=== design 1 ===
**Design 1: where the registers sit**

Bar = 20 um.
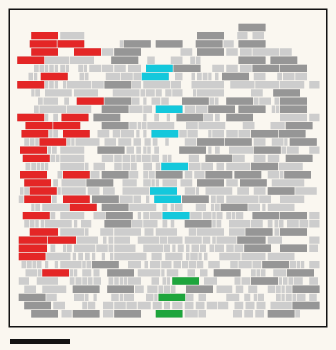

$ cat src/rtl/cpu_pkg.sv
// rtl/cpu_pkg.sv - shared opcodes, FSM encodings and sizing helper for multicycle_cpu_core
package cpu_pkg;

  localparam logic [1:0] OP_ADD   = 2'b00;
  localparam logic [1:0] OP_LOAD  = 2'b01;
  localparam logic [1:0] OP_STORE = 2'b10;
  localparam logic [1:0] OP_BEQ   = 2'b11;

  typedef enum logic [2:0] {
    S_FETCH     = 3'd0,
    S_DECODE    = 3'd1,
    S_EXECUTE   = 3'd2,
    S_MEMORY    = 3'd3,
    S_WRITEBACK = 3'd4
  } state_t;

  // Index width for a power-of-two count; never narrower than one bit.
  function automatic int reg_bits(input int n);
    return (n > 2) ? $clog2(n) : 1;
  endfunction

endpackage

$ cat src/rtl/register_file.sv
// rtl/register_file.sv - two-read one-write register file, reset to reg[i]=i
module register_file
  import cpu_pkg::*;
#(
  parameter int DATA_WIDTH = 8,
  parameter int NUM_REGS   = 4
) (
  input  logic                             i_clock,
  input  logic                             i_clear,
  input  logic [reg_bits(NUM_REGS)-1:0]    i_rs_addr,
  input  logic [reg_bits(NUM_REGS)-1:0]    i_rt_addr,
  input  logic                             i_we,
  input  logic [reg_bits(NUM_REGS)-1:0]    i_wr_addr,
  input  logic [DATA_WIDTH-1:0]            i_wr_data,
  output logic [DATA_WIDTH-1:0]            o_rs_data,
  output logic [DATA_WIDTH-1:0]            o_rt_data
);

  logic [DATA_WIDTH-1:0] r_regs [NUM_REGS];

  always_ff @(posedge i_clock or negedge i_clear) begin
    if (!i_clear) begin
      for (int i = 0; i < NUM_REGS; i++) begin
        r_regs[i] <= DATA_WIDTH'(i);
      end
    end else if (i_we) begin
      r_regs[i_wr_addr] <= i_wr_data;
    end
  end

  assign o_rs_data = r_regs[i_rs_addr];
  assign o_rt_data = r_regs[i_rt_addr];

endmodule

$ cat src/rtl/multicycle_cpu_core.sv
// rtl/multicycle_cpu_core.sv - step-enabled multicycle core: fetch/decode/execute/memory/writeback
module multicycle_cpu_core
  import cpu_pkg::*;
#(
  parameter int DATA_WIDTH = 8,
  parameter int NUM_REGS   = 4,
  parameter int DMEM_DEPTH = 4,
  parameter int PC_WIDTH   = 8
) (
  input  logic                                clock,
  input  logic                                clear,
  input  logic                                step_en,
  input  logic [2+3*reg_bits(NUM_REGS)-1:0]   instruction,
  output logic [PC_WIDTH-1:0]                 read_address,
  output logic [DATA_WIDTH-1:0]               display_value,
  output logic [2:0]                          state,
  output logic                                retire
);

  localparam int REG_BITS    = reg_bits(NUM_REGS);
  localparam int INSTR_WIDTH = 2 + 3 * REG_BITS;
  localparam int DMEM_BITS   = (DMEM_DEPTH > 1) ? $clog2(DMEM_DEPTH) : 1;

  state_t                r_state;
  state_t                w_next_state;
  logic [PC_WIDTH-1:0]   r_pc;
  logic [INSTR_WIDTH-1:0] r_ir;
  logic [DATA_WIDTH-1:0] r_a;
  logic [DATA_WIDTH-1:0] r_b;
  logic [DATA_WIDTH-1:0] r_alu;
  logic [DATA_WIDTH-1:0] r_mdr;
  logic [DATA_WIDTH-1:0] r_display;
  logic                  r_retire;
  logic [DATA_WIDTH-1:0] r_dmem [DMEM_DEPTH];

  logic                  w_retire;
  logic                  w_rf_we;
  logic [1:0]            w_op;
  logic [REG_BITS-1:0]   w_rs;
  logic [REG_BITS-1:0]   w_rt;
  logic [REG_BITS-1:0]   w_rd;
  logic [DATA_WIDTH-1:0] w_imm_d;
  logic [PC_WIDTH-1:0]   w_imm_p;
  logic [DMEM_BITS-1:0]  w_ea;
  logic [DMEM_BITS-1:0]  w_mem_addr;
  logic [REG_BITS-1:0]   w_wr_addr;
  logic [DATA_WIDTH-1:0] w_wr_data;
  logic [DATA_WIDTH-1:0] w_rs_data;
  logic [DATA_WIDTH-1:0] w_rt_data;

  assign w_op       = r_ir[INSTR_WIDTH-1 -: 2];
  assign w_rs       = r_ir[3*REG_BITS-1 -: REG_BITS];
  assign w_rt       = r_ir[2*REG_BITS-1 -: REG_BITS];
  assign w_rd       = r_ir[REG_BITS-1:0];
  assign w_imm_d    = {{(DATA_WIDTH-REG_BITS){w_rd[REG_BITS-1]}}, w_rd};
  assign w_imm_p    = {{(PC_WIDTH-REG_BITS){w_rd[REG_BITS-1]}}, w_rd};
  assign w_ea       = DMEM_BITS'(r_a + w_imm_d);
  assign w_mem_addr = r_alu[DMEM_BITS-1:0];
  assign w_wr_addr  = (w_op == OP_LOAD) ? w_rt : w_rd;
  assign w_wr_data  = (w_op == OP_LOAD) ? r_mdr : r_alu;

  register_file #(
    .DATA_WIDTH (DATA_WIDTH),
    .NUM_REGS   (NUM_REGS)
  ) u_register_file (
    .i_clock   (clock),
    .i_clear   (clear),
    .i_rs_addr (w_rs),
    .i_rt_addr (w_rt),
    .i_we      (w_rf_we),
    .i_wr_addr (w_wr_addr),
    .i_wr_data (w_wr_data),
    .o_rs_data (w_rs_data),
    .o_rt_data (w_rt_data)
  );

  always_comb begin
    w_next_state = r_state;
    w_retire     = 1'b0;
    w_rf_we      = 1'b0;
    if (step_en) begin
      case (r_state)
        S_FETCH:   w_next_state = S_DECODE;
        S_DECODE:  w_next_state = S_EXECUTE;
        S_EXECUTE: begin
          case (w_op)
            OP_ADD:  w_next_state = S_WRITEBACK;
            OP_BEQ: begin
              w_next_state = S_FETCH;
              w_retire     = 1'b1;
            end
            default: w_next_state = S_MEMORY;
          endcase
        end
        S_MEMORY: begin
          if (w_op == OP_LOAD) begin
            w_next_state = S_WRITEBACK;
          end else begin
            w_next_state = S_FETCH;
            w_retire     = 1'b1;
          end
        end
        S_WRITEBACK: begin
          w_next_state = S_FETCH;
          w_retire     = 1'b1;
          w_rf_we      = 1'b1;
        end
        default:   w_next_state = S_FETCH;
      endcase
    end
  end

  // retire is a pulse, so it clears on every clock that does not retire, enabled or not.
  always_ff @(posedge clock or negedge clear) begin
    if (!clear) begin
      r_state   <= S_FETCH;
      r_pc      <= '0;
      r_ir      <= '0;
      r_a       <= '0;
      r_b       <= '0;
      r_alu     <= '0;
      r_mdr     <= '0;
      r_display <= '0;
      r_retire  <= 1'b0;
      for (int i = 0; i < DMEM_DEPTH; i++) begin
        r_dmem[i] <= '0;
      end
    end else begin
      r_state  <= w_next_state;
      r_retire <= w_retire;
      if (step_en) begin
        case (r_state)
          S_FETCH: begin
            r_ir <= instruction;
            r_pc <= r_pc + PC_WIDTH'(1);
          end
          S_DECODE: begin
            r_a <= w_rs_data;
            r_b <= w_rt_data;
          end
          S_EXECUTE: begin
            if (w_op == OP_ADD) begin
              r_alu <= r_a + r_b;
            end else if (w_op == OP_BEQ) begin
              if (r_a == r_b) begin
                r_pc <= r_pc + w_imm_p;
              end
            end else begin
              r_alu <= DATA_WIDTH'(w_ea);
            end
          end
          S_MEMORY: begin
            if (w_op == OP_LOAD) begin
              r_mdr <= r_dmem[w_mem_addr];
            end else begin
              r_dmem[w_mem_addr] <= r_b;
              r_display          <= r_b;
            end
          end
          S_WRITEBACK: r_display <= w_wr_data;
          default: ;
        endcase
      end
    end
  end

  assign read_address  = r_pc;
  assign display_value = r_display;
  assign state         = r_state;
  assign retire        = r_retire;

endmodule

$ cat config.mk
export PLATFORM = sky130hd
export DESIGN_NAME = multicycle_cpu_core
export DESIGN_NICKNAME = d
export VERILOG_FILES = /design/src/rtl/cpu_pkg.sv /design/src/rtl/register_file.sv /design/src/rtl/multicycle_cpu_core.sv
export SDC_FILE = /design/constraint.sdc
export NUM_CORES = 1
export LEC_CHECK = 0
export CAP_MARGIN = 0
export CORE_MARGIN = 2
export CORE_UTILIZATION = 60
export DETAILED_ROUTE_END_ITERATION = 12
export PLACE_DENSITY = 0.77
export SLEW_MARGIN = 10
export SYNTH_ARGS = -nofsm -noshare
export SYNTH_HDL_FRONTEND = slang
export SYNTH_SLANG_ARGS = --single-unit
export TNS_END_PERCENT = 5
$ cat constraint.sdc
create_clock -name clock -period 2.25 [get_ports clock]
set_input_delay 0.675 -clock clock [delete_from_list [all_inputs] [get_ports clock]]
set_output_delay 0.675 -clock clock [all_outputs]
set_load 0.02 [all_outputs]
=== design 2 ===
`config.mk`:
```
export PLATFORM = sky130hd
export DESIGN_NAME = dmem_lsu
export DESIGN_NICKNAME = d
export VERILOG_FILES = /design/src/rtl/dmem_lsu.sv
export SDC_FILE = /design/constraint.sdc
export NUM_CORES = 1
export LEC_CHECK = 0
export CORE_MARGIN = 5
export CORE_UTILIZATION = 35
export DETAILED_ROUTE_END_ITERATION = 8
export GPL_TIMING_DRIVEN = 0
export PLACE_DENSITY = 0.75
export SLEW_MARGIN = 25
export SYNTH_ARGS = -nofsm -noshare
export SYNTH_HDL_FRONTEND = slang
export SYNTH_SLANG_ARGS = --single-unit
```
`constraint.sdc`:
```
create_clock -name clk -period 1.34 [get_ports clk]
set_input_delay 0.134 -clock clk [delete_from_list [all_inputs] [get_ports clk]]
set_output_delay 0.134 -clock clk [all_outputs]
set_load 0.1 [all_outputs]
```
`src/rtl/dmem_lsu.sv`:
```
// dmem_lsu: load/store unit sequencing one data-memory access per request (IDLE/ADDR/WAIT/CAPT/RESP).
// Optional wait states (wait_cfg input, WAIT state, down-counter) are compiled in with DMEM_WAIT_EN.
module dmem_lsu #(
  parameter int ADDR_W = 8,
  parameter int DATA_W = 8
) (
  input  logic              clk,
  input  logic              rst,
  input  logic              req_valid,
  output logic              req_ready,
  input  logic              req_we,
  input  logic              req_mode,
  input  logic [ADDR_W-1:0] req_addr_imm,
  input  logic [ADDR_W-1:0] req_addr_reg,
  input  logic [DATA_W-1:0] req_wdata,
  output logic              rsp_valid,
  input  logic              rsp_ready,
  output logic [DATA_W-1:0] rsp_rdata,
  output logic              dmem_write,
  output logic              dmem_addr_sel,
  output logic [ADDR_W-1:0] dmem_addr_imm,
  output logic [ADDR_W-1:0] dmem_addr_reg,
  output logic [DATA_W-1:0] dmem_data_w,
  input  logic [DATA_W-1:0] dmem_data_r
`ifdef DMEM_WAIT_EN
  ,
  input  logic [3:0]        wait_cfg
`endif
);
  localparam logic [2:0] IDLE = 3'd0;
  localparam logic [2:0] ADDR = 3'd1;
  localparam logic [2:0] CAPT = 3'd3;
  localparam logic [2:0] RESP = 3'd4;
`ifdef DMEM_WAIT_EN
  localparam logic [2:0] WAIT = 3'd2;
  logic [3:0] cnt;
`endif
  logic [2:0] state;
  logic       we_q;
  logic       in_wr;
  assign req_ready = state == IDLE;
  assign rsp_valid = state == RESP;
`ifdef DMEM_WAIT_EN
  assign in_wr = state == ADDR || state == WAIT;
`else
  assign in_wr = state == ADDR;
`endif
  assign dmem_write = we_q && in_wr;
  always_ff @(posedge clk) begin
    if (!rst) begin
      state         <= IDLE;
      we_q          <= 1'b0;
      dmem_addr_sel <= 1'b0;
      dmem_addr_imm <= '0;
      dmem_addr_reg <= '0;
      dmem_data_w   <= '0;
      rsp_rdata     <= '0;
`ifdef DMEM_WAIT_EN
      cnt           <= 4'd0;
`endif
    end else begin
      case (state)
        IDLE: if (req_valid) begin
          state         <= ADDR;
          we_q          <= req_we;
          dmem_addr_sel <= req_mode;
          dmem_addr_imm <= req_addr_imm;
          dmem_addr_reg <= req_addr_reg;
          dmem_data_w   <= req_wdata;
`ifdef DMEM_WAIT_EN
          cnt           <= wait_cfg;
`endif
        end
`ifdef DMEM_WAIT_EN
        ADDR: state <= cnt != 4'd0 ? WAIT : (we_q ? RESP : CAPT);
        // counter reaches zero on the same edge that leaves WAIT
        WAIT: begin
          if (cnt == 4'd1) state <= we_q ? RESP : CAPT;
          cnt <= cnt - 4'd1;
        end
`else
        ADDR: state <= we_q ? RESP : CAPT;
`endif
        CAPT: begin
          rsp_rdata <= dmem_data_r;
          state     <= RESP;
        end
        RESP: if (rsp_ready) state <= IDLE;
        default: state <= IDLE;
      endcase
    end
  end
endmodule

```
=== design 3 ===
[config.mk]
export PLATFORM = sky130hd
export DESIGN_NAME = led_blink_coder
export DESIGN_NICKNAME = d
export VERILOG_FILES = /design/src/rtl/led_coder_pkg.sv /design/src/rtl/led_interval_timer.sv /design/src/rtl/led_blink_coder.sv
export SDC_FILE = /design/constraint.sdc
export NUM_CORES = 1
export LEC_CHECK = 0
export CAP_MARGIN = 10
export CORE_ASPECT_RATIO = 0.7
export CORE_UTILIZATION = 61
export DETAILED_ROUTE_END_ITERATION = 6
export DONT_BUFFER_PORTS = 1
export PLACE_DENSITY = 0.77
export SLEW_MARGIN = 25
export SYNTH_ARGS = -nofsm -noshare
export SYNTH_HDL_FRONTEND = slang
export SYNTH_HIERARCHICAL = 1
export SYNTH_SLANG_ARGS = --single-unit
[constraint.sdc]
create_clock -name clk -period 6.4 [get_ports clk]
set_input_delay 1.28 -clock clk [delete_from_list [all_inputs] [get_ports clk]]
set_output_delay 1.28 -clock clk [all_outputs]
set_load 0.01 [all_outputs]
[src/rtl/led_coder_pkg.sv]
// Shared definitions for the LED blink coder: FSM state encoding,
// interval timer sizing and the LED output polarity helper.
package led_coder_pkg;

    // Frame phases: idle, LED lit, dark between blinks, long dark gap after the frame
    typedef enum logic [1:0] {
        ST_IDLE = 2'd0,
        ST_ON   = 2'd1,
        ST_OFF  = 2'd2,
        ST_GAP  = 2'd3
    } blink_state_t;

    // Width of a down-counter able to hold the longest interval minus one
    function automatic int timerWidth(input int onCycles, input int offCycles, input int gapCycles);
        int longest;
        int width;
        longest = onCycles;
        if (offCycles > longest) longest = offCycles;
        if (gapCycles > longest) longest = gapCycles;
        width = $clog2(longest + 1);
        if (width < 1) width = 1;
        return width;
    endfunction

    // Map "LED should be lit" onto the pin level for the chosen polarity
    function automatic logic ledLevel(input logic lit, input bit activeHigh);
        return activeHigh ? lit : ~lit;
    endfunction

endpackage

[src/rtl/led_interval_timer.sv]
// Loadable down-counter used to time the ON, OFF and GAP intervals.
// Loading LEN-1 on entry to a phase makes the zero flag rise on that
// phase's last cycle; the count holds at zero until reloaded.
module led_interval_timer #(
    parameter int WIDTH = 4
) (
    input  logic             clk,
    input  logic             reset,
    input  logic             i_load,
    input  logic [WIDTH-1:0] i_loadValue,
    output logic             o_zero,
    output logic [WIDTH-1:0] o_count
);

    logic [WIDTH-1:0] r_count;

    // Load has priority over counting; the counter parks at zero
    always_ff @(posedge clk) begin
        if (reset) begin
            r_count <= '0;
        end else if (i_load) begin
            r_count <= i_loadValue;
        end else if (r_count != '0) begin
            r_count <= r_count - 1'b1;
        end
    end

    assign o_zero  = (r_count == '0);
    assign o_count = r_count;

endmodule

[src/rtl/led_blink_coder.sv]
// Turns a small status code into a repeating LED pattern: N short blinks
// followed by a long dark gap. All outputs are registered and reflect the
// phase the FSM is in during the same cycle.
module led_blink_coder
    import led_coder_pkg::*;
#(
    parameter int CODE_W      = 4,
    parameter int ON_CYCLES   = 3_000_000,
    parameter int OFF_CYCLES  = 3_000_000,
    parameter int GAP_CYCLES  = 12_000_000,
    parameter bit ACTIVE_HIGH = 1'b1
) (
    input  logic              clk,
    input  logic              reset,
    input  logic              io_enable,
    input  logic [CODE_W-1:0] io_code,
    output logic              io_led,
    output logic              io_busy,
    output logic              io_frameDone
);

    localparam int TIMER_W = timerWidth(ON_CYCLES, OFF_CYCLES, GAP_CYCLES);
    localparam logic [TIMER_W-1:0] ON_LOAD  = TIMER_W'(ON_CYCLES - 1);
    localparam logic [TIMER_W-1:0] OFF_LOAD = TIMER_W'(OFF_CYCLES - 1);
    localparam logic [TIMER_W-1:0] GAP_LOAD = TIMER_W'(GAP_CYCLES - 1);

    blink_state_t        r_state;
    logic [CODE_W-1:0]   r_blinks;
    logic [CODE_W-1:0]   r_code;
    logic                r_led;
    logic                r_busy;
    logic                r_frameDone;

    blink_state_t        w_nextState;
    logic [CODE_W-1:0]   w_nextBlinks;
    logic [CODE_W-1:0]   w_nextCode;
    logic                w_startFrame;
    logic                w_load;
    logic [TIMER_W-1:0]  w_loadValue;
    logic                w_timerZero;
    logic [TIMER_W-1:0]  w_timerCount;
    logic                w_nextTimerZero;

    led_interval_timer #(
        .WIDTH(TIMER_W)
    ) u_timer (
        .clk        (clk),
        .reset      (reset),
        .i_load     (w_load),
        .i_loadValue(w_loadValue),
        .o_zero     (w_timerZero),
        .o_count    (w_timerCount)
    );

    // Next-state logic: abort has priority, otherwise walk the frame phases.
    // r_blinks counts blinks already started, so it is compared against the
    // latched code at the end of each ON phase and never exceeds the code.
    always_comb begin
        w_nextState  = r_state;
        w_nextBlinks = r_blinks;
        w_nextCode   = r_code;
        w_startFrame = 1'b0;
        w_load       = 1'b0;
        w_loadValue  = '0;

        if ((r_state != ST_IDLE) && !io_enable) begin
            w_nextState  = ST_IDLE;
            w_nextBlinks = '0;
            w_nextCode   = '0;
            w_load       = 1'b1;
            w_loadValue  = '0;
        end else begin
            case (r_state)
                ST_IDLE: begin
                    if (io_enable) w_startFrame = 1'b1;
                end
                ST_ON: begin
                    if (w_timerZero) begin
                        w_load = 1'b1;
                        if (r_blinks == r_code) begin
                            w_nextState = ST_GAP;
                            w_loadValue = GAP_LOAD;
                        end else begin
                            w_nextState = ST_OFF;
                            w_loadValue = OFF_LOAD;
                        end
                    end
                end
                ST_OFF: begin
                    if (w_timerZero) begin
                        w_nextState  = ST_ON;
                        w_load       = 1'b1;
                        w_loadValue  = ON_LOAD;
                        w_nextBlinks = r_blinks + 1'b1;
                    end
                end
                ST_GAP: begin
                    if (w_timerZero) w_startFrame = 1'b1;
                end
                default: begin
                    w_nextState = ST_IDLE;
                end
            endcase

            if (w_startFrame) begin
                w_nextCode = io_code;
                w_load     = 1'b1;
                if (io_code != '0) begin
                    w_nextState  = ST_ON;
                    w_loadValue  = ON_LOAD;
                    w_nextBlinks = CODE_W'(1);
                end else begin
                    w_nextState  = ST_GAP;
                    w_loadValue  = GAP_LOAD;
                    w_nextBlinks = '0;
                end
            end
        end

        w_nextTimerZero = w_load ? (w_loadValue == '0) : (w_timerCount <= TIMER_W'(1));
    end

    // State, counters and output registers; outputs are computed from the
    // next state so they line up with the phase the FSM is in
    always_ff @(posedge clk) begin
        if (reset) begin
            r_state     <= ST_IDLE;
            r_blinks    <= '0;
            r_code      <= '0;
            r_led       <= ledLevel(1'b0, ACTIVE_HIGH);
            r_busy      <= 1'b0;
            r_frameDone <= 1'b0;
        end else begin
            r_state     <= w_nextState;
            r_blinks    <= w_nextBlinks;
            r_code      <= w_nextCode;
            r_led       <= ledLevel(w_nextState == ST_ON, ACTIVE_HIGH);
            r_busy      <= (w_nextState != ST_IDLE);
            r_frameDone <= (w_nextState == ST_GAP) && w_nextTimerZero;
        end
    end

    assign io_led       = r_led;
    assign io_busy      = r_busy;
    assign io_frameDone = r_frameDone;

endmodule
=== design 4 ===
===== src/rtl/hex_digest_loader.sv =====
// Shifts ASCII hex characters into a NIBBLES-wide digest, first character ending up in the top nibble; one char per cycle.
// Accepts only while loading (CharReady registered from state); stops on completion or on a non-hex char until the next Start.
module hex_digest_loader #(
    parameter int NIBBLES = 64
) (
    input  logic                 Clk,
    input  logic                 Reset,
    input  logic                 Start,
    input  logic [7:0]           CharIn,
    input  logic                 CharValid,
    output logic                 CharReady,
    output logic [4*NIBBLES-1:0] DigestOut,
    output logic                 DigestValid,
    output logic                 CharError,
    output logic [6:0]           NibbleCount
);

    typedef enum logic [1:0] {
        IDLE,
        LOAD,
        DONE,
        ERR
    } state_t;

    state_t     state;
    logic [3:0] nib;
    logic       nib_ok;
    logic       last_nib;

    always_comb begin
        nib    = 4'd0;
        nib_ok = 1'b0;
        if (CharIn >= 8'h30 && CharIn <= 8'h39) begin
            nib    = 4'(CharIn - 8'h30);
            nib_ok = 1'b1;
        end else if (CharIn >= 8'h61 && CharIn <= 8'h66) begin
            nib    = 4'(CharIn - 8'h57);
            nib_ok = 1'b1;
        end else if (CharIn >= 8'h41 && CharIn <= 8'h46) begin
            nib    = 4'(CharIn - 8'h37);
            nib_ok = 1'b1;
        end
    end

    assign last_nib = (NibbleCount == 7'(NIBBLES - 1));

    // Start overrides any coincident handshake; Reset overrides both.
    always_ff @(posedge Clk) begin
        if (Reset) begin
            state       <= IDLE;
            DigestOut   <= '0;
            NibbleCount <= 7'd0;
            CharReady   <= 1'b0;
            DigestValid <= 1'b0;
            CharError   <= 1'b0;
        end else if (Start) begin
            state       <= LOAD;
            DigestOut   <= '0;
            NibbleCount <= 7'd0;
            CharReady   <= 1'b1;
            DigestValid <= 1'b0;
            CharError   <= 1'b0;
        end else begin
            case (state)
                LOAD: begin
                    if (CharValid) begin
                        if (nib_ok) begin
                            DigestOut   <= {DigestOut[4*NIBBLES-5:0], nib};
                            NibbleCount <= NibbleCount + 7'd1;
                            if (last_nib) begin
                                state       <= DONE;
                                CharReady   <= 1'b0;
                                DigestValid <= 1'b1;
                            end
                        end else begin
                            state     <= ERR;
                            CharReady <= 1'b0;
                            CharError <= 1'b1;
                        end
                    end
                end
                default: begin
                    state <= state;
                end
            endcase
        end
    end

endmodule


===== config.mk =====
export PLATFORM = sky130hd
export DESIGN_NAME = hex_digest_loader
export DESIGN_NICKNAME = d
export VERILOG_FILES = /design/src/rtl/hex_digest_loader.sv
export SDC_FILE = /design/constraint.sdc
export NUM_CORES = 1
export LEC_CHECK = 0
export CAP_MARGIN = 20
export CELL_PAD_IN_SITES_DETAIL_PLACEMENT = 1
export CELL_PAD_IN_SITES_GLOBAL_PLACEMENT = 2
export CORE_UTILIZATION = 30
export DETAILED_ROUTE_END_ITERATION = 7
export PLACE_DENSITY = 0.81
export SYNTH_ARGS = -nofsm -noshare
export SYNTH_HDL_FRONTEND = slang
export SYNTH_SLANG_ARGS = --single-unit

===== constraint.sdc =====
create_clock -name Clk -period 1.9 [get_ports Clk]
set_input_delay 0.19 -clock Clk [delete_from_list [all_inputs] [get_ports Clk]]
set_output_delay 0.19 -clock Clk [all_outputs]
set_load 0.03 [all_outputs]

=== design 5 ===
File: src/rtl/reg8_rr_write_arbiter.sv
// Round-robin write arbiter for a shared register. Requesters present a byte
// with a req/ack handshake; one is granted at a time, its byte is loaded into
// the register on the following cycle and acknowledged with a one-cycle pulse.
module reg8_rr_write_arbiter #(
  parameter int N_REQ = 4,
  parameter int WIDTH = 8,
  parameter int IDW   = $clog2(N_REQ)
) (
  input  logic                   clk,
  input  logic                   rst,
  input  logic [N_REQ-1:0]       req,
  input  logic [N_REQ*WIDTH-1:0] data_in,
  input  logic                   clr,
  output logic [N_REQ-1:0]       gnt,
  output logic [N_REQ-1:0]       ack,
  output logic [IDW-1:0]         owner,
  output logic                   busy,
  output logic [WIDTH-1:0]       PO
);

  typedef enum logic [1:0] {
    IDLE = 2'd0,
    LOAD = 2'd1,
    ACK  = 2'd2
  } state_t;

  state_t             state;
  state_t             state_nxt;
  logic [IDW-1:0]     ptr;
  logic [IDW-1:0]     ptr_nxt;
  logic [IDW-1:0]     owner_nxt;
  logic [IDW-1:0]     win;
  logic [IDW-1:0]     idx;
  logic               found;
  logic [N_REQ-1:0]   gnt_nxt;
  logic [N_REQ-1:0]   ack_nxt;
  logic [WIDTH-1:0]   po_nxt;

  // Pick the first active request starting at ptr and wrapping around.
  always_comb begin
    win   = ptr;
    idx   = ptr;
    found = 1'b0;
    for (int k = 0; k < N_REQ; k++) begin
      idx = IDW'((int'(ptr) + k) % N_REQ);
      if (!found && req[idx]) begin
        found = 1'b1;
        win   = idx;
      end
    end
  end

  // Next-state and next-output decisions for the IDLE/LOAD/ACK sequence.
  always_comb begin
    state_nxt = state;
    ptr_nxt   = ptr;
    owner_nxt = owner;
    gnt_nxt   = gnt;
    ack_nxt   = ack;
    po_nxt    = PO;
    case (state)
      IDLE: begin
        gnt_nxt = '0;
        ack_nxt = '0;
        if (clr) begin
          po_nxt = '0;
        end else if (found) begin
          gnt_nxt      = '0;
          gnt_nxt[win] = 1'b1;
          owner_nxt    = win;
          state_nxt    = LOAD;
        end
      end
      LOAD: begin
        gnt_nxt = '0;
        if (req[owner]) begin
          po_nxt         = data_in[int'(owner)*WIDTH +: WIDTH];
          ack_nxt        = '0;
          ack_nxt[owner] = 1'b1;
          if (owner == IDW'(N_REQ - 1)) begin
            ptr_nxt = '0;
          end else begin
            ptr_nxt = owner + 1'b1;
          end
          state_nxt = ACK;
        end else begin
          state_nxt = IDLE;
        end
      end
      ACK: begin
        ack_nxt   = '0;
        gnt_nxt   = '0;
        state_nxt = IDLE;
      end
      default: begin
        gnt_nxt   = '0;
        ack_nxt   = '0;
        state_nxt = IDLE;
      end
    endcase
  end

  // State, pointer, handshake outputs and the shared register itself.
  always_ff @(posedge clk or negedge rst) begin
    if (!rst) begin
      state <= IDLE;
      ptr   <= '0;
      owner <= '0;
      gnt   <= '0;
      ack   <= '0;
      PO    <= '0;
    end else begin
      state <= state_nxt;
      ptr   <= ptr_nxt;
      owner <= owner_nxt;
      gnt   <= gnt_nxt;
      ack   <= ack_nxt;
      PO    <= po_nxt;
    end
  end

  assign busy = (state != IDLE);

endmodule

File: config.mk
export PLATFORM = sky130hd
export DESIGN_NAME = reg8_rr_write_arbiter
export DESIGN_NICKNAME = d
export VERILOG_FILES = /design/src/rtl/reg8_rr_write_arbiter.sv
export SDC_FILE = /design/constraint.sdc
export NUM_CORES = 1
export LEC_CHECK = 0
export CORE_UTILIZATION = 41
export DETAILED_ROUTE_END_ITERATION = 6
export GPL_TIMING_DRIVEN = 1
export PLACE_DENSITY = 0.79
export SLEW_MARGIN = 30
export SYNTH_ARGS = -nofsm -noshare
export SYNTH_HDL_FRONTEND = slang
export SYNTH_SLANG_ARGS = --single-unit
File: constraint.sdc
create_clock -name clk -period 2.1 [get_ports clk]
set_input_delay 0.42 -clock clk [delete_from_list [all_inputs] [get_ports clk]]
set_output_delay 0.42 -clock clk [all_outputs]
set_load 0.01 [all_outputs]
**Design 4: M3 wires**

Bar = 50 um.
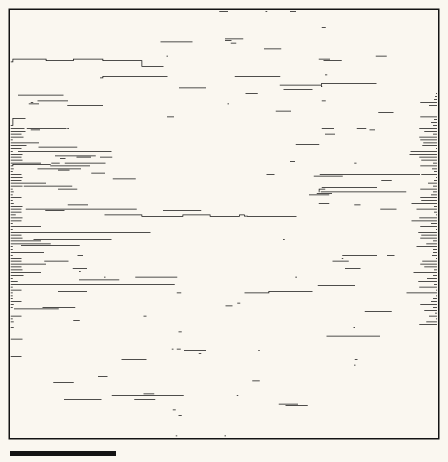
The wires run mostly horizontal. The layer carries 2260 um of wire. The longest straight run is 77.1 um. 219 nets have wire on it. The layer holds 5.0% of the routed length.
via count: 12120
met3 usage: 0.03612
Post-Route WL: 44950 um

==> run summary, design 4 <==
fresh numbers from the pnr run: status=finished clean, root buffer cell=clkbuf_16, NetSw=3.094 mW, Num CTS Buffers=34, ys cells=1310, Crit Path Category=input port to register, Starting DRT DRC Count=781, RSZ-0062 raised after global routing=true, Period minus WS final=1.869 ns, P_seq=5.63 mW, synth-to-layout area growth=43.98%, Ant. Diodes=1, Syn Std Cell Area=11960 um^2, Unique cell types=38, Leak=5.190 nW, gpl congestion=0.7789, crit end category=register, Pre-Place Util=0.3065
-- design 4: state kept, by name, indices dropped and copies added, names as in the netlist --
signal	count
CharError	1
CharReady	1
state	2
NibbleCount	7
DigestOut	256
DigestValid	1
-- design 4: kinds of logic (layout without fill, tap and decap cells) --
kind of cell,Yosys count,in the layout,share of synthesized area
flip-flops,268,268,0.4488
adder cells (fa/ha/maj),4,4,0.004186
AND-OR/OR-AND,788,788,0.4429
other,0,1,0
buffers and inverters,208,455,0.08048
multiplexers,8,8,0.006698
AND/OR/NAND/NOR,34,34,0.01695
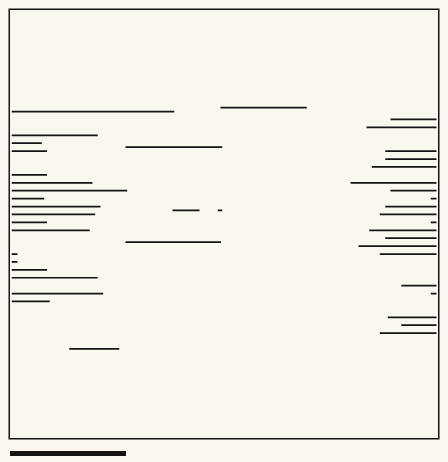
**Above:** design 2 (M3 wires).
Bar = 20 um.
The layer carries 408 um of wire. The layer holds 10% of the routed length. The wires run mostly horizontal. The longest straight run is 27.6 um.
Post-Route WL: 4024 um
via count: 1430
met3 usage: 0.07798

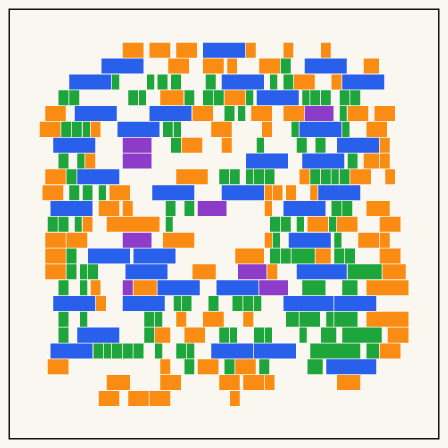
**Above:** design 2 (cells colored by class).
Key: blue = flops [cells 37, share of their area 33%]; purple = clock drivers and dummy loads [cells 8, share of their area 4.4%]; green = combinational and other logic [cells 116, share of their area 27%]; orange = other buffers and delay cells [cells 92, share of their area 36%]
Design Area, Final: 2342 um^2
core area: 3971 um^2
final core area utilization: 0.5898

==> run summary, design 2 <==
fresh numbers from the pnr run: switching share of power=0.3702, Synth Seq Share=0.5239, aoi share=0.1257, status=finished clean, Period minus WS final=1.305 ns, largest net degree at the start of global routing=12, M2 GR Usage=0.2451, Cell Rows=23, max_slew headroom=0.6354, Gate Area=609.3 um^2, Worst-Skew Late Latency=roughly 0.28 ns, tool warnings=28, most instantiated logic cell after routing=clkdlybuf4s50_1, Pwr per Cell Area=1317 nW/um^2, layout cell share with drive strength beyond 1=0.2727, CP delay by family, top=buffers and inverters, Final WS setup=about 0.035 ns, Top Consumer=registers, Clock group=0.838 mW, clock-cell share of area=0.04327, Dominant cell area share=0.5239, DR top layer=met4, nonclk buf count=92
[design 2: cell usage after synthesis]
cell type and number:
nor3_1 1, dfxtp_1 37, and3_1 1, buf_2 4
nor3b_1 2, clkbuf_1 5, nor2_1 2, o21ai_0 31
clkbuf_2 2, o21a_1 1, inv_1 1, nand2_1 34
o21ai_1 3, nor4b_4 1, mux2i_1 1, nand3b_1 1
nand3_1 34, nor2b_1 1, and3_2 1, and4b_2 1
buf_6 4
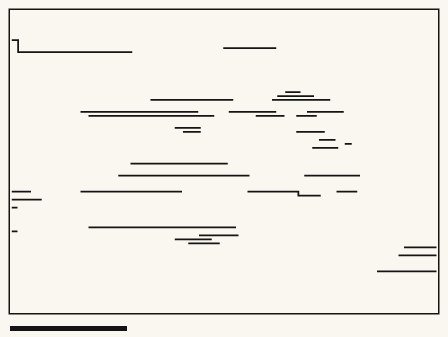
**Above:** design 3 (M3 wires).
Bar = 20 um.
The longest straight run is 24.8 um. 30 nets have wire on it. The layer carries 298 um of wire. The wires run mostly horizontal.
met3 usage: 0.07171
Post-Route WL: 4568 um
via count: 1794

==> run summary, design 3 <==
fresh numbers from the pnr run: max_slew headroom=0.4533, Unique cell types=roughly 58, Crit Path Category=register to register, gpl congestion=about 0.82, worst hold margin=0.4734 ns, status=finished clean, Leak=0.8610 nW, Num CTS Buffers=5, tool warnings=30, Max Slew Vio Count=0, Ant. Diodes=0, Mapped Avg Cell Area=8.421 um^2, clock-cell share of area=0.03330, ys flop type=dfxtp_1, Synth Seq Share=0.3436, Worst-Margin Slew=0.8200 ns, sequential share of power=0.302, initial antenna violation count=0, die footprint=3780 um^2, non-clk buf share=0, Gate Area=between 1000 and 1500 um^2, largest net degree at the start of global routing=24, area reported by Yosys stat=about 2200 um^2, Worst Path Buf+Inv=0, WL/cell=15.33 um, Port Buf Inserts=0, met1 Resource Use GR=0.4113, Setup TNS=0 ns
## design 3: worst paths after layout
check	cells past startpoint	slack (ns)	end
min reg2reg	2	0.47	r_code[1]
max reg2reg	8	2.26	u_timer/o_count[1]
min	2	0.47	r_code[1]
max	8	2.26	u_timer/o_count[1]
## design 3: kinds of logic (layout without fill, tap and decap cells)
logic type,after synthesis,after routing,share of synthesized area
AOI/OAI and AO/OA,51,51,0.1689
and+or+nand+nor,114,114,0.2838
other,1,3,0.001739
buffers and inverters,19,12,0.05049
xor gates and xnor gates,25,25,0.1016
DFF,37,37,0.3436
adders and majority gates,7,7,0.04062
muxes,2,2,0.009286
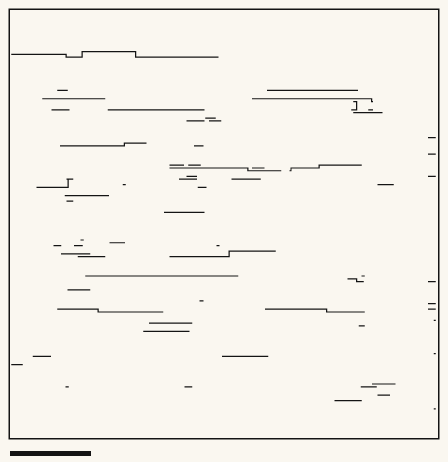
**Above:** design 1 (M3 wires).
Bar = 20 um.
The layer holds 3.8% of the routed length. The wires run mostly horizontal. The longest straight run is 37.3 um. 50 nets have wire on it.
via count: 4265
met3 usage: 0.06550

## Picture notes: 'where the registers sit' of design 1
Key: cyan = r_alu [flops 8]; red = u_register_file.r_regs [flops 32]; green = state [flops 3]
Another 81 sequential cells are not colored.
sequential share of cell area: 0.4092
register area: 3109 um^2
final core area utilization: 0.7703
P_seq: 3.67 mW

==> run summary, design 1 <==
fresh numbers from the pnr run: Crit Path Category=register to primary output, Overflow after GRT=0, max cap viols=0, Basic Gates by Area=0.1104, Reg clk slew, reported paths=~0.060 ns, worst hold margin=0.08666 ns, ys cells=510, dpl hpwl=9457 um, xor/xnor share=0.02142, Flops after synth=124, worst min path class=input port to asynchronous set/reset pin, Period minus WS final=2.197 ns, CTS H-tree depth=4, Max Clock Skew=0.008476 ns, final cell count without fillers=722, WP data arrival=1.52 ns, Gate Area=around 2900 um^2, Port Buf Inserts=30, core area=between 9000 and 10000 um^2, vias in the first global route=approximately 4600, dpl ws=-0.4025 ns, cts hold-fix bufs=0, area reported by Yosys stat=roughly 6000 um^2, cell type with the largest total area=dfrtp_1, status=finished clean, total power=around 10 mW, Comb pwr share=0.349, Final WS setup=between 0.05 and 0.06 ns, ys flop type=dfrtp_1, Unique cell types=52
-- design 1: power by group through the flow --
stage	Clock, mW	Combinational, mW	Sequential (mW)
floorplan	0	2.32	3.49
global placement	0	3.39	3.61
detailed placement	0	3.49	3.67
CTS	2.93	3.49	3.65
global route	3.04	3.85	3.78
finish	2.90	3.52	3.67
-- design 1: worst max path at each step --
| stage | end | cells after the start |
|---|---|---|
| floorplan | read_address[4] | 9 |
| global placement | display_value[5] | 5 |
| detailed placement | display_value[6] | 5 |
| CTS | display_value[6] | 5 |
| global route | read_address[6] | 8 |
| finish | read_address[0] | 1 |
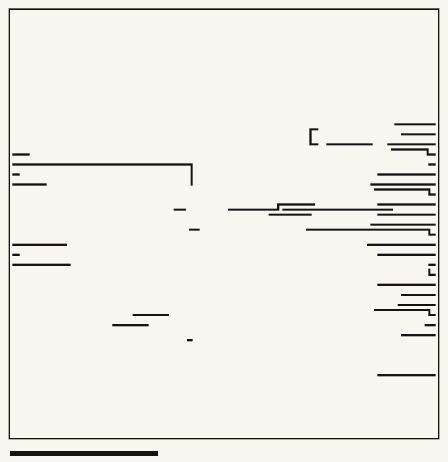
**Above:** design 5 (M3 wires).
Bar = 20 um.
39 nets have wire on it. The wires run mostly horizontal. The longest straight run is 24.1 um. The layer carries 250 um of wire. The layer holds 7.4% of the routed length.
met3 usage: 0.02902
Post-Route WL: 3399 um
via count: 1173

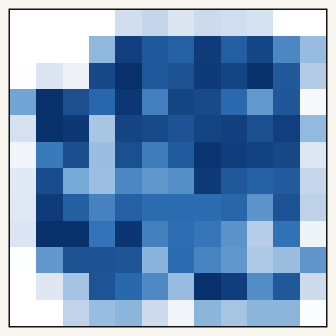
**Above:** design 5 (local utilization).
12 x 12 tiles, from white (low) to dark blue (high), 0 to 100% covered.
The densest ninth of the die: center. The emptiest ninth of the die: upper left. 10% of the tiles are nearly empty. The mean over all tiles is 57%. The fullest tile reaches 100%.
final core area utilization: 0.6886
Pre-Place Util: 0.4504
core area: 2853 um^2

==> run summary, design 5 <==
fresh numbers from the pnr run: status=finished, violations left, violated checks=design-rule violations, layout cell share with drive strength beyond 1=0.1436, worst vdd ir=0.0005234 V, Final WS setup=0.08468 ns, worst path cell trace=or2_2 > clkdlybuf4s50_1, DR top layer=met4, # clk buffers=3, dpl ws=0.03472 ns, Worst Path Buf+Inv=1, die x size=57.99 um, crit end category=primary output, fraction of registers with async set/reset=1.000, area reported by Yosys stat=roughly 1300 um^2, Clock group=0.331 mW, Design Area, Final=1964 um^2, CP Launch Type=register, tool warnings=29, initial antenna violation count=0, Pwr per Cell Area=1158 nW/um^2, Post-DP Area=1912 um^2, drc violations=5, Max Slew Vio Count=0, Comb pwr share=0.534, NetSw=0.8337 mW, met3 WL=250 um, ys cells=118, required time worst endpoint=1.68 ns
==> design 5: placed cells by master, fill, tap and decap left out, types with 2 or more instances in the layout <==
cell             Yosys  final
nor3b_1              2      2
mux2_2               2      2
nand3_1              9      9
o21ai_0              5      5
mux4_2               8      8
nor2_1               5      5
ha_1                 4      4
mux2i_1              4      4
a21oi_1              2      2
o211ai_1             8      8
buf_4                1      8
nand2_1             19     19
clkbuf_4             0      3
nor2b_1              2      2
inv_1                5      5
dfrtp_1             22     22
or3_1                2      2
clkdlybuf4s50_1      0     57

==> layout pictures side by side <==
Where the registers sit.
image #1
Bar = 20 um.
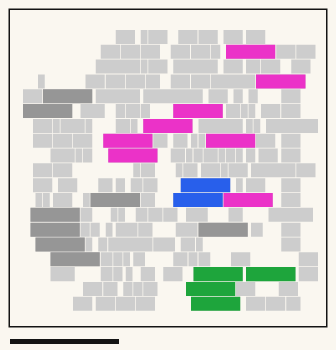
image #2
Bar = 20 um.
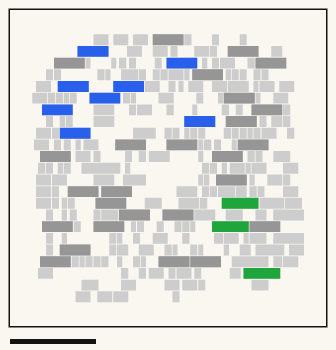
image #3
Bar = 50 um.
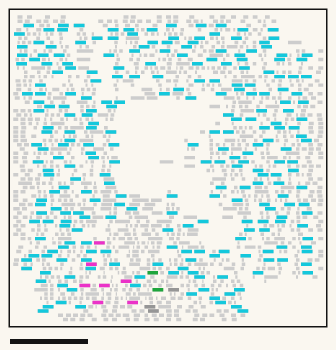
image #4
Bar = 20 um.
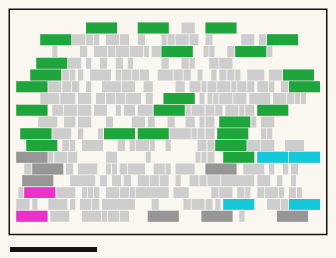
design 3: image #4
design 4: image #3
design 2: image #2
design 5: image #1
The one with the most sequential cells is image #3.
The one with the fewest cells is image #1.


=== design 6 ===
[config.mk]
export PLATFORM = sky130hd
export DESIGN_NAME = pc_sequencer
export DESIGN_NICKNAME = d
export VERILOG_FILES = /design/src/rtl/pc_pkg.sv /design/src/rtl/pc_ret_stack.sv /design/src/rtl/pc_sequencer.sv
export SDC_FILE = /design/constraint.sdc
export NUM_CORES = 1
export LEC_CHECK = 0
export ABC_AREA = 1
export CORE_ASPECT_RATIO = 1.1
export CORE_MARGIN = 3
export CORE_UTILIZATION = 50
export DETAILED_ROUTE_END_ITERATION = 6
export MAX_ROUTING_LAYER = met4
export PLACE_DENSITY = 0.76
export SKIP_CTS_REPAIR_TIMING = 1
export SYNTH_ARGS = -nofsm -noshare
export SYNTH_HDL_FRONTEND = slang
export SYNTH_SLANG_ARGS = --single-unit
[constraint.sdc]
create_clock -name CLK -period 4 [get_ports CLK]
set_input_delay 0.8 -clock CLK [delete_from_list [all_inputs] [get_ports CLK]]
set_output_delay 0.8 -clock CLK [all_outputs]
set_load 0.02 [all_outputs]
[src/rtl/pc_pkg.sv]
// Shared definitions for the program-counter sequencer: resolved command
// encoding, the priority decoder and default sizing constants.
package pc_pkg;

  localparam int ADDR_W_DEF    = 10;
  localparam int STK_DEPTH_DEF = 8;

  typedef enum logic [2:0] {
    CMD_CLR   = 3'd0,
    CMD_STALL = 3'd1,
    CMD_INTR  = 3'd2,
    CMD_RET   = 3'd3,
    CMD_CALL  = 3'd4,
    CMD_LD    = 3'd5,
    CMD_INC   = 3'd6,
    CMD_HOLD  = 3'd7
  } cmd_e;

  // Highest-priority asserted input wins; everything below it is ignored.
  function automatic cmd_e decode_cmd(input logic clr, input logic stall,
                                      input logic intr, input logic ret,
                                      input logic call, input logic ld,
                                      input logic inc);
    if (clr)        return CMD_CLR;
    else if (stall) return CMD_STALL;
    else if (intr)  return CMD_INTR;
    else if (ret)   return CMD_RET;
    else if (call)  return CMD_CALL;
    else if (ld)    return CMD_LD;
    else if (inc)   return CMD_INC;
    else            return CMD_HOLD;
  endfunction

endpackage

[src/rtl/pc_ret_stack.sv]
// Return-address LIFO: register array plus occupancy counter. Pushes when
// full and pops when empty are ignored here; the caller reports them.
module pc_ret_stack #(
  parameter int ADDR_W    = 10,
  parameter int STK_DEPTH = 8
) (
  input  logic                       CLK,
  input  logic                       RST_N,
  input  logic                       clr,
  input  logic                       push,
  input  logic                       pop,
  input  logic [ADDR_W-1:0]          push_data,
  output logic [ADDR_W-1:0]          top_data,
  output logic [$clog2(STK_DEPTH):0] level,
  output logic                       full,
  output logic                       empty
);

  localparam int IW = $clog2(STK_DEPTH);
  localparam int LW = IW + 1;

  logic [ADDR_W-1:0] mem [STK_DEPTH];
  logic [IW-1:0]     top_idx;

  assign full     = (level == LW'(STK_DEPTH));
  assign empty    = (level == '0);
  assign top_idx  = IW'(level - LW'(1));
  // Registered array read asynchronously, so an entry pushed last cycle is
  // already visible to a pop this cycle.
  assign top_data = mem[top_idx];

  always_ff @(posedge CLK) begin
    if (push && !full)
      mem[level[IW-1:0]] <= push_data;
  end

  always_ff @(posedge CLK or negedge RST_N) begin
    if (!RST_N)
      level <= '0;
    else if (clr)
      level <= '0;
    else if (push && !full)
      level <= level + LW'(1);
    else if (pop && !empty)
      level <= level - LW'(1);
  end

endmodule

[src/rtl/pc_sequencer.sv]
// Program-counter sequencer for the fetch path: priority command decode,
// PC register, call/interrupt return stack and sticky stack error flags.
module pc_sequencer
  import pc_pkg::*;
#(
  parameter int                ADDR_W     = ADDR_W_DEF,
  parameter int                STK_DEPTH  = STK_DEPTH_DEF,
  parameter logic [ADDR_W-1:0] RESET_ADDR = '0,
  parameter logic [ADDR_W-1:0] INTR_VEC   = '1
) (
  input  logic                       CLK,
  input  logic                       RST_N,
  input  logic                       PC_CLR,
  input  logic                       STALL,
  input  logic                       INTR,
  input  logic                       RET,
  input  logic                       CALL,
  input  logic                       LD,
  input  logic                       INC,
  input  logic                       CLR_ERR,
  input  logic [ADDR_W-1:0]          DIN,
  output logic [ADDR_W-1:0]          PC_COUNT,
  output logic [$clog2(STK_DEPTH):0] STK_LEVEL,
  output logic                       STK_EMPTY,
  output logic                       STK_FULL,
  output logic                       STK_OVF,
  output logic                       STK_UNF
);

  cmd_e              cmd;
  logic [ADDR_W-1:0] pc_inc;
  logic [ADDR_W-1:0] pc_nxt;
  logic [ADDR_W-1:0] push_data;
  logic [ADDR_W-1:0] top_data;
  logic              push_req;
  logic              pop_req;
  logic              ovf_set;
  logic              unf_set;

  assign cmd       = decode_cmd(PC_CLR, STALL, INTR, RET, CALL, LD, INC);
  assign pc_inc    = PC_COUNT + ADDR_W'(1);
  assign push_req  = (cmd == CMD_INTR) || (cmd == CMD_CALL);
  assign pop_req   = (cmd == CMD_RET);
  // An interrupt resumes the interrupted instruction; a call resumes after it.
  assign push_data = (cmd == CMD_INTR) ? PC_COUNT : pc_inc;
  assign ovf_set   = push_req && STK_FULL;
  assign unf_set   = pop_req && STK_EMPTY;

  always_comb begin
    pc_nxt = PC_COUNT;
    case (cmd)
      CMD_CLR:  pc_nxt = RESET_ADDR;
      CMD_INTR: pc_nxt = INTR_VEC;
      CMD_RET:  pc_nxt = STK_EMPTY ? PC_COUNT : top_data;
      CMD_CALL: pc_nxt = DIN;
      CMD_LD:   pc_nxt = DIN;
      CMD_INC:  pc_nxt = pc_inc;
      default:  pc_nxt = PC_COUNT;
    endcase
  end

  always_ff @(posedge CLK or negedge RST_N) begin
    if (!RST_N) begin
      PC_COUNT <= RESET_ADDR;
      STK_OVF  <= 1'b0;
      STK_UNF  <= 1'b0;
    end else begin
      PC_COUNT <= pc_nxt;
      STK_OVF  <= ovf_set || (STK_OVF && !CLR_ERR);
      STK_UNF  <= unf_set || (STK_UNF && !CLR_ERR);
    end
  end

  pc_ret_stack #(
    .ADDR_W    (ADDR_W),
    .STK_DEPTH (STK_DEPTH)
  ) u_stack (
    .CLK       (CLK),
    .RST_N     (RST_N),
    .clr       (cmd == CMD_CLR),
    .push      (push_req),
    .pop       (pop_req),
    .push_data (push_data),
    .top_data  (top_data),
    .level     (STK_LEVEL),
    .full      (STK_FULL),
    .empty     (STK_EMPTY)
  );

endmodule
=== design 7 ===
===== src/rtl/decode_pkg.sv =====
// decode_pkg
//   Shared definitions for the decode-side instruction queue: field widths
//   of the decode mux outputs, the flat bit layout of one queue entry, the
//   functional-unit identifiers and the register access pattern codes.
//   No ports (package).
package decode_pkg;

  // Field widths, identical to the decode mux outputs.
  localparam int unsigned opcodeSize              = 12;
  localparam int unsigned addressWidth            = 64;
  localparam int unsigned funcUnitCodeSize        = 3;
  localparam int unsigned instructionCounterWidth = 64;
  localparam int unsigned instMinIdWidth          = 7;
  localparam int unsigned PidSize                 = 20;
  localparam int unsigned TidSize                 = 16;
  localparam int unsigned regAccessPatternSize    = 2;
  localparam int unsigned bodyWidth               = 84;

  // Entry layout, LSB first: body, opNIsReg (op4 lowest), opNrw (op4 lowest),
  // tid, pid, is64Bit, minID, majID, funcUnitType, address, opcode.
  localparam int unsigned bodyOffset         = 0;
  localparam int unsigned op4IsRegOffset     = bodyOffset + bodyWidth;
  localparam int unsigned op3IsRegOffset     = op4IsRegOffset + 1;
  localparam int unsigned op2IsRegOffset     = op3IsRegOffset + 1;
  localparam int unsigned op1IsRegOffset     = op2IsRegOffset + 1;
  localparam int unsigned op4rwOffset        = op1IsRegOffset + 1;
  localparam int unsigned op3rwOffset        = op4rwOffset + regAccessPatternSize;
  localparam int unsigned op2rwOffset        = op3rwOffset + regAccessPatternSize;
  localparam int unsigned op1rwOffset        = op2rwOffset + regAccessPatternSize;
  localparam int unsigned tidOffset          = op1rwOffset + regAccessPatternSize;
  localparam int unsigned pidOffset          = tidOffset + TidSize;
  localparam int unsigned is64BitOffset      = pidOffset + PidSize;
  localparam int unsigned minIDOffset        = is64BitOffset + 1;
  localparam int unsigned majIDOffset        = minIDOffset + instMinIdWidth;
  localparam int unsigned funcUnitTypeOffset = majIDOffset + instructionCounterWidth;
  localparam int unsigned addressOffset      = funcUnitTypeOffset + funcUnitCodeSize;
  localparam int unsigned opcodeOffset       = addressOffset + addressWidth;

  // Total entry width: 283 bits.
  localparam int unsigned entryWidth = opcodeOffset + opcodeSize;

  typedef logic [entryWidth-1:0] entry_t;

  // Functional unit identifiers (codes 5 and 7 are unassigned).
  typedef enum logic [funcUnitCodeSize-1:0] {
    fuFX     = 3'd0,
    fuFP     = 3'd1,
    fuVX     = 3'd2,
    fuCR     = 3'd3,
    fuLS     = 3'd4,
    fuBranch = 3'd6
  } funcUnit_e;

  // Register access pattern codes.
  localparam logic [regAccessPatternSize-1:0] regRead  = 2'b10;
  localparam logic [regAccessPatternSize-1:0] regWrite = 2'b01;

endpackage


===== src/rtl/decode_inst_queue_if.sv =====
// decode_inst_queue_if
//   Bundles the push side (decode mux -> queue), the status flags and the
//   pop side (queue -> issue/rename) of the decoded-instruction queue.
//   Modports:
//     slave  - the queue itself (decode_inst_queue)
//     master - the surrounding decode front end and issue consumer
//   Optional: DECODE_QUEUE_STATS_EN adds pushCount_o, popCount_o, dropCount_o.
interface decode_inst_queue_if;
  import decode_pkg::*;

  // Push side
  logic                                 flush_i;
  logic                                 enable_i;
  logic [opcodeSize-1:0]                opcode_i;
  logic [addressWidth-1:0]              address_i;
  logic [funcUnitCodeSize-1:0]          funcUnitType_i;
  logic [instructionCounterWidth-1:0]   majID_i;
  logic [instMinIdWidth-1:0]            minID_i;
  logic                                 is64Bit_i;
  logic [PidSize-1:0]                   pid_i;
  logic [TidSize-1:0]                   tid_i;
  logic [regAccessPatternSize-1:0]      op1rw_i;
  logic [regAccessPatternSize-1:0]      op2rw_i;
  logic [regAccessPatternSize-1:0]      op3rw_i;
  logic [regAccessPatternSize-1:0]      op4rw_i;
  logic                                 op1IsReg_i;
  logic                                 op2IsReg_i;
  logic                                 op3IsReg_i;
  logic                                 op4IsReg_i;
  logic [bodyWidth-1:0]                 body_i;

  // Status
  logic                                 stall_o;
  logic                                 overflow_o;

  // Pop side
  logic                                 valid_o;
  logic                                 ready_i;
  logic [opcodeSize-1:0]                opcode_o;
  logic [addressWidth-1:0]              address_o;
  logic [funcUnitCodeSize-1:0]          funcUnitType_o;
  logic [instructionCounterWidth-1:0]   majID_o;
  logic [instMinIdWidth-1:0]            minID_o;
  logic                                 is64Bit_o;
  logic [PidSize-1:0]                   pid_o;
  logic [TidSize-1:0]                   tid_o;
  logic [regAccessPatternSize-1:0]      op1rw_o;
  logic [regAccessPatternSize-1:0]      op2rw_o;
  logic [regAccessPatternSize-1:0]      op3rw_o;
  logic [regAccessPatternSize-1:0]      op4rw_o;
  logic                                 op1IsReg_o;
  logic                                 op2IsReg_o;
  logic                                 op3IsReg_o;
  logic                                 op4IsReg_o;
  logic [bodyWidth-1:0]                 body_o;

`ifdef DECODE_QUEUE_STATS_EN
  logic [63:0]                          pushCount_o;
  logic [63:0]                          popCount_o;
  logic [31:0]                          dropCount_o;
`endif

  modport slave (
    input  flush_i, enable_i,
    input  opcode_i, address_i, funcUnitType_i, majID_i, minID_i, is64Bit_i,
    input  pid_i, tid_i, op1rw_i, op2rw_i, op3rw_i, op4rw_i,
    input  op1IsReg_i, op2IsReg_i, op3IsReg_i, op4IsReg_i, body_i,
    output stall_o, overflow_o,
    output valid_o,
    input  ready_i,
    output opcode_o, address_o, funcUnitType_o, majID_o, minID_o, is64Bit_o,
    output pid_o, tid_o, op1rw_o, op2rw_o, op3rw_o, op4rw_o,
    output op1IsReg_o, op2IsReg_o, op3IsReg_o, op4IsReg_o, body_o
`ifdef DECODE_QUEUE_STATS_EN
    , output pushCount_o, popCount_o, dropCount_o
`endif
  );

  modport master (
    output flush_i, enable_i,
    output opcode_i, address_i, funcUnitType_i, majID_i, minID_i, is64Bit_i,
    output pid_i, tid_i, op1rw_i, op2rw_i, op3rw_i, op4rw_i,
    output op1IsReg_i, op2IsReg_i, op3IsReg_i, op4IsReg_i, body_i,
    input  stall_o, overflow_o,
    input  valid_o,
    output ready_i,
    input  opcode_o, address_o, funcUnitType_o, majID_o, minID_o, is64Bit_o,
    input  pid_o, tid_o, op1rw_o, op2rw_o, op3rw_o, op4rw_o,
    input  op1IsReg_o, op2IsReg_o, op3IsReg_o, op4IsReg_o, body_o
`ifdef DECODE_QUEUE_STATS_EN
    , input pushCount_o, popCount_o, dropCount_o
`endif
  );

endinterface


===== src/rtl/decode_queue_ram.sv =====
// decode_queue_ram
//   depth x entryWidth register array backing the decoded-instruction queue.
//   One synchronous write port, one combinational read port. No reset: the
//   queue masks stale contents through its own valid tracking.
//   Ports:
//     clock_i   in   clock
//     wrEn_i    in   write strobe
//     wrAddr_i  in   write slot
//     wrData_i  in   entry to store
//     rdAddr_i  in   read slot
//     rdData_o  out  entry at rdAddr_i (combinational)
module decode_queue_ram
  import decode_pkg::*;
#(
  parameter int unsigned depth = 8,
  localparam int unsigned addrWidth = $clog2(depth)
) (
  input  logic                 clock_i,
  input  logic                 wrEn_i,
  input  logic [addrWidth-1:0] wrAddr_i,
  input  entry_t               wrData_i,
  input  logic [addrWidth-1:0] rdAddr_i,
  output entry_t               rdData_o
);

  entry_t mem [depth];

  always_ff @(posedge clock_i) begin
    if (wrEn_i) begin
      mem[wrAddr_i] <= wrData_i;
    end
  end

  assign rdData_o = mem[rdAddr_i];

endmodule


===== src/rtl/decode_inst_queue.sv =====
// decode_inst_queue
//   In-order FIFO of merged A/B/D-format decoded instructions between the
//   decode mux and issue/rename. One push and one pop per cycle; the head
//   entry is presented with valid/ready. stall_o is raised early (stallSlack
//   free entries left) because the mux cannot be back-pressured directly.
//   Ports:
//     clock_i  in  clock, rising edge
//     reset_i  in  synchronous active-high reset
//     dq       decode_inst_queue_if.slave: push fields/enable/flush, ready,
//              stall/overflow flags, head valid and head fields
//   Optional: DECODE_QUEUE_STATS_EN adds push/pop/drop counters that are
//   cleared only by reset and wrap on overflow.
module decode_inst_queue
  import decode_pkg::*;
#(
  parameter int unsigned depth      = 8,
  parameter int unsigned stallSlack = 2
) (
  input  logic                  clock_i,
  input  logic                  reset_i,
  decode_inst_queue_if.slave    dq
);

  localparam int unsigned ptrWidth = $clog2(depth);
  localparam logic [ptrWidth:0] fullLevel  = (ptrWidth+1)'(depth);
  localparam logic [ptrWidth:0] stallLevel = (ptrWidth+1)'(depth - stallSlack);

  logic [ptrWidth-1:0] head;
  logic [ptrWidth-1:0] tail;
  logic [ptrWidth:0]   count;
  logic                overflow;

  logic   valid;
  logic   push;
  logic   pop;
  logic   drop;
  logic   wrEn;
  entry_t wrData;
  entry_t rdData;
  entry_t headData;

  // A pop in the same cycle frees the slot, so a full queue still accepts.
  always_comb begin
    valid = (count != '0);
    pop   = valid && dq.ready_i;
    push  = dq.enable_i && ((count < fullLevel) || pop);
    drop  = dq.enable_i && !push;
    wrEn  = push && !dq.flush_i && !reset_i;
  end

  always_comb begin
    wrData = '0;
    wrData[opcodeOffset       +: opcodeSize]              = dq.opcode_i;
    wrData[addressOffset      +: addressWidth]            = dq.address_i;
    wrData[funcUnitTypeOffset +: funcUnitCodeSize]        = dq.funcUnitType_i;
    wrData[majIDOffset        +: instructionCounterWidth] = dq.majID_i;
    wrData[minIDOffset        +: instMinIdWidth]          = dq.minID_i;
    wrData[is64BitOffset]                                 = dq.is64Bit_i;
    wrData[pidOffset          +: PidSize]                 = dq.pid_i;
    wrData[tidOffset          +: TidSize]                 = dq.tid_i;
    wrData[op1rwOffset        +: regAccessPatternSize]    = dq.op1rw_i;
    wrData[op2rwOffset        +: regAccessPatternSize]    = dq.op2rw_i;
    wrData[op3rwOffset        +: regAccessPatternSize]    = dq.op3rw_i;
    wrData[op4rwOffset        +: regAccessPatternSize]    = dq.op4rw_i;
    wrData[op1IsRegOffset]                                = dq.op1IsReg_i;
    wrData[op2IsRegOffset]                                = dq.op2IsReg_i;
    wrData[op3IsRegOffset]                                = dq.op3IsReg_i;
    wrData[op4IsRegOffset]                                = dq.op4IsReg_i;
    wrData[bodyOffset         +: bodyWidth]               = dq.body_i;
  end

  decode_queue_ram #(.depth(depth)) ram (
    .clock_i  (clock_i),
    .wrEn_i   (wrEn),
    .wrAddr_i (tail),
    .wrData_i (wrData),
    .rdAddr_i (head),
    .rdData_o (rdData)
  );

  always_ff @(posedge clock_i) begin
    if (reset_i) begin
      head     <= '0;
      tail     <= '0;
      count    <= '0;
      overflow <= 1'b0;
    end else if (dq.flush_i) begin
      // Flush discards the contents but keeps the sticky overflow flag.
      head  <= '0;
      tail  <= '0;
      count <= '0;
    end else begin
      if (push) begin
        tail <= tail + 1'b1;
      end
      if (pop) begin
        head <= head + 1'b1;
      end
      if (push && !pop) begin
        count <= count + 1'b1;
      end else if (pop && !push) begin
        count <= count - 1'b1;
      end
      if (drop) begin
        overflow <= 1'b1;
      end
    end
  end

  // Head fields read as zero whenever the queue is empty.
  assign headData = valid ? rdData : '0;

  assign dq.valid_o        = valid;
  assign dq.stall_o        = (count >= stallLevel);
  assign dq.overflow_o     = overflow;

  assign dq.opcode_o       = headData[opcodeOffset       +: opcodeSize];
  assign dq.address_o      = headData[addressOffset      +: addressWidth];
  assign dq.funcUnitType_o = headData[funcUnitTypeOffset +: funcUnitCodeSize];
  assign dq.majID_o        = headData[majIDOffset        +: instructionCounterWidth];
  assign dq.minID_o        = headData[minIDOffset        +: instMinIdWidth];
  assign dq.is64Bit_o      = headData[is64BitOffset];
  assign dq.pid_o          = headData[pidOffset          +: PidSize];
  assign dq.tid_o          = headData[tidOffset          +: TidSize];
  assign dq.op1rw_o        = headData[op1rwOffset        +: regAccessPatternSize];
  assign dq.op2rw_o        = headData[op2rwOffset        +: regAccessPatternSize];
  assign dq.op3rw_o        = headData[op3rwOffset        +: regAccessPatternSize];
  assign dq.op4rw_o        = headData[op4rwOffset        +: regAccessPatternSize];
  assign dq.op1IsReg_o     = headData[op1IsRegOffset];
  assign dq.op2IsReg_o     = headData[op2IsRegOffset];
  assign dq.op3IsReg_o     = headData[op3IsRegOffset];
  assign dq.op4IsReg_o     = headData[op4IsRegOffset];
  assign dq.body_o         = headData[bodyOffset         +: bodyWidth];

`ifdef DECODE_QUEUE_STATS_EN
  logic [63:0] pushCount;
  logic [63:0] popCount;
  logic [31:0] dropCount;

  // Counters survive flush; only reset clears them.
  always_ff @(posedge clock_i) begin
    if (reset_i) begin
      pushCount <= '0;
      popCount  <= '0;
      dropCount <= '0;
    end else if (!dq.flush_i) begin
      if (push) begin
        pushCount <= pushCount + 1'b1;
      end
      if (pop) begin
        popCount <= popCount + 1'b1;
      end
      if (drop) begin
        dropCount <= dropCount + 1'b1;
      end
    end
  end

  assign dq.pushCount_o = pushCount;
  assign dq.popCount_o  = popCount;
  assign dq.dropCount_o = dropCount;
`endif

endmodule


===== src/flat_wrapper.sv =====
// flat-port wrapper written by rule: the top's interface ports become plain ports
module decode_inst_queue_flat import decode_pkg::*;
#(
  parameter int unsigned depth      = 8,
  parameter int unsigned stallSlack = 2
)
  (clock_i, reset_i, dq_flush_i, dq_enable_i, dq_opcode_i, dq_address_i, dq_funcUnitType_i, dq_majID_i, dq_minID_i, dq_is64Bit_i, dq_pid_i, dq_tid_i, dq_op1rw_i, dq_op2rw_i, dq_op3rw_i, dq_op4rw_i, dq_op1IsReg_i, dq_op2IsReg_i, dq_op3IsReg_i, dq_op4IsReg_i, dq_body_i, dq_stall_o, dq_overflow_o, dq_valid_o, dq_ready_i, dq_opcode_o, dq_address_o, dq_funcUnitType_o, dq_majID_o, dq_minID_o, dq_is64Bit_o, dq_pid_o, dq_tid_o, dq_op1rw_o, dq_op2rw_o, dq_op3rw_o, dq_op4rw_o, dq_op1IsReg_o, dq_op2IsReg_o, dq_op3IsReg_o, dq_op4IsReg_o, dq_body_o);
  decode_inst_queue_if dq_i ();
  input  logic clock_i;
  input  logic reset_i;
  input wire logic [$bits(dq_i.flush_i)-1:0] dq_flush_i;
  input wire logic [$bits(dq_i.enable_i)-1:0] dq_enable_i;
  input wire logic [$bits(dq_i.opcode_i)-1:0] dq_opcode_i;
  input wire logic [$bits(dq_i.address_i)-1:0] dq_address_i;
  input wire logic [$bits(dq_i.funcUnitType_i)-1:0] dq_funcUnitType_i;
  input wire logic [$bits(dq_i.majID_i)-1:0] dq_majID_i;
  input wire logic [$bits(dq_i.minID_i)-1:0] dq_minID_i;
  input wire logic [$bits(dq_i.is64Bit_i)-1:0] dq_is64Bit_i;
  input wire logic [$bits(dq_i.pid_i)-1:0] dq_pid_i;
  input wire logic [$bits(dq_i.tid_i)-1:0] dq_tid_i;
  input wire logic [$bits(dq_i.op1rw_i)-1:0] dq_op1rw_i;
  input wire logic [$bits(dq_i.op2rw_i)-1:0] dq_op2rw_i;
  input wire logic [$bits(dq_i.op3rw_i)-1:0] dq_op3rw_i;
  input wire logic [$bits(dq_i.op4rw_i)-1:0] dq_op4rw_i;
  input wire logic [$bits(dq_i.op1IsReg_i)-1:0] dq_op1IsReg_i;
  input wire logic [$bits(dq_i.op2IsReg_i)-1:0] dq_op2IsReg_i;
  input wire logic [$bits(dq_i.op3IsReg_i)-1:0] dq_op3IsReg_i;
  input wire logic [$bits(dq_i.op4IsReg_i)-1:0] dq_op4IsReg_i;
  input wire logic [$bits(dq_i.body_i)-1:0] dq_body_i;
  output wire logic [$bits(dq_i.stall_o)-1:0] dq_stall_o;
  output wire logic [$bits(dq_i.overflow_o)-1:0] dq_overflow_o;
  output wire logic [$bits(dq_i.valid_o)-1:0] dq_valid_o;
  input wire logic [$bits(dq_i.ready_i)-1:0] dq_ready_i;
  output wire logic [$bits(dq_i.opcode_o)-1:0] dq_opcode_o;
  output wire logic [$bits(dq_i.address_o)-1:0] dq_address_o;
  output wire logic [$bits(dq_i.funcUnitType_o)-1:0] dq_funcUnitType_o;
  output wire logic [$bits(dq_i.majID_o)-1:0] dq_majID_o;
  output wire logic [$bits(dq_i.minID_o)-1:0] dq_minID_o;
  output wire logic [$bits(dq_i.is64Bit_o)-1:0] dq_is64Bit_o;
  output wire logic [$bits(dq_i.pid_o)-1:0] dq_pid_o;
  output wire logic [$bits(dq_i.tid_o)-1:0] dq_tid_o;
  output wire logic [$bits(dq_i.op1rw_o)-1:0] dq_op1rw_o;
  output wire logic [$bits(dq_i.op2rw_o)-1:0] dq_op2rw_o;
  output wire logic [$bits(dq_i.op3rw_o)-1:0] dq_op3rw_o;
  output wire logic [$bits(dq_i.op4rw_o)-1:0] dq_op4rw_o;
  output wire logic [$bits(dq_i.op1IsReg_o)-1:0] dq_op1IsReg_o;
  output wire logic [$bits(dq_i.op2IsReg_o)-1:0] dq_op2IsReg_o;
  output wire logic [$bits(dq_i.op3IsReg_o)-1:0] dq_op3IsReg_o;
  output wire logic [$bits(dq_i.op4IsReg_o)-1:0] dq_op4IsReg_o;
  output wire logic [$bits(dq_i.body_o)-1:0] dq_body_o;
  assign dq_i.flush_i = dq_flush_i;
  assign dq_i.enable_i = dq_enable_i;
  assign dq_i.opcode_i = dq_opcode_i;
  assign dq_i.address_i = dq_address_i;
  assign dq_i.funcUnitType_i = dq_funcUnitType_i;
  assign dq_i.majID_i = dq_majID_i;
  assign dq_i.minID_i = dq_minID_i;
  assign dq_i.is64Bit_i = dq_is64Bit_i;
  assign dq_i.pid_i = dq_pid_i;
  assign dq_i.tid_i = dq_tid_i;
  assign dq_i.op1rw_i = dq_op1rw_i;
  assign dq_i.op2rw_i = dq_op2rw_i;
  assign dq_i.op3rw_i = dq_op3rw_i;
  assign dq_i.op4rw_i = dq_op4rw_i;
  assign dq_i.op1IsReg_i = dq_op1IsReg_i;
  assign dq_i.op2IsReg_i = dq_op2IsReg_i;
  assign dq_i.op3IsReg_i = dq_op3IsReg_i;
  assign dq_i.op4IsReg_i = dq_op4IsReg_i;
  assign dq_i.body_i = dq_body_i;
  assign dq_stall_o = dq_i.stall_o;
  assign dq_overflow_o = dq_i.overflow_o;
  assign dq_valid_o = dq_i.valid_o;
  assign dq_i.ready_i = dq_ready_i;
  assign dq_opcode_o = dq_i.opcode_o;
  assign dq_address_o = dq_i.address_o;
  assign dq_funcUnitType_o = dq_i.funcUnitType_o;
  assign dq_majID_o = dq_i.majID_o;
  assign dq_minID_o = dq_i.minID_o;
  assign dq_is64Bit_o = dq_i.is64Bit_o;
  assign dq_pid_o = dq_i.pid_o;
  assign dq_tid_o = dq_i.tid_o;
  assign dq_op1rw_o = dq_i.op1rw_o;
  assign dq_op2rw_o = dq_i.op2rw_o;
  assign dq_op3rw_o = dq_i.op3rw_o;
  assign dq_op4rw_o = dq_i.op4rw_o;
  assign dq_op1IsReg_o = dq_i.op1IsReg_o;
  assign dq_op2IsReg_o = dq_i.op2IsReg_o;
  assign dq_op3IsReg_o = dq_i.op3IsReg_o;
  assign dq_op4IsReg_o = dq_i.op4IsReg_o;
  assign dq_body_o = dq_i.body_o;
  decode_inst_queue #(.depth(depth), .stallSlack(stallSlack)) u_core (.clock_i(clock_i), .reset_i(reset_i), .dq(dq_i));
endmodule

===== config.mk =====
export PLATFORM = sky130hd
export DESIGN_NAME = decode_inst_queue_flat
export DESIGN_NICKNAME = d
export VERILOG_FILES = /design/src/rtl/decode_pkg.sv /design/src/rtl/decode_inst_queue_if.sv /design/src/rtl/decode_queue_ram.sv /design/src/rtl/decode_inst_queue.sv /design/src/flat_wrapper.sv
export SDC_FILE = /design/constraint.sdc
export NUM_CORES = 2
export LEC_CHECK = 0
export ABC_AREA = 0
export CAP_MARGIN = 20
export CORE_MARGIN = 3
export CORE_UTILIZATION = 53
export DETAILED_ROUTE_END_ITERATION = 10
export PLACE_DENSITY = 0.87
export SYNTH_ARGS = -nofsm -noshare
export SYNTH_HDL_FRONTEND = slang
export SYNTH_HIERARCHICAL = 1
export SYNTH_SLANG_ARGS = --single-unit

===== constraint.sdc =====
create_clock -name clock_i -period 21.8 [get_ports clock_i]
set_input_delay 2.18 -clock clock_i [delete_from_list [all_inputs] [get_ports clock_i]]
set_output_delay 2.18 -clock clock_i [all_outputs]
set_load 0.02 [all_outputs]

=== design 8 ===
[src/rtl/axis_stream_fifo_if.sv]
// axis_stream_fifo_if: one valid/ready stream leg carrying data plus an end-of-packet flag.
// master drives valid/data/last and samples ready; slave is the mirror image.
interface axis_stream_fifo_if #(
    parameter int DATA_WIDTH = 8
);
    logic                  valid;
    logic [DATA_WIDTH-1:0] data;
    logic                  last;
    logic                  ready;

    modport master (output valid, output data, output last, input ready);
    modport slave  (input valid, input data, input last, output ready);
endinterface

[src/rtl/axis_stream_fifo.sv]
// axis_stream_fifo: synchronous first-word-fall-through stream FIFO with fill level,
// almost-full/almost-empty flags and an optional store-and-forward packet mode.
// Define AXIS_STREAM_FIFO_PKT_MODE_EN to hold words back until a whole packet is stored.
// Without it the FIFO is plain cut-through and pkt_cnt reads 0.
module axis_stream_fifo #(
    parameter int DATA_WIDTH = 8,
    parameter int ADDR_WIDTH = 4,
    parameter     RAM_STYLE  = "distributed",
    parameter int AF_TH      = 1,
    parameter int AE_TH      = 1
) (
    input  logic                clk,
    input  logic                rst_n,
    axis_stream_fifo_if.slave   wr,
    axis_stream_fifo_if.master  rd,
    output logic [ADDR_WIDTH:0] level,
    output logic                almost_full,
    output logic                almost_empty,
    output logic [ADDR_WIDTH:0] pkt_cnt
);
    localparam int DEPTH = 1 << ADDR_WIDTH;
    localparam int LW    = ADDR_WIDTH + 1;
    // Thresholds pre-converted to level width so the flag compares stay width-matched.
    localparam logic [ADDR_WIDTH:0] AF_LVL = LW'(DEPTH - AF_TH);
    localparam logic [ADDR_WIDTH:0] AE_LVL = LW'(AE_TH);

    // Pointers carry one extra wrap bit so full and empty are distinguishable.
    logic [ADDR_WIDTH:0] wptr;
    logic [ADDR_WIDTH:0] rptr;
    logic [ADDR_WIDTH:0] level_q;
    logic [DATA_WIDTH:0] rd_word;   // {last, data} at the read pointer
    logic                empty;
    logic                full;
    logic                wr_fire;
    logic                rd_fire;
    logic                rd_avail;

    assign empty   = (wptr == rptr);
    assign full    = (wptr[ADDR_WIDTH] != rptr[ADDR_WIDTH]) &&
                     (wptr[ADDR_WIDTH-1:0] == rptr[ADDR_WIDTH-1:0]);
    // A full FIFO never takes a write, even if a read frees a slot this cycle.
    assign wr_fire = wr.valid & ~full;
    assign rd_fire = rd_avail & rd.ready;

    // Storage is unreset; only written slots are ever presented on rd.data.
    generate
        if (RAM_STYLE == "block") begin : g_bram
            (* ram_style = "block" *) logic [DATA_WIDTH:0] mem [DEPTH];

            // Write port: store {last, data} at the write pointer.
            always_ff @(posedge clk) begin
                if (wr_fire) mem[wptr[ADDR_WIDTH-1:0]] <= {wr.last, wr.data};
            end

            assign rd_word = mem[rptr[ADDR_WIDTH-1:0]];
        end else begin : g_dram
            (* ram_style = "distributed" *) logic [DATA_WIDTH:0] mem [DEPTH];

            // Write port: store {last, data} at the write pointer.
            always_ff @(posedge clk) begin
                if (wr_fire) mem[wptr[ADDR_WIDTH-1:0]] <= {wr.last, wr.data};
            end

            assign rd_word = mem[rptr[ADDR_WIDTH-1:0]];
        end
    endgenerate

    // Pointer advance on accepted transfers; binary wrap at 2*DEPTH comes for free.
    always_ff @(posedge clk or negedge rst_n) begin
        if (!rst_n) begin
            wptr <= '0;
            rptr <= '0;
        end else begin
            if (wr_fire) wptr <= wptr + 1'b1;
            if (rd_fire) rptr <= rptr + 1'b1;
        end
    end

    // Registered fill level; a simultaneous write and read cancel out.
    always_ff @(posedge clk or negedge rst_n) begin
        if (!rst_n) begin
            level_q <= '0;
        end else begin
            unique case ({wr_fire, rd_fire})
                2'b10:   level_q <= level_q + 1'b1;
                2'b01:   level_q <= level_q - 1'b1;
                default: level_q <= level_q;
            endcase
        end
    end

`ifdef AXIS_STREAM_FIFO_PKT_MODE_EN
    logic [ADDR_WIDTH:0] pkt_q;
    logic                pkt_in;
    logic                pkt_out;

    assign pkt_in  = wr_fire & wr.last;
    assign pkt_out = rd_fire & rd_word[DATA_WIDTH];

    // Count of complete packets held; a packet entering and one leaving cancel out.
    always_ff @(posedge clk or negedge rst_n) begin
        if (!rst_n) begin
            pkt_q <= '0;
        end else begin
            unique case ({pkt_in, pkt_out})
                2'b10:   pkt_q <= pkt_q + 1'b1;
                2'b01:   pkt_q <= pkt_q - 1'b1;
                default: pkt_q <= pkt_q;
            endcase
        end
    end

    // Release words only once a whole packet is inside. A packet larger than the
    // FIFO would never complete, so a full FIFO lets that packet trickle out.
    assign rd_avail = ~empty & ((pkt_q != '0) | full);
    assign pkt_cnt  = pkt_q;
`else
    assign rd_avail = ~empty;
    assign pkt_cnt  = '0;
`endif

    // Read side: FWFT, data forced to zero whenever nothing is offered.
    always_comb begin
        rd.valid = rd_avail;
        rd.data  = rd_avail ? rd_word[DATA_WIDTH-1:0] : '0;
        rd.last  = rd_avail & rd_word[DATA_WIDTH];
    end

    // Status outputs, all derived from registered state.
    always_comb begin
        wr.ready     = ~full;
        level        = level_q;
        almost_full  = (level_q >= AF_LVL);
        almost_empty = (level_q <= AE_LVL);
    end
endmodule
[src/flat_wrapper.sv]
// flat-port wrapper written by rule: the top's interface ports become plain ports
module axis_stream_fifo_flat 
#(
    parameter int DATA_WIDTH = 8,
    parameter int ADDR_WIDTH = 4,
    parameter     RAM_STYLE  = "           ",
    parameter int AF_TH      = 1,
    parameter int AE_TH      = 1
)
  (clk, rst_n, level, almost_full, almost_empty, pkt_cnt, wr_valid, wr_data, wr_last, wr_ready, rd_valid, rd_data, rd_last, rd_ready);
  axis_stream_fifo_if #(.DATA_WIDTH(DATA_WIDTH)) wr_i ();
  axis_stream_fifo_if #(.DATA_WIDTH(DATA_WIDTH)) rd_i ();
  input  logic clk;
  input  logic rst_n;
  output logic [ADDR_WIDTH:0] level;
  output logic almost_full;
  output logic almost_empty;
  output logic [ADDR_WIDTH:0] pkt_cnt;
  input wire logic [$bits(wr_i.valid)-1:0] wr_valid;
  input wire logic [$bits(wr_i.data)-1:0] wr_data;
  input wire logic [$bits(wr_i.last)-1:0] wr_last;
  output wire logic [$bits(wr_i.ready)-1:0] wr_ready;
  output wire logic [$bits(rd_i.valid)-1:0] rd_valid;
  output wire logic [$bits(rd_i.data)-1:0] rd_data;
  output wire logic [$bits(rd_i.last)-1:0] rd_last;
  input wire logic [$bits(rd_i.ready)-1:0] rd_ready;
  assign wr_i.valid = wr_valid;
  assign wr_i.data = wr_data;
  assign wr_i.last = wr_last;
  assign wr_ready = wr_i.ready;
  assign rd_valid = rd_i.valid;
  assign rd_data = rd_i.data;
  assign rd_last = rd_i.last;
  assign rd_i.ready = rd_ready;
  axis_stream_fifo #(.DATA_WIDTH(DATA_WIDTH), .ADDR_WIDTH(ADDR_WIDTH), .RAM_STYLE(RAM_STYLE), .AF_TH(AF_TH), .AE_TH(AE_TH)) u_core (.clk(clk), .rst_n(rst_n), .wr(wr_i), .rd(rd_i), .level(level), .almost_full(almost_full), .almost_empty(almost_empty), .pkt_cnt(pkt_cnt));
endmodule
[config.mk]
export PLATFORM = sky130hd
export DESIGN_NAME = axis_stream_fifo_flat
export DESIGN_NICKNAME = d
export VERILOG_FILES = /design/src/rtl/axis_stream_fifo_if.sv /design/src/rtl/axis_stream_fifo.sv /design/src/flat_wrapper.sv
export SDC_FILE = /design/constraint.sdc
export NUM_CORES = 1
export LEC_CHECK = 0
export CORE_ASPECT_RATIO = 0.9
export CORE_MARGIN = 1.5
export CORE_UTILIZATION = 54
export DETAILED_ROUTE_END_ITERATION = 6
export PLACE_DENSITY = 0.82
export SLEW_MARGIN = 10
export SYNTH_ARGS = -nofsm -noshare
export SYNTH_HDL_FRONTEND = slang
export SYNTH_SLANG_ARGS = --single-unit
export TNS_END_PERCENT = 50
[constraint.sdc]
create_clock -name clk -period 2 [get_ports clk]
set_input_delay 0.4 -clock clk [delete_from_list [all_inputs] [get_ports clk]]
set_output_delay 0.4 -clock clk [all_outputs]
set_load 0.03 [all_outputs]
**Design 8: local utilization**

12 x 11 tiles, from white (low) to dark blue (high), 0 to 100% covered.
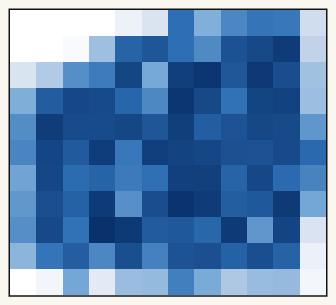
55% of the tiles are over 75% full. The emptiest ninth of the die: upper left. 5.3% of the tiles are nearly empty. The mean over all tiles is 67%. The fullest tile reaches 99%.
core area: 12080 um^2
final core area utilization: 0.7445
Pre-Place Util: 0.5533

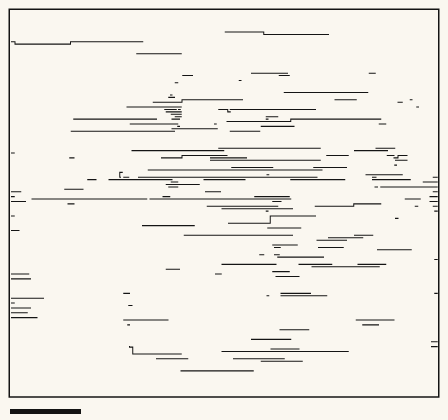
**Above:** design 8 (M3 wires).
Bar = 20 um.
The wires run mostly horizontal. 107 nets have wire on it. The layer holds 7.7% of the routed length.
Post-Route WL: 17430 um
via count: 3970
met3 usage: 0.07331

==> run summary, design 8 <==
fresh numbers from the pnr run: Final Setup Violations=163, Final WS setup=-0.5892 ns, status=finished, violations left, io pins=36, most instantiated logic cell after routing=edfxtp_1, Max Slew Vio Count=0, Comb pwr share=0.477, largest cell class by area=registers, Logic family by area=multiplexers, max cap viols=0, Flops after synth=159, violated checks=negative setup slack, Overflow after GRT=0, Synth mux share=0.1397, fmax=approximately 390 MHz
[design 8: worst paths after layout]
kind	to	slack, ns	depth (start not counted)
setup / recovery	rd_data[4]	-0.59	6
hold / removal	u_core.rptr[0]	0.29	2
setup reg to reg	u_core.level[3]	-0.34	13
hold reg to reg	u_core.level[3]	0.59	2
max in group asynchronous	u_core.rptr[1]	1.51	2
min in group clk	u_core.level[3]	0.59	2
[design 8: state kept, by name (all words and copies together) (netlist names)]
name               cells
u_core.rptr            5
u_core.g_dram.mem    144
u_core.level           5
u_core.wptr            5
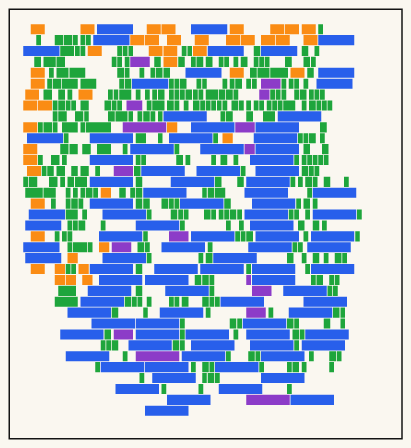
**Above:** design 6 (cells colored by class).
Key: purple = clock drivers and dummy loads [cells 16, share of their area 4.7%]; blue = flops [cells 96, share of their area 54%]; green = combinational and other logic [cells 367, share of their area 33%]; orange = other buffers and delay cells [cells 47, share of their area 8.6%]
sequential share of cell area: 0.5247
Design Area, Final: 5341 um^2
Cell Rows: 36

==> run summary, design 6 <==
fresh numbers from the pnr run: die footprint=around 10000 um^2, RSZ-0062 raised after global routing=false, io pins=38, fmax=340.4 MHz, dpl ws=approximately 0.86 ns, dpl hpwl=6914 um, # clk buffers=10, Overflow after GRT=0, reg2reg end=u_stack.mem[7][0], area reported by Yosys stat=4618 um^2, ys cells=483, Port Buf Inserts=37, cell type with the largest total area=edfxtp_1, Fillers=723, Non-CTS inverters=28, Reg clk slew, reported paths=0.10 ns, CTS H-tree depth=3, Ant. Diodes=0, drc violations=0, status=finished clean, nonclk buf count=47
-- design 6: metrics by stage --
step             util  std cells
2_1_floorplan       -        483
4_1_cts        0.5989        640
5_1_grt        0.5989        640
3_3_place_gp   0.5715        624
6_report       0.5989        640
3_5_place_dp   0.5715        624
-- design 6: worst max-delay path: stages, from the launching register on --
cell,delay (ns)
dfrtp_1,0.47
inv_1,0.15
ha_1,0.26
nand2_1,0.13
nor2_1,0.15
clkdlybuf4s50_1,0.62
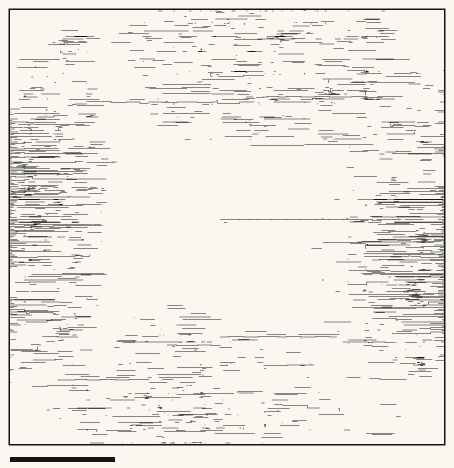
**Above:** design 7 (M3 wires).
Bar = 100 um.
The layer holds 8.9% of the routed length. The longest straight run is 87.2 um. 711 nets have wire on it. The layer carries 17400 um of wire.
met3 usage: 0.05432
Post-Route WL: 196200 um
via count: 41030

==> run summary, design 7 <==
fresh numbers from the pnr run: status=finished clean, P_seq=4.85 mW, Setup crit start=u_core/head[0], Logic family by area=multiplexers, M2 GR Usage=0.3806, sequential share of power=0.518, Top Consumer=registers, WL/cell=29.18 um, sequential share of cell area=0.6664, Synth area leaders=edfxtp_1 (78%), mux4_2 (15%), mux2_2 (3.6%), met3 WL=17390 um, fin crit share=0.4177, ys cells=3663, Worst-Margin Slew=1.250 ns, layout cell share with drive strength beyond 1=0.2723
design 7: state kept, by name, summed over array words and instances (netlist names):
name                  count
u_core/dq.overflow_o      1
u_core/head               3
u_core/count              4
u_core/ram/mem         2264
u_core/tail               3
design 7: worst paths after layout:
path	slack, ns	depth (start not counted)	end
max reg2reg	16.29	9	u_core/ram/mem[5][209]
min reg2reg	0.57	2	u_core/dq.overflow_o
min	0.57	2	u_core/dq.overflow_o
max	12.69	8	dq_majID_o[12]
design 7: tightest hold or removal path, delay by kind of cell (launching register included):
kind,cells,cell delay (ns)
DFF,1,0.35
and+or+nand+nor,2,0.17

==> screenshots <==
Cell outlines without signal wires.
picture 1
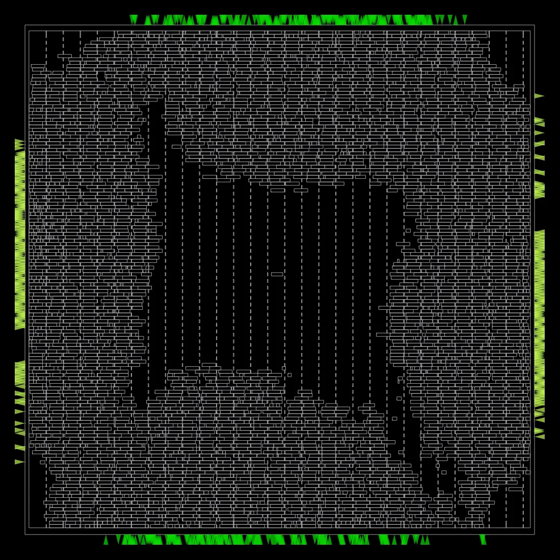
picture 2
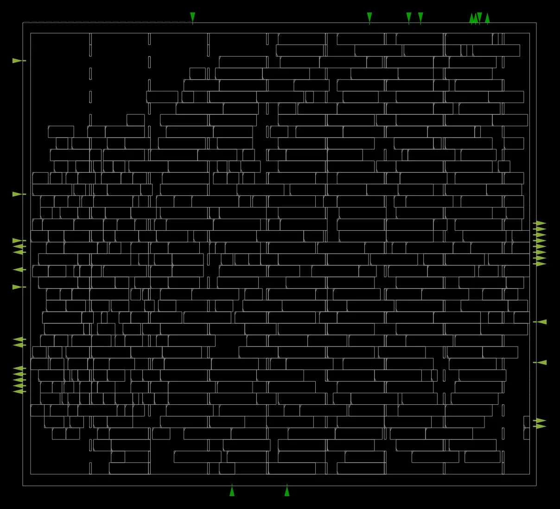
picture 3
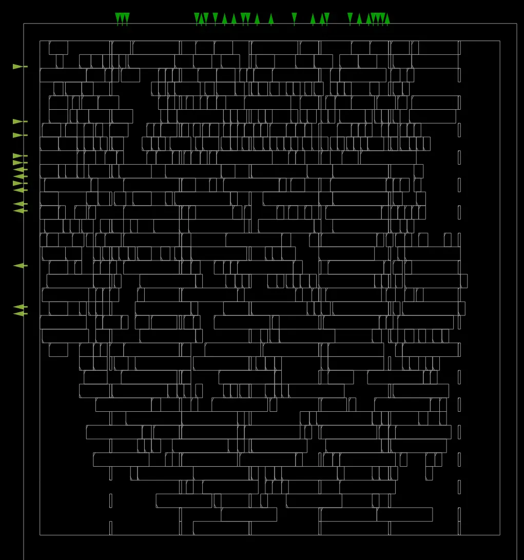
Design 7 is picture 1.
Design 6 is picture 3.
Design 8 is picture 2.



==> layout pictures side by side <==
Local utilization.
panel A
7 x 7 tiles, from white (low) to dark blue (high), 0 to 100% covered.
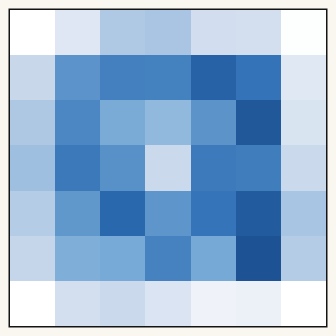
panel B
21 x 21 tiles, from white (low) to dark blue (high), 0 to 100% covered.
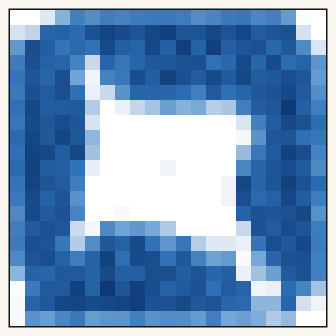
panel C
20 x 20 tiles, from white (low) to dark blue (high), 0 to 100% covered.
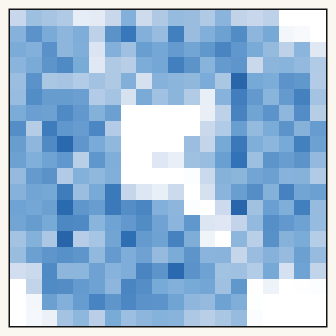
panel D
7 x 5 tiles, from white (low) to dark blue (high), 0 to 100% covered.
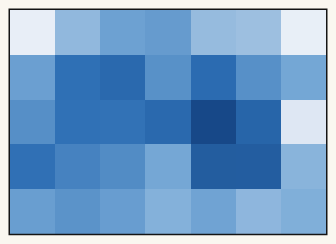
panel E
11 x 11 tiles, from white (low) to dark blue (high), 0 to 100% covered.
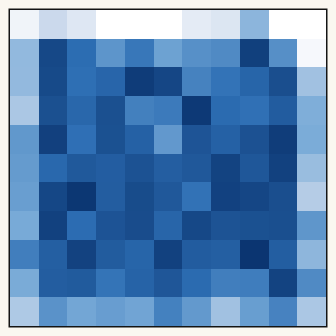
panel F
10 x 11 tiles, from white (low) to dark blue (high), 0 to 100% covered.
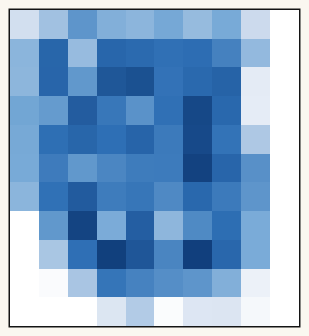
- design 6 = panel F
- design 1 = panel E
- design 2 = panel A
- design 7 = panel B
- design 4 = panel C
- design 3 = panel D


==> notes/layouts.md <==
Pictures saved along the way, in no particular order.

Where the registers sit.
shot_01.png
Bar = 100 um.
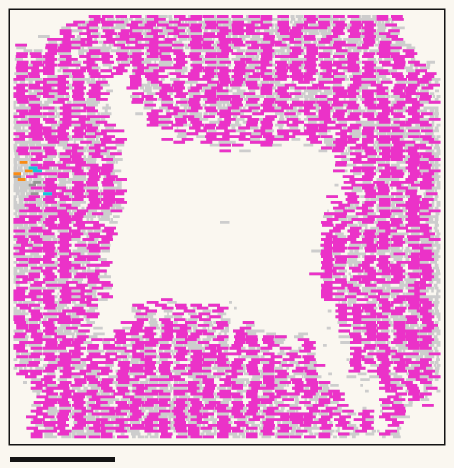
shot_02.png
Bar = 20 um.
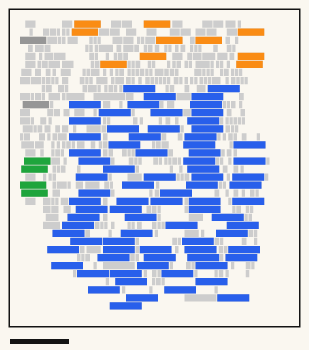
shot_03.png
Bar = 20 um.
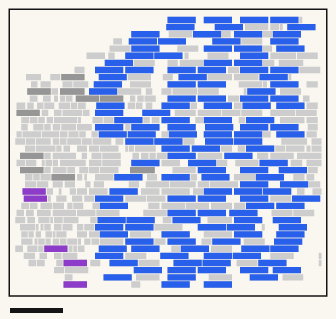
Of these, most cells: shot_01.png
Of these, fewest sequential cells: shot_02.png
For design 6, see shot_02.png.
For design 7, see shot_01.png.
For design 8, see shot_03.png.

Key to shot_02.png:
Key: green = u_stack.level [flops 4, where middle left]; blue = u_stack.mem [flops 80]; orange = PC_COUNT [flops 10]
Another 2 sequential cells are not colored.

Power and IR drop assume default switching activity.
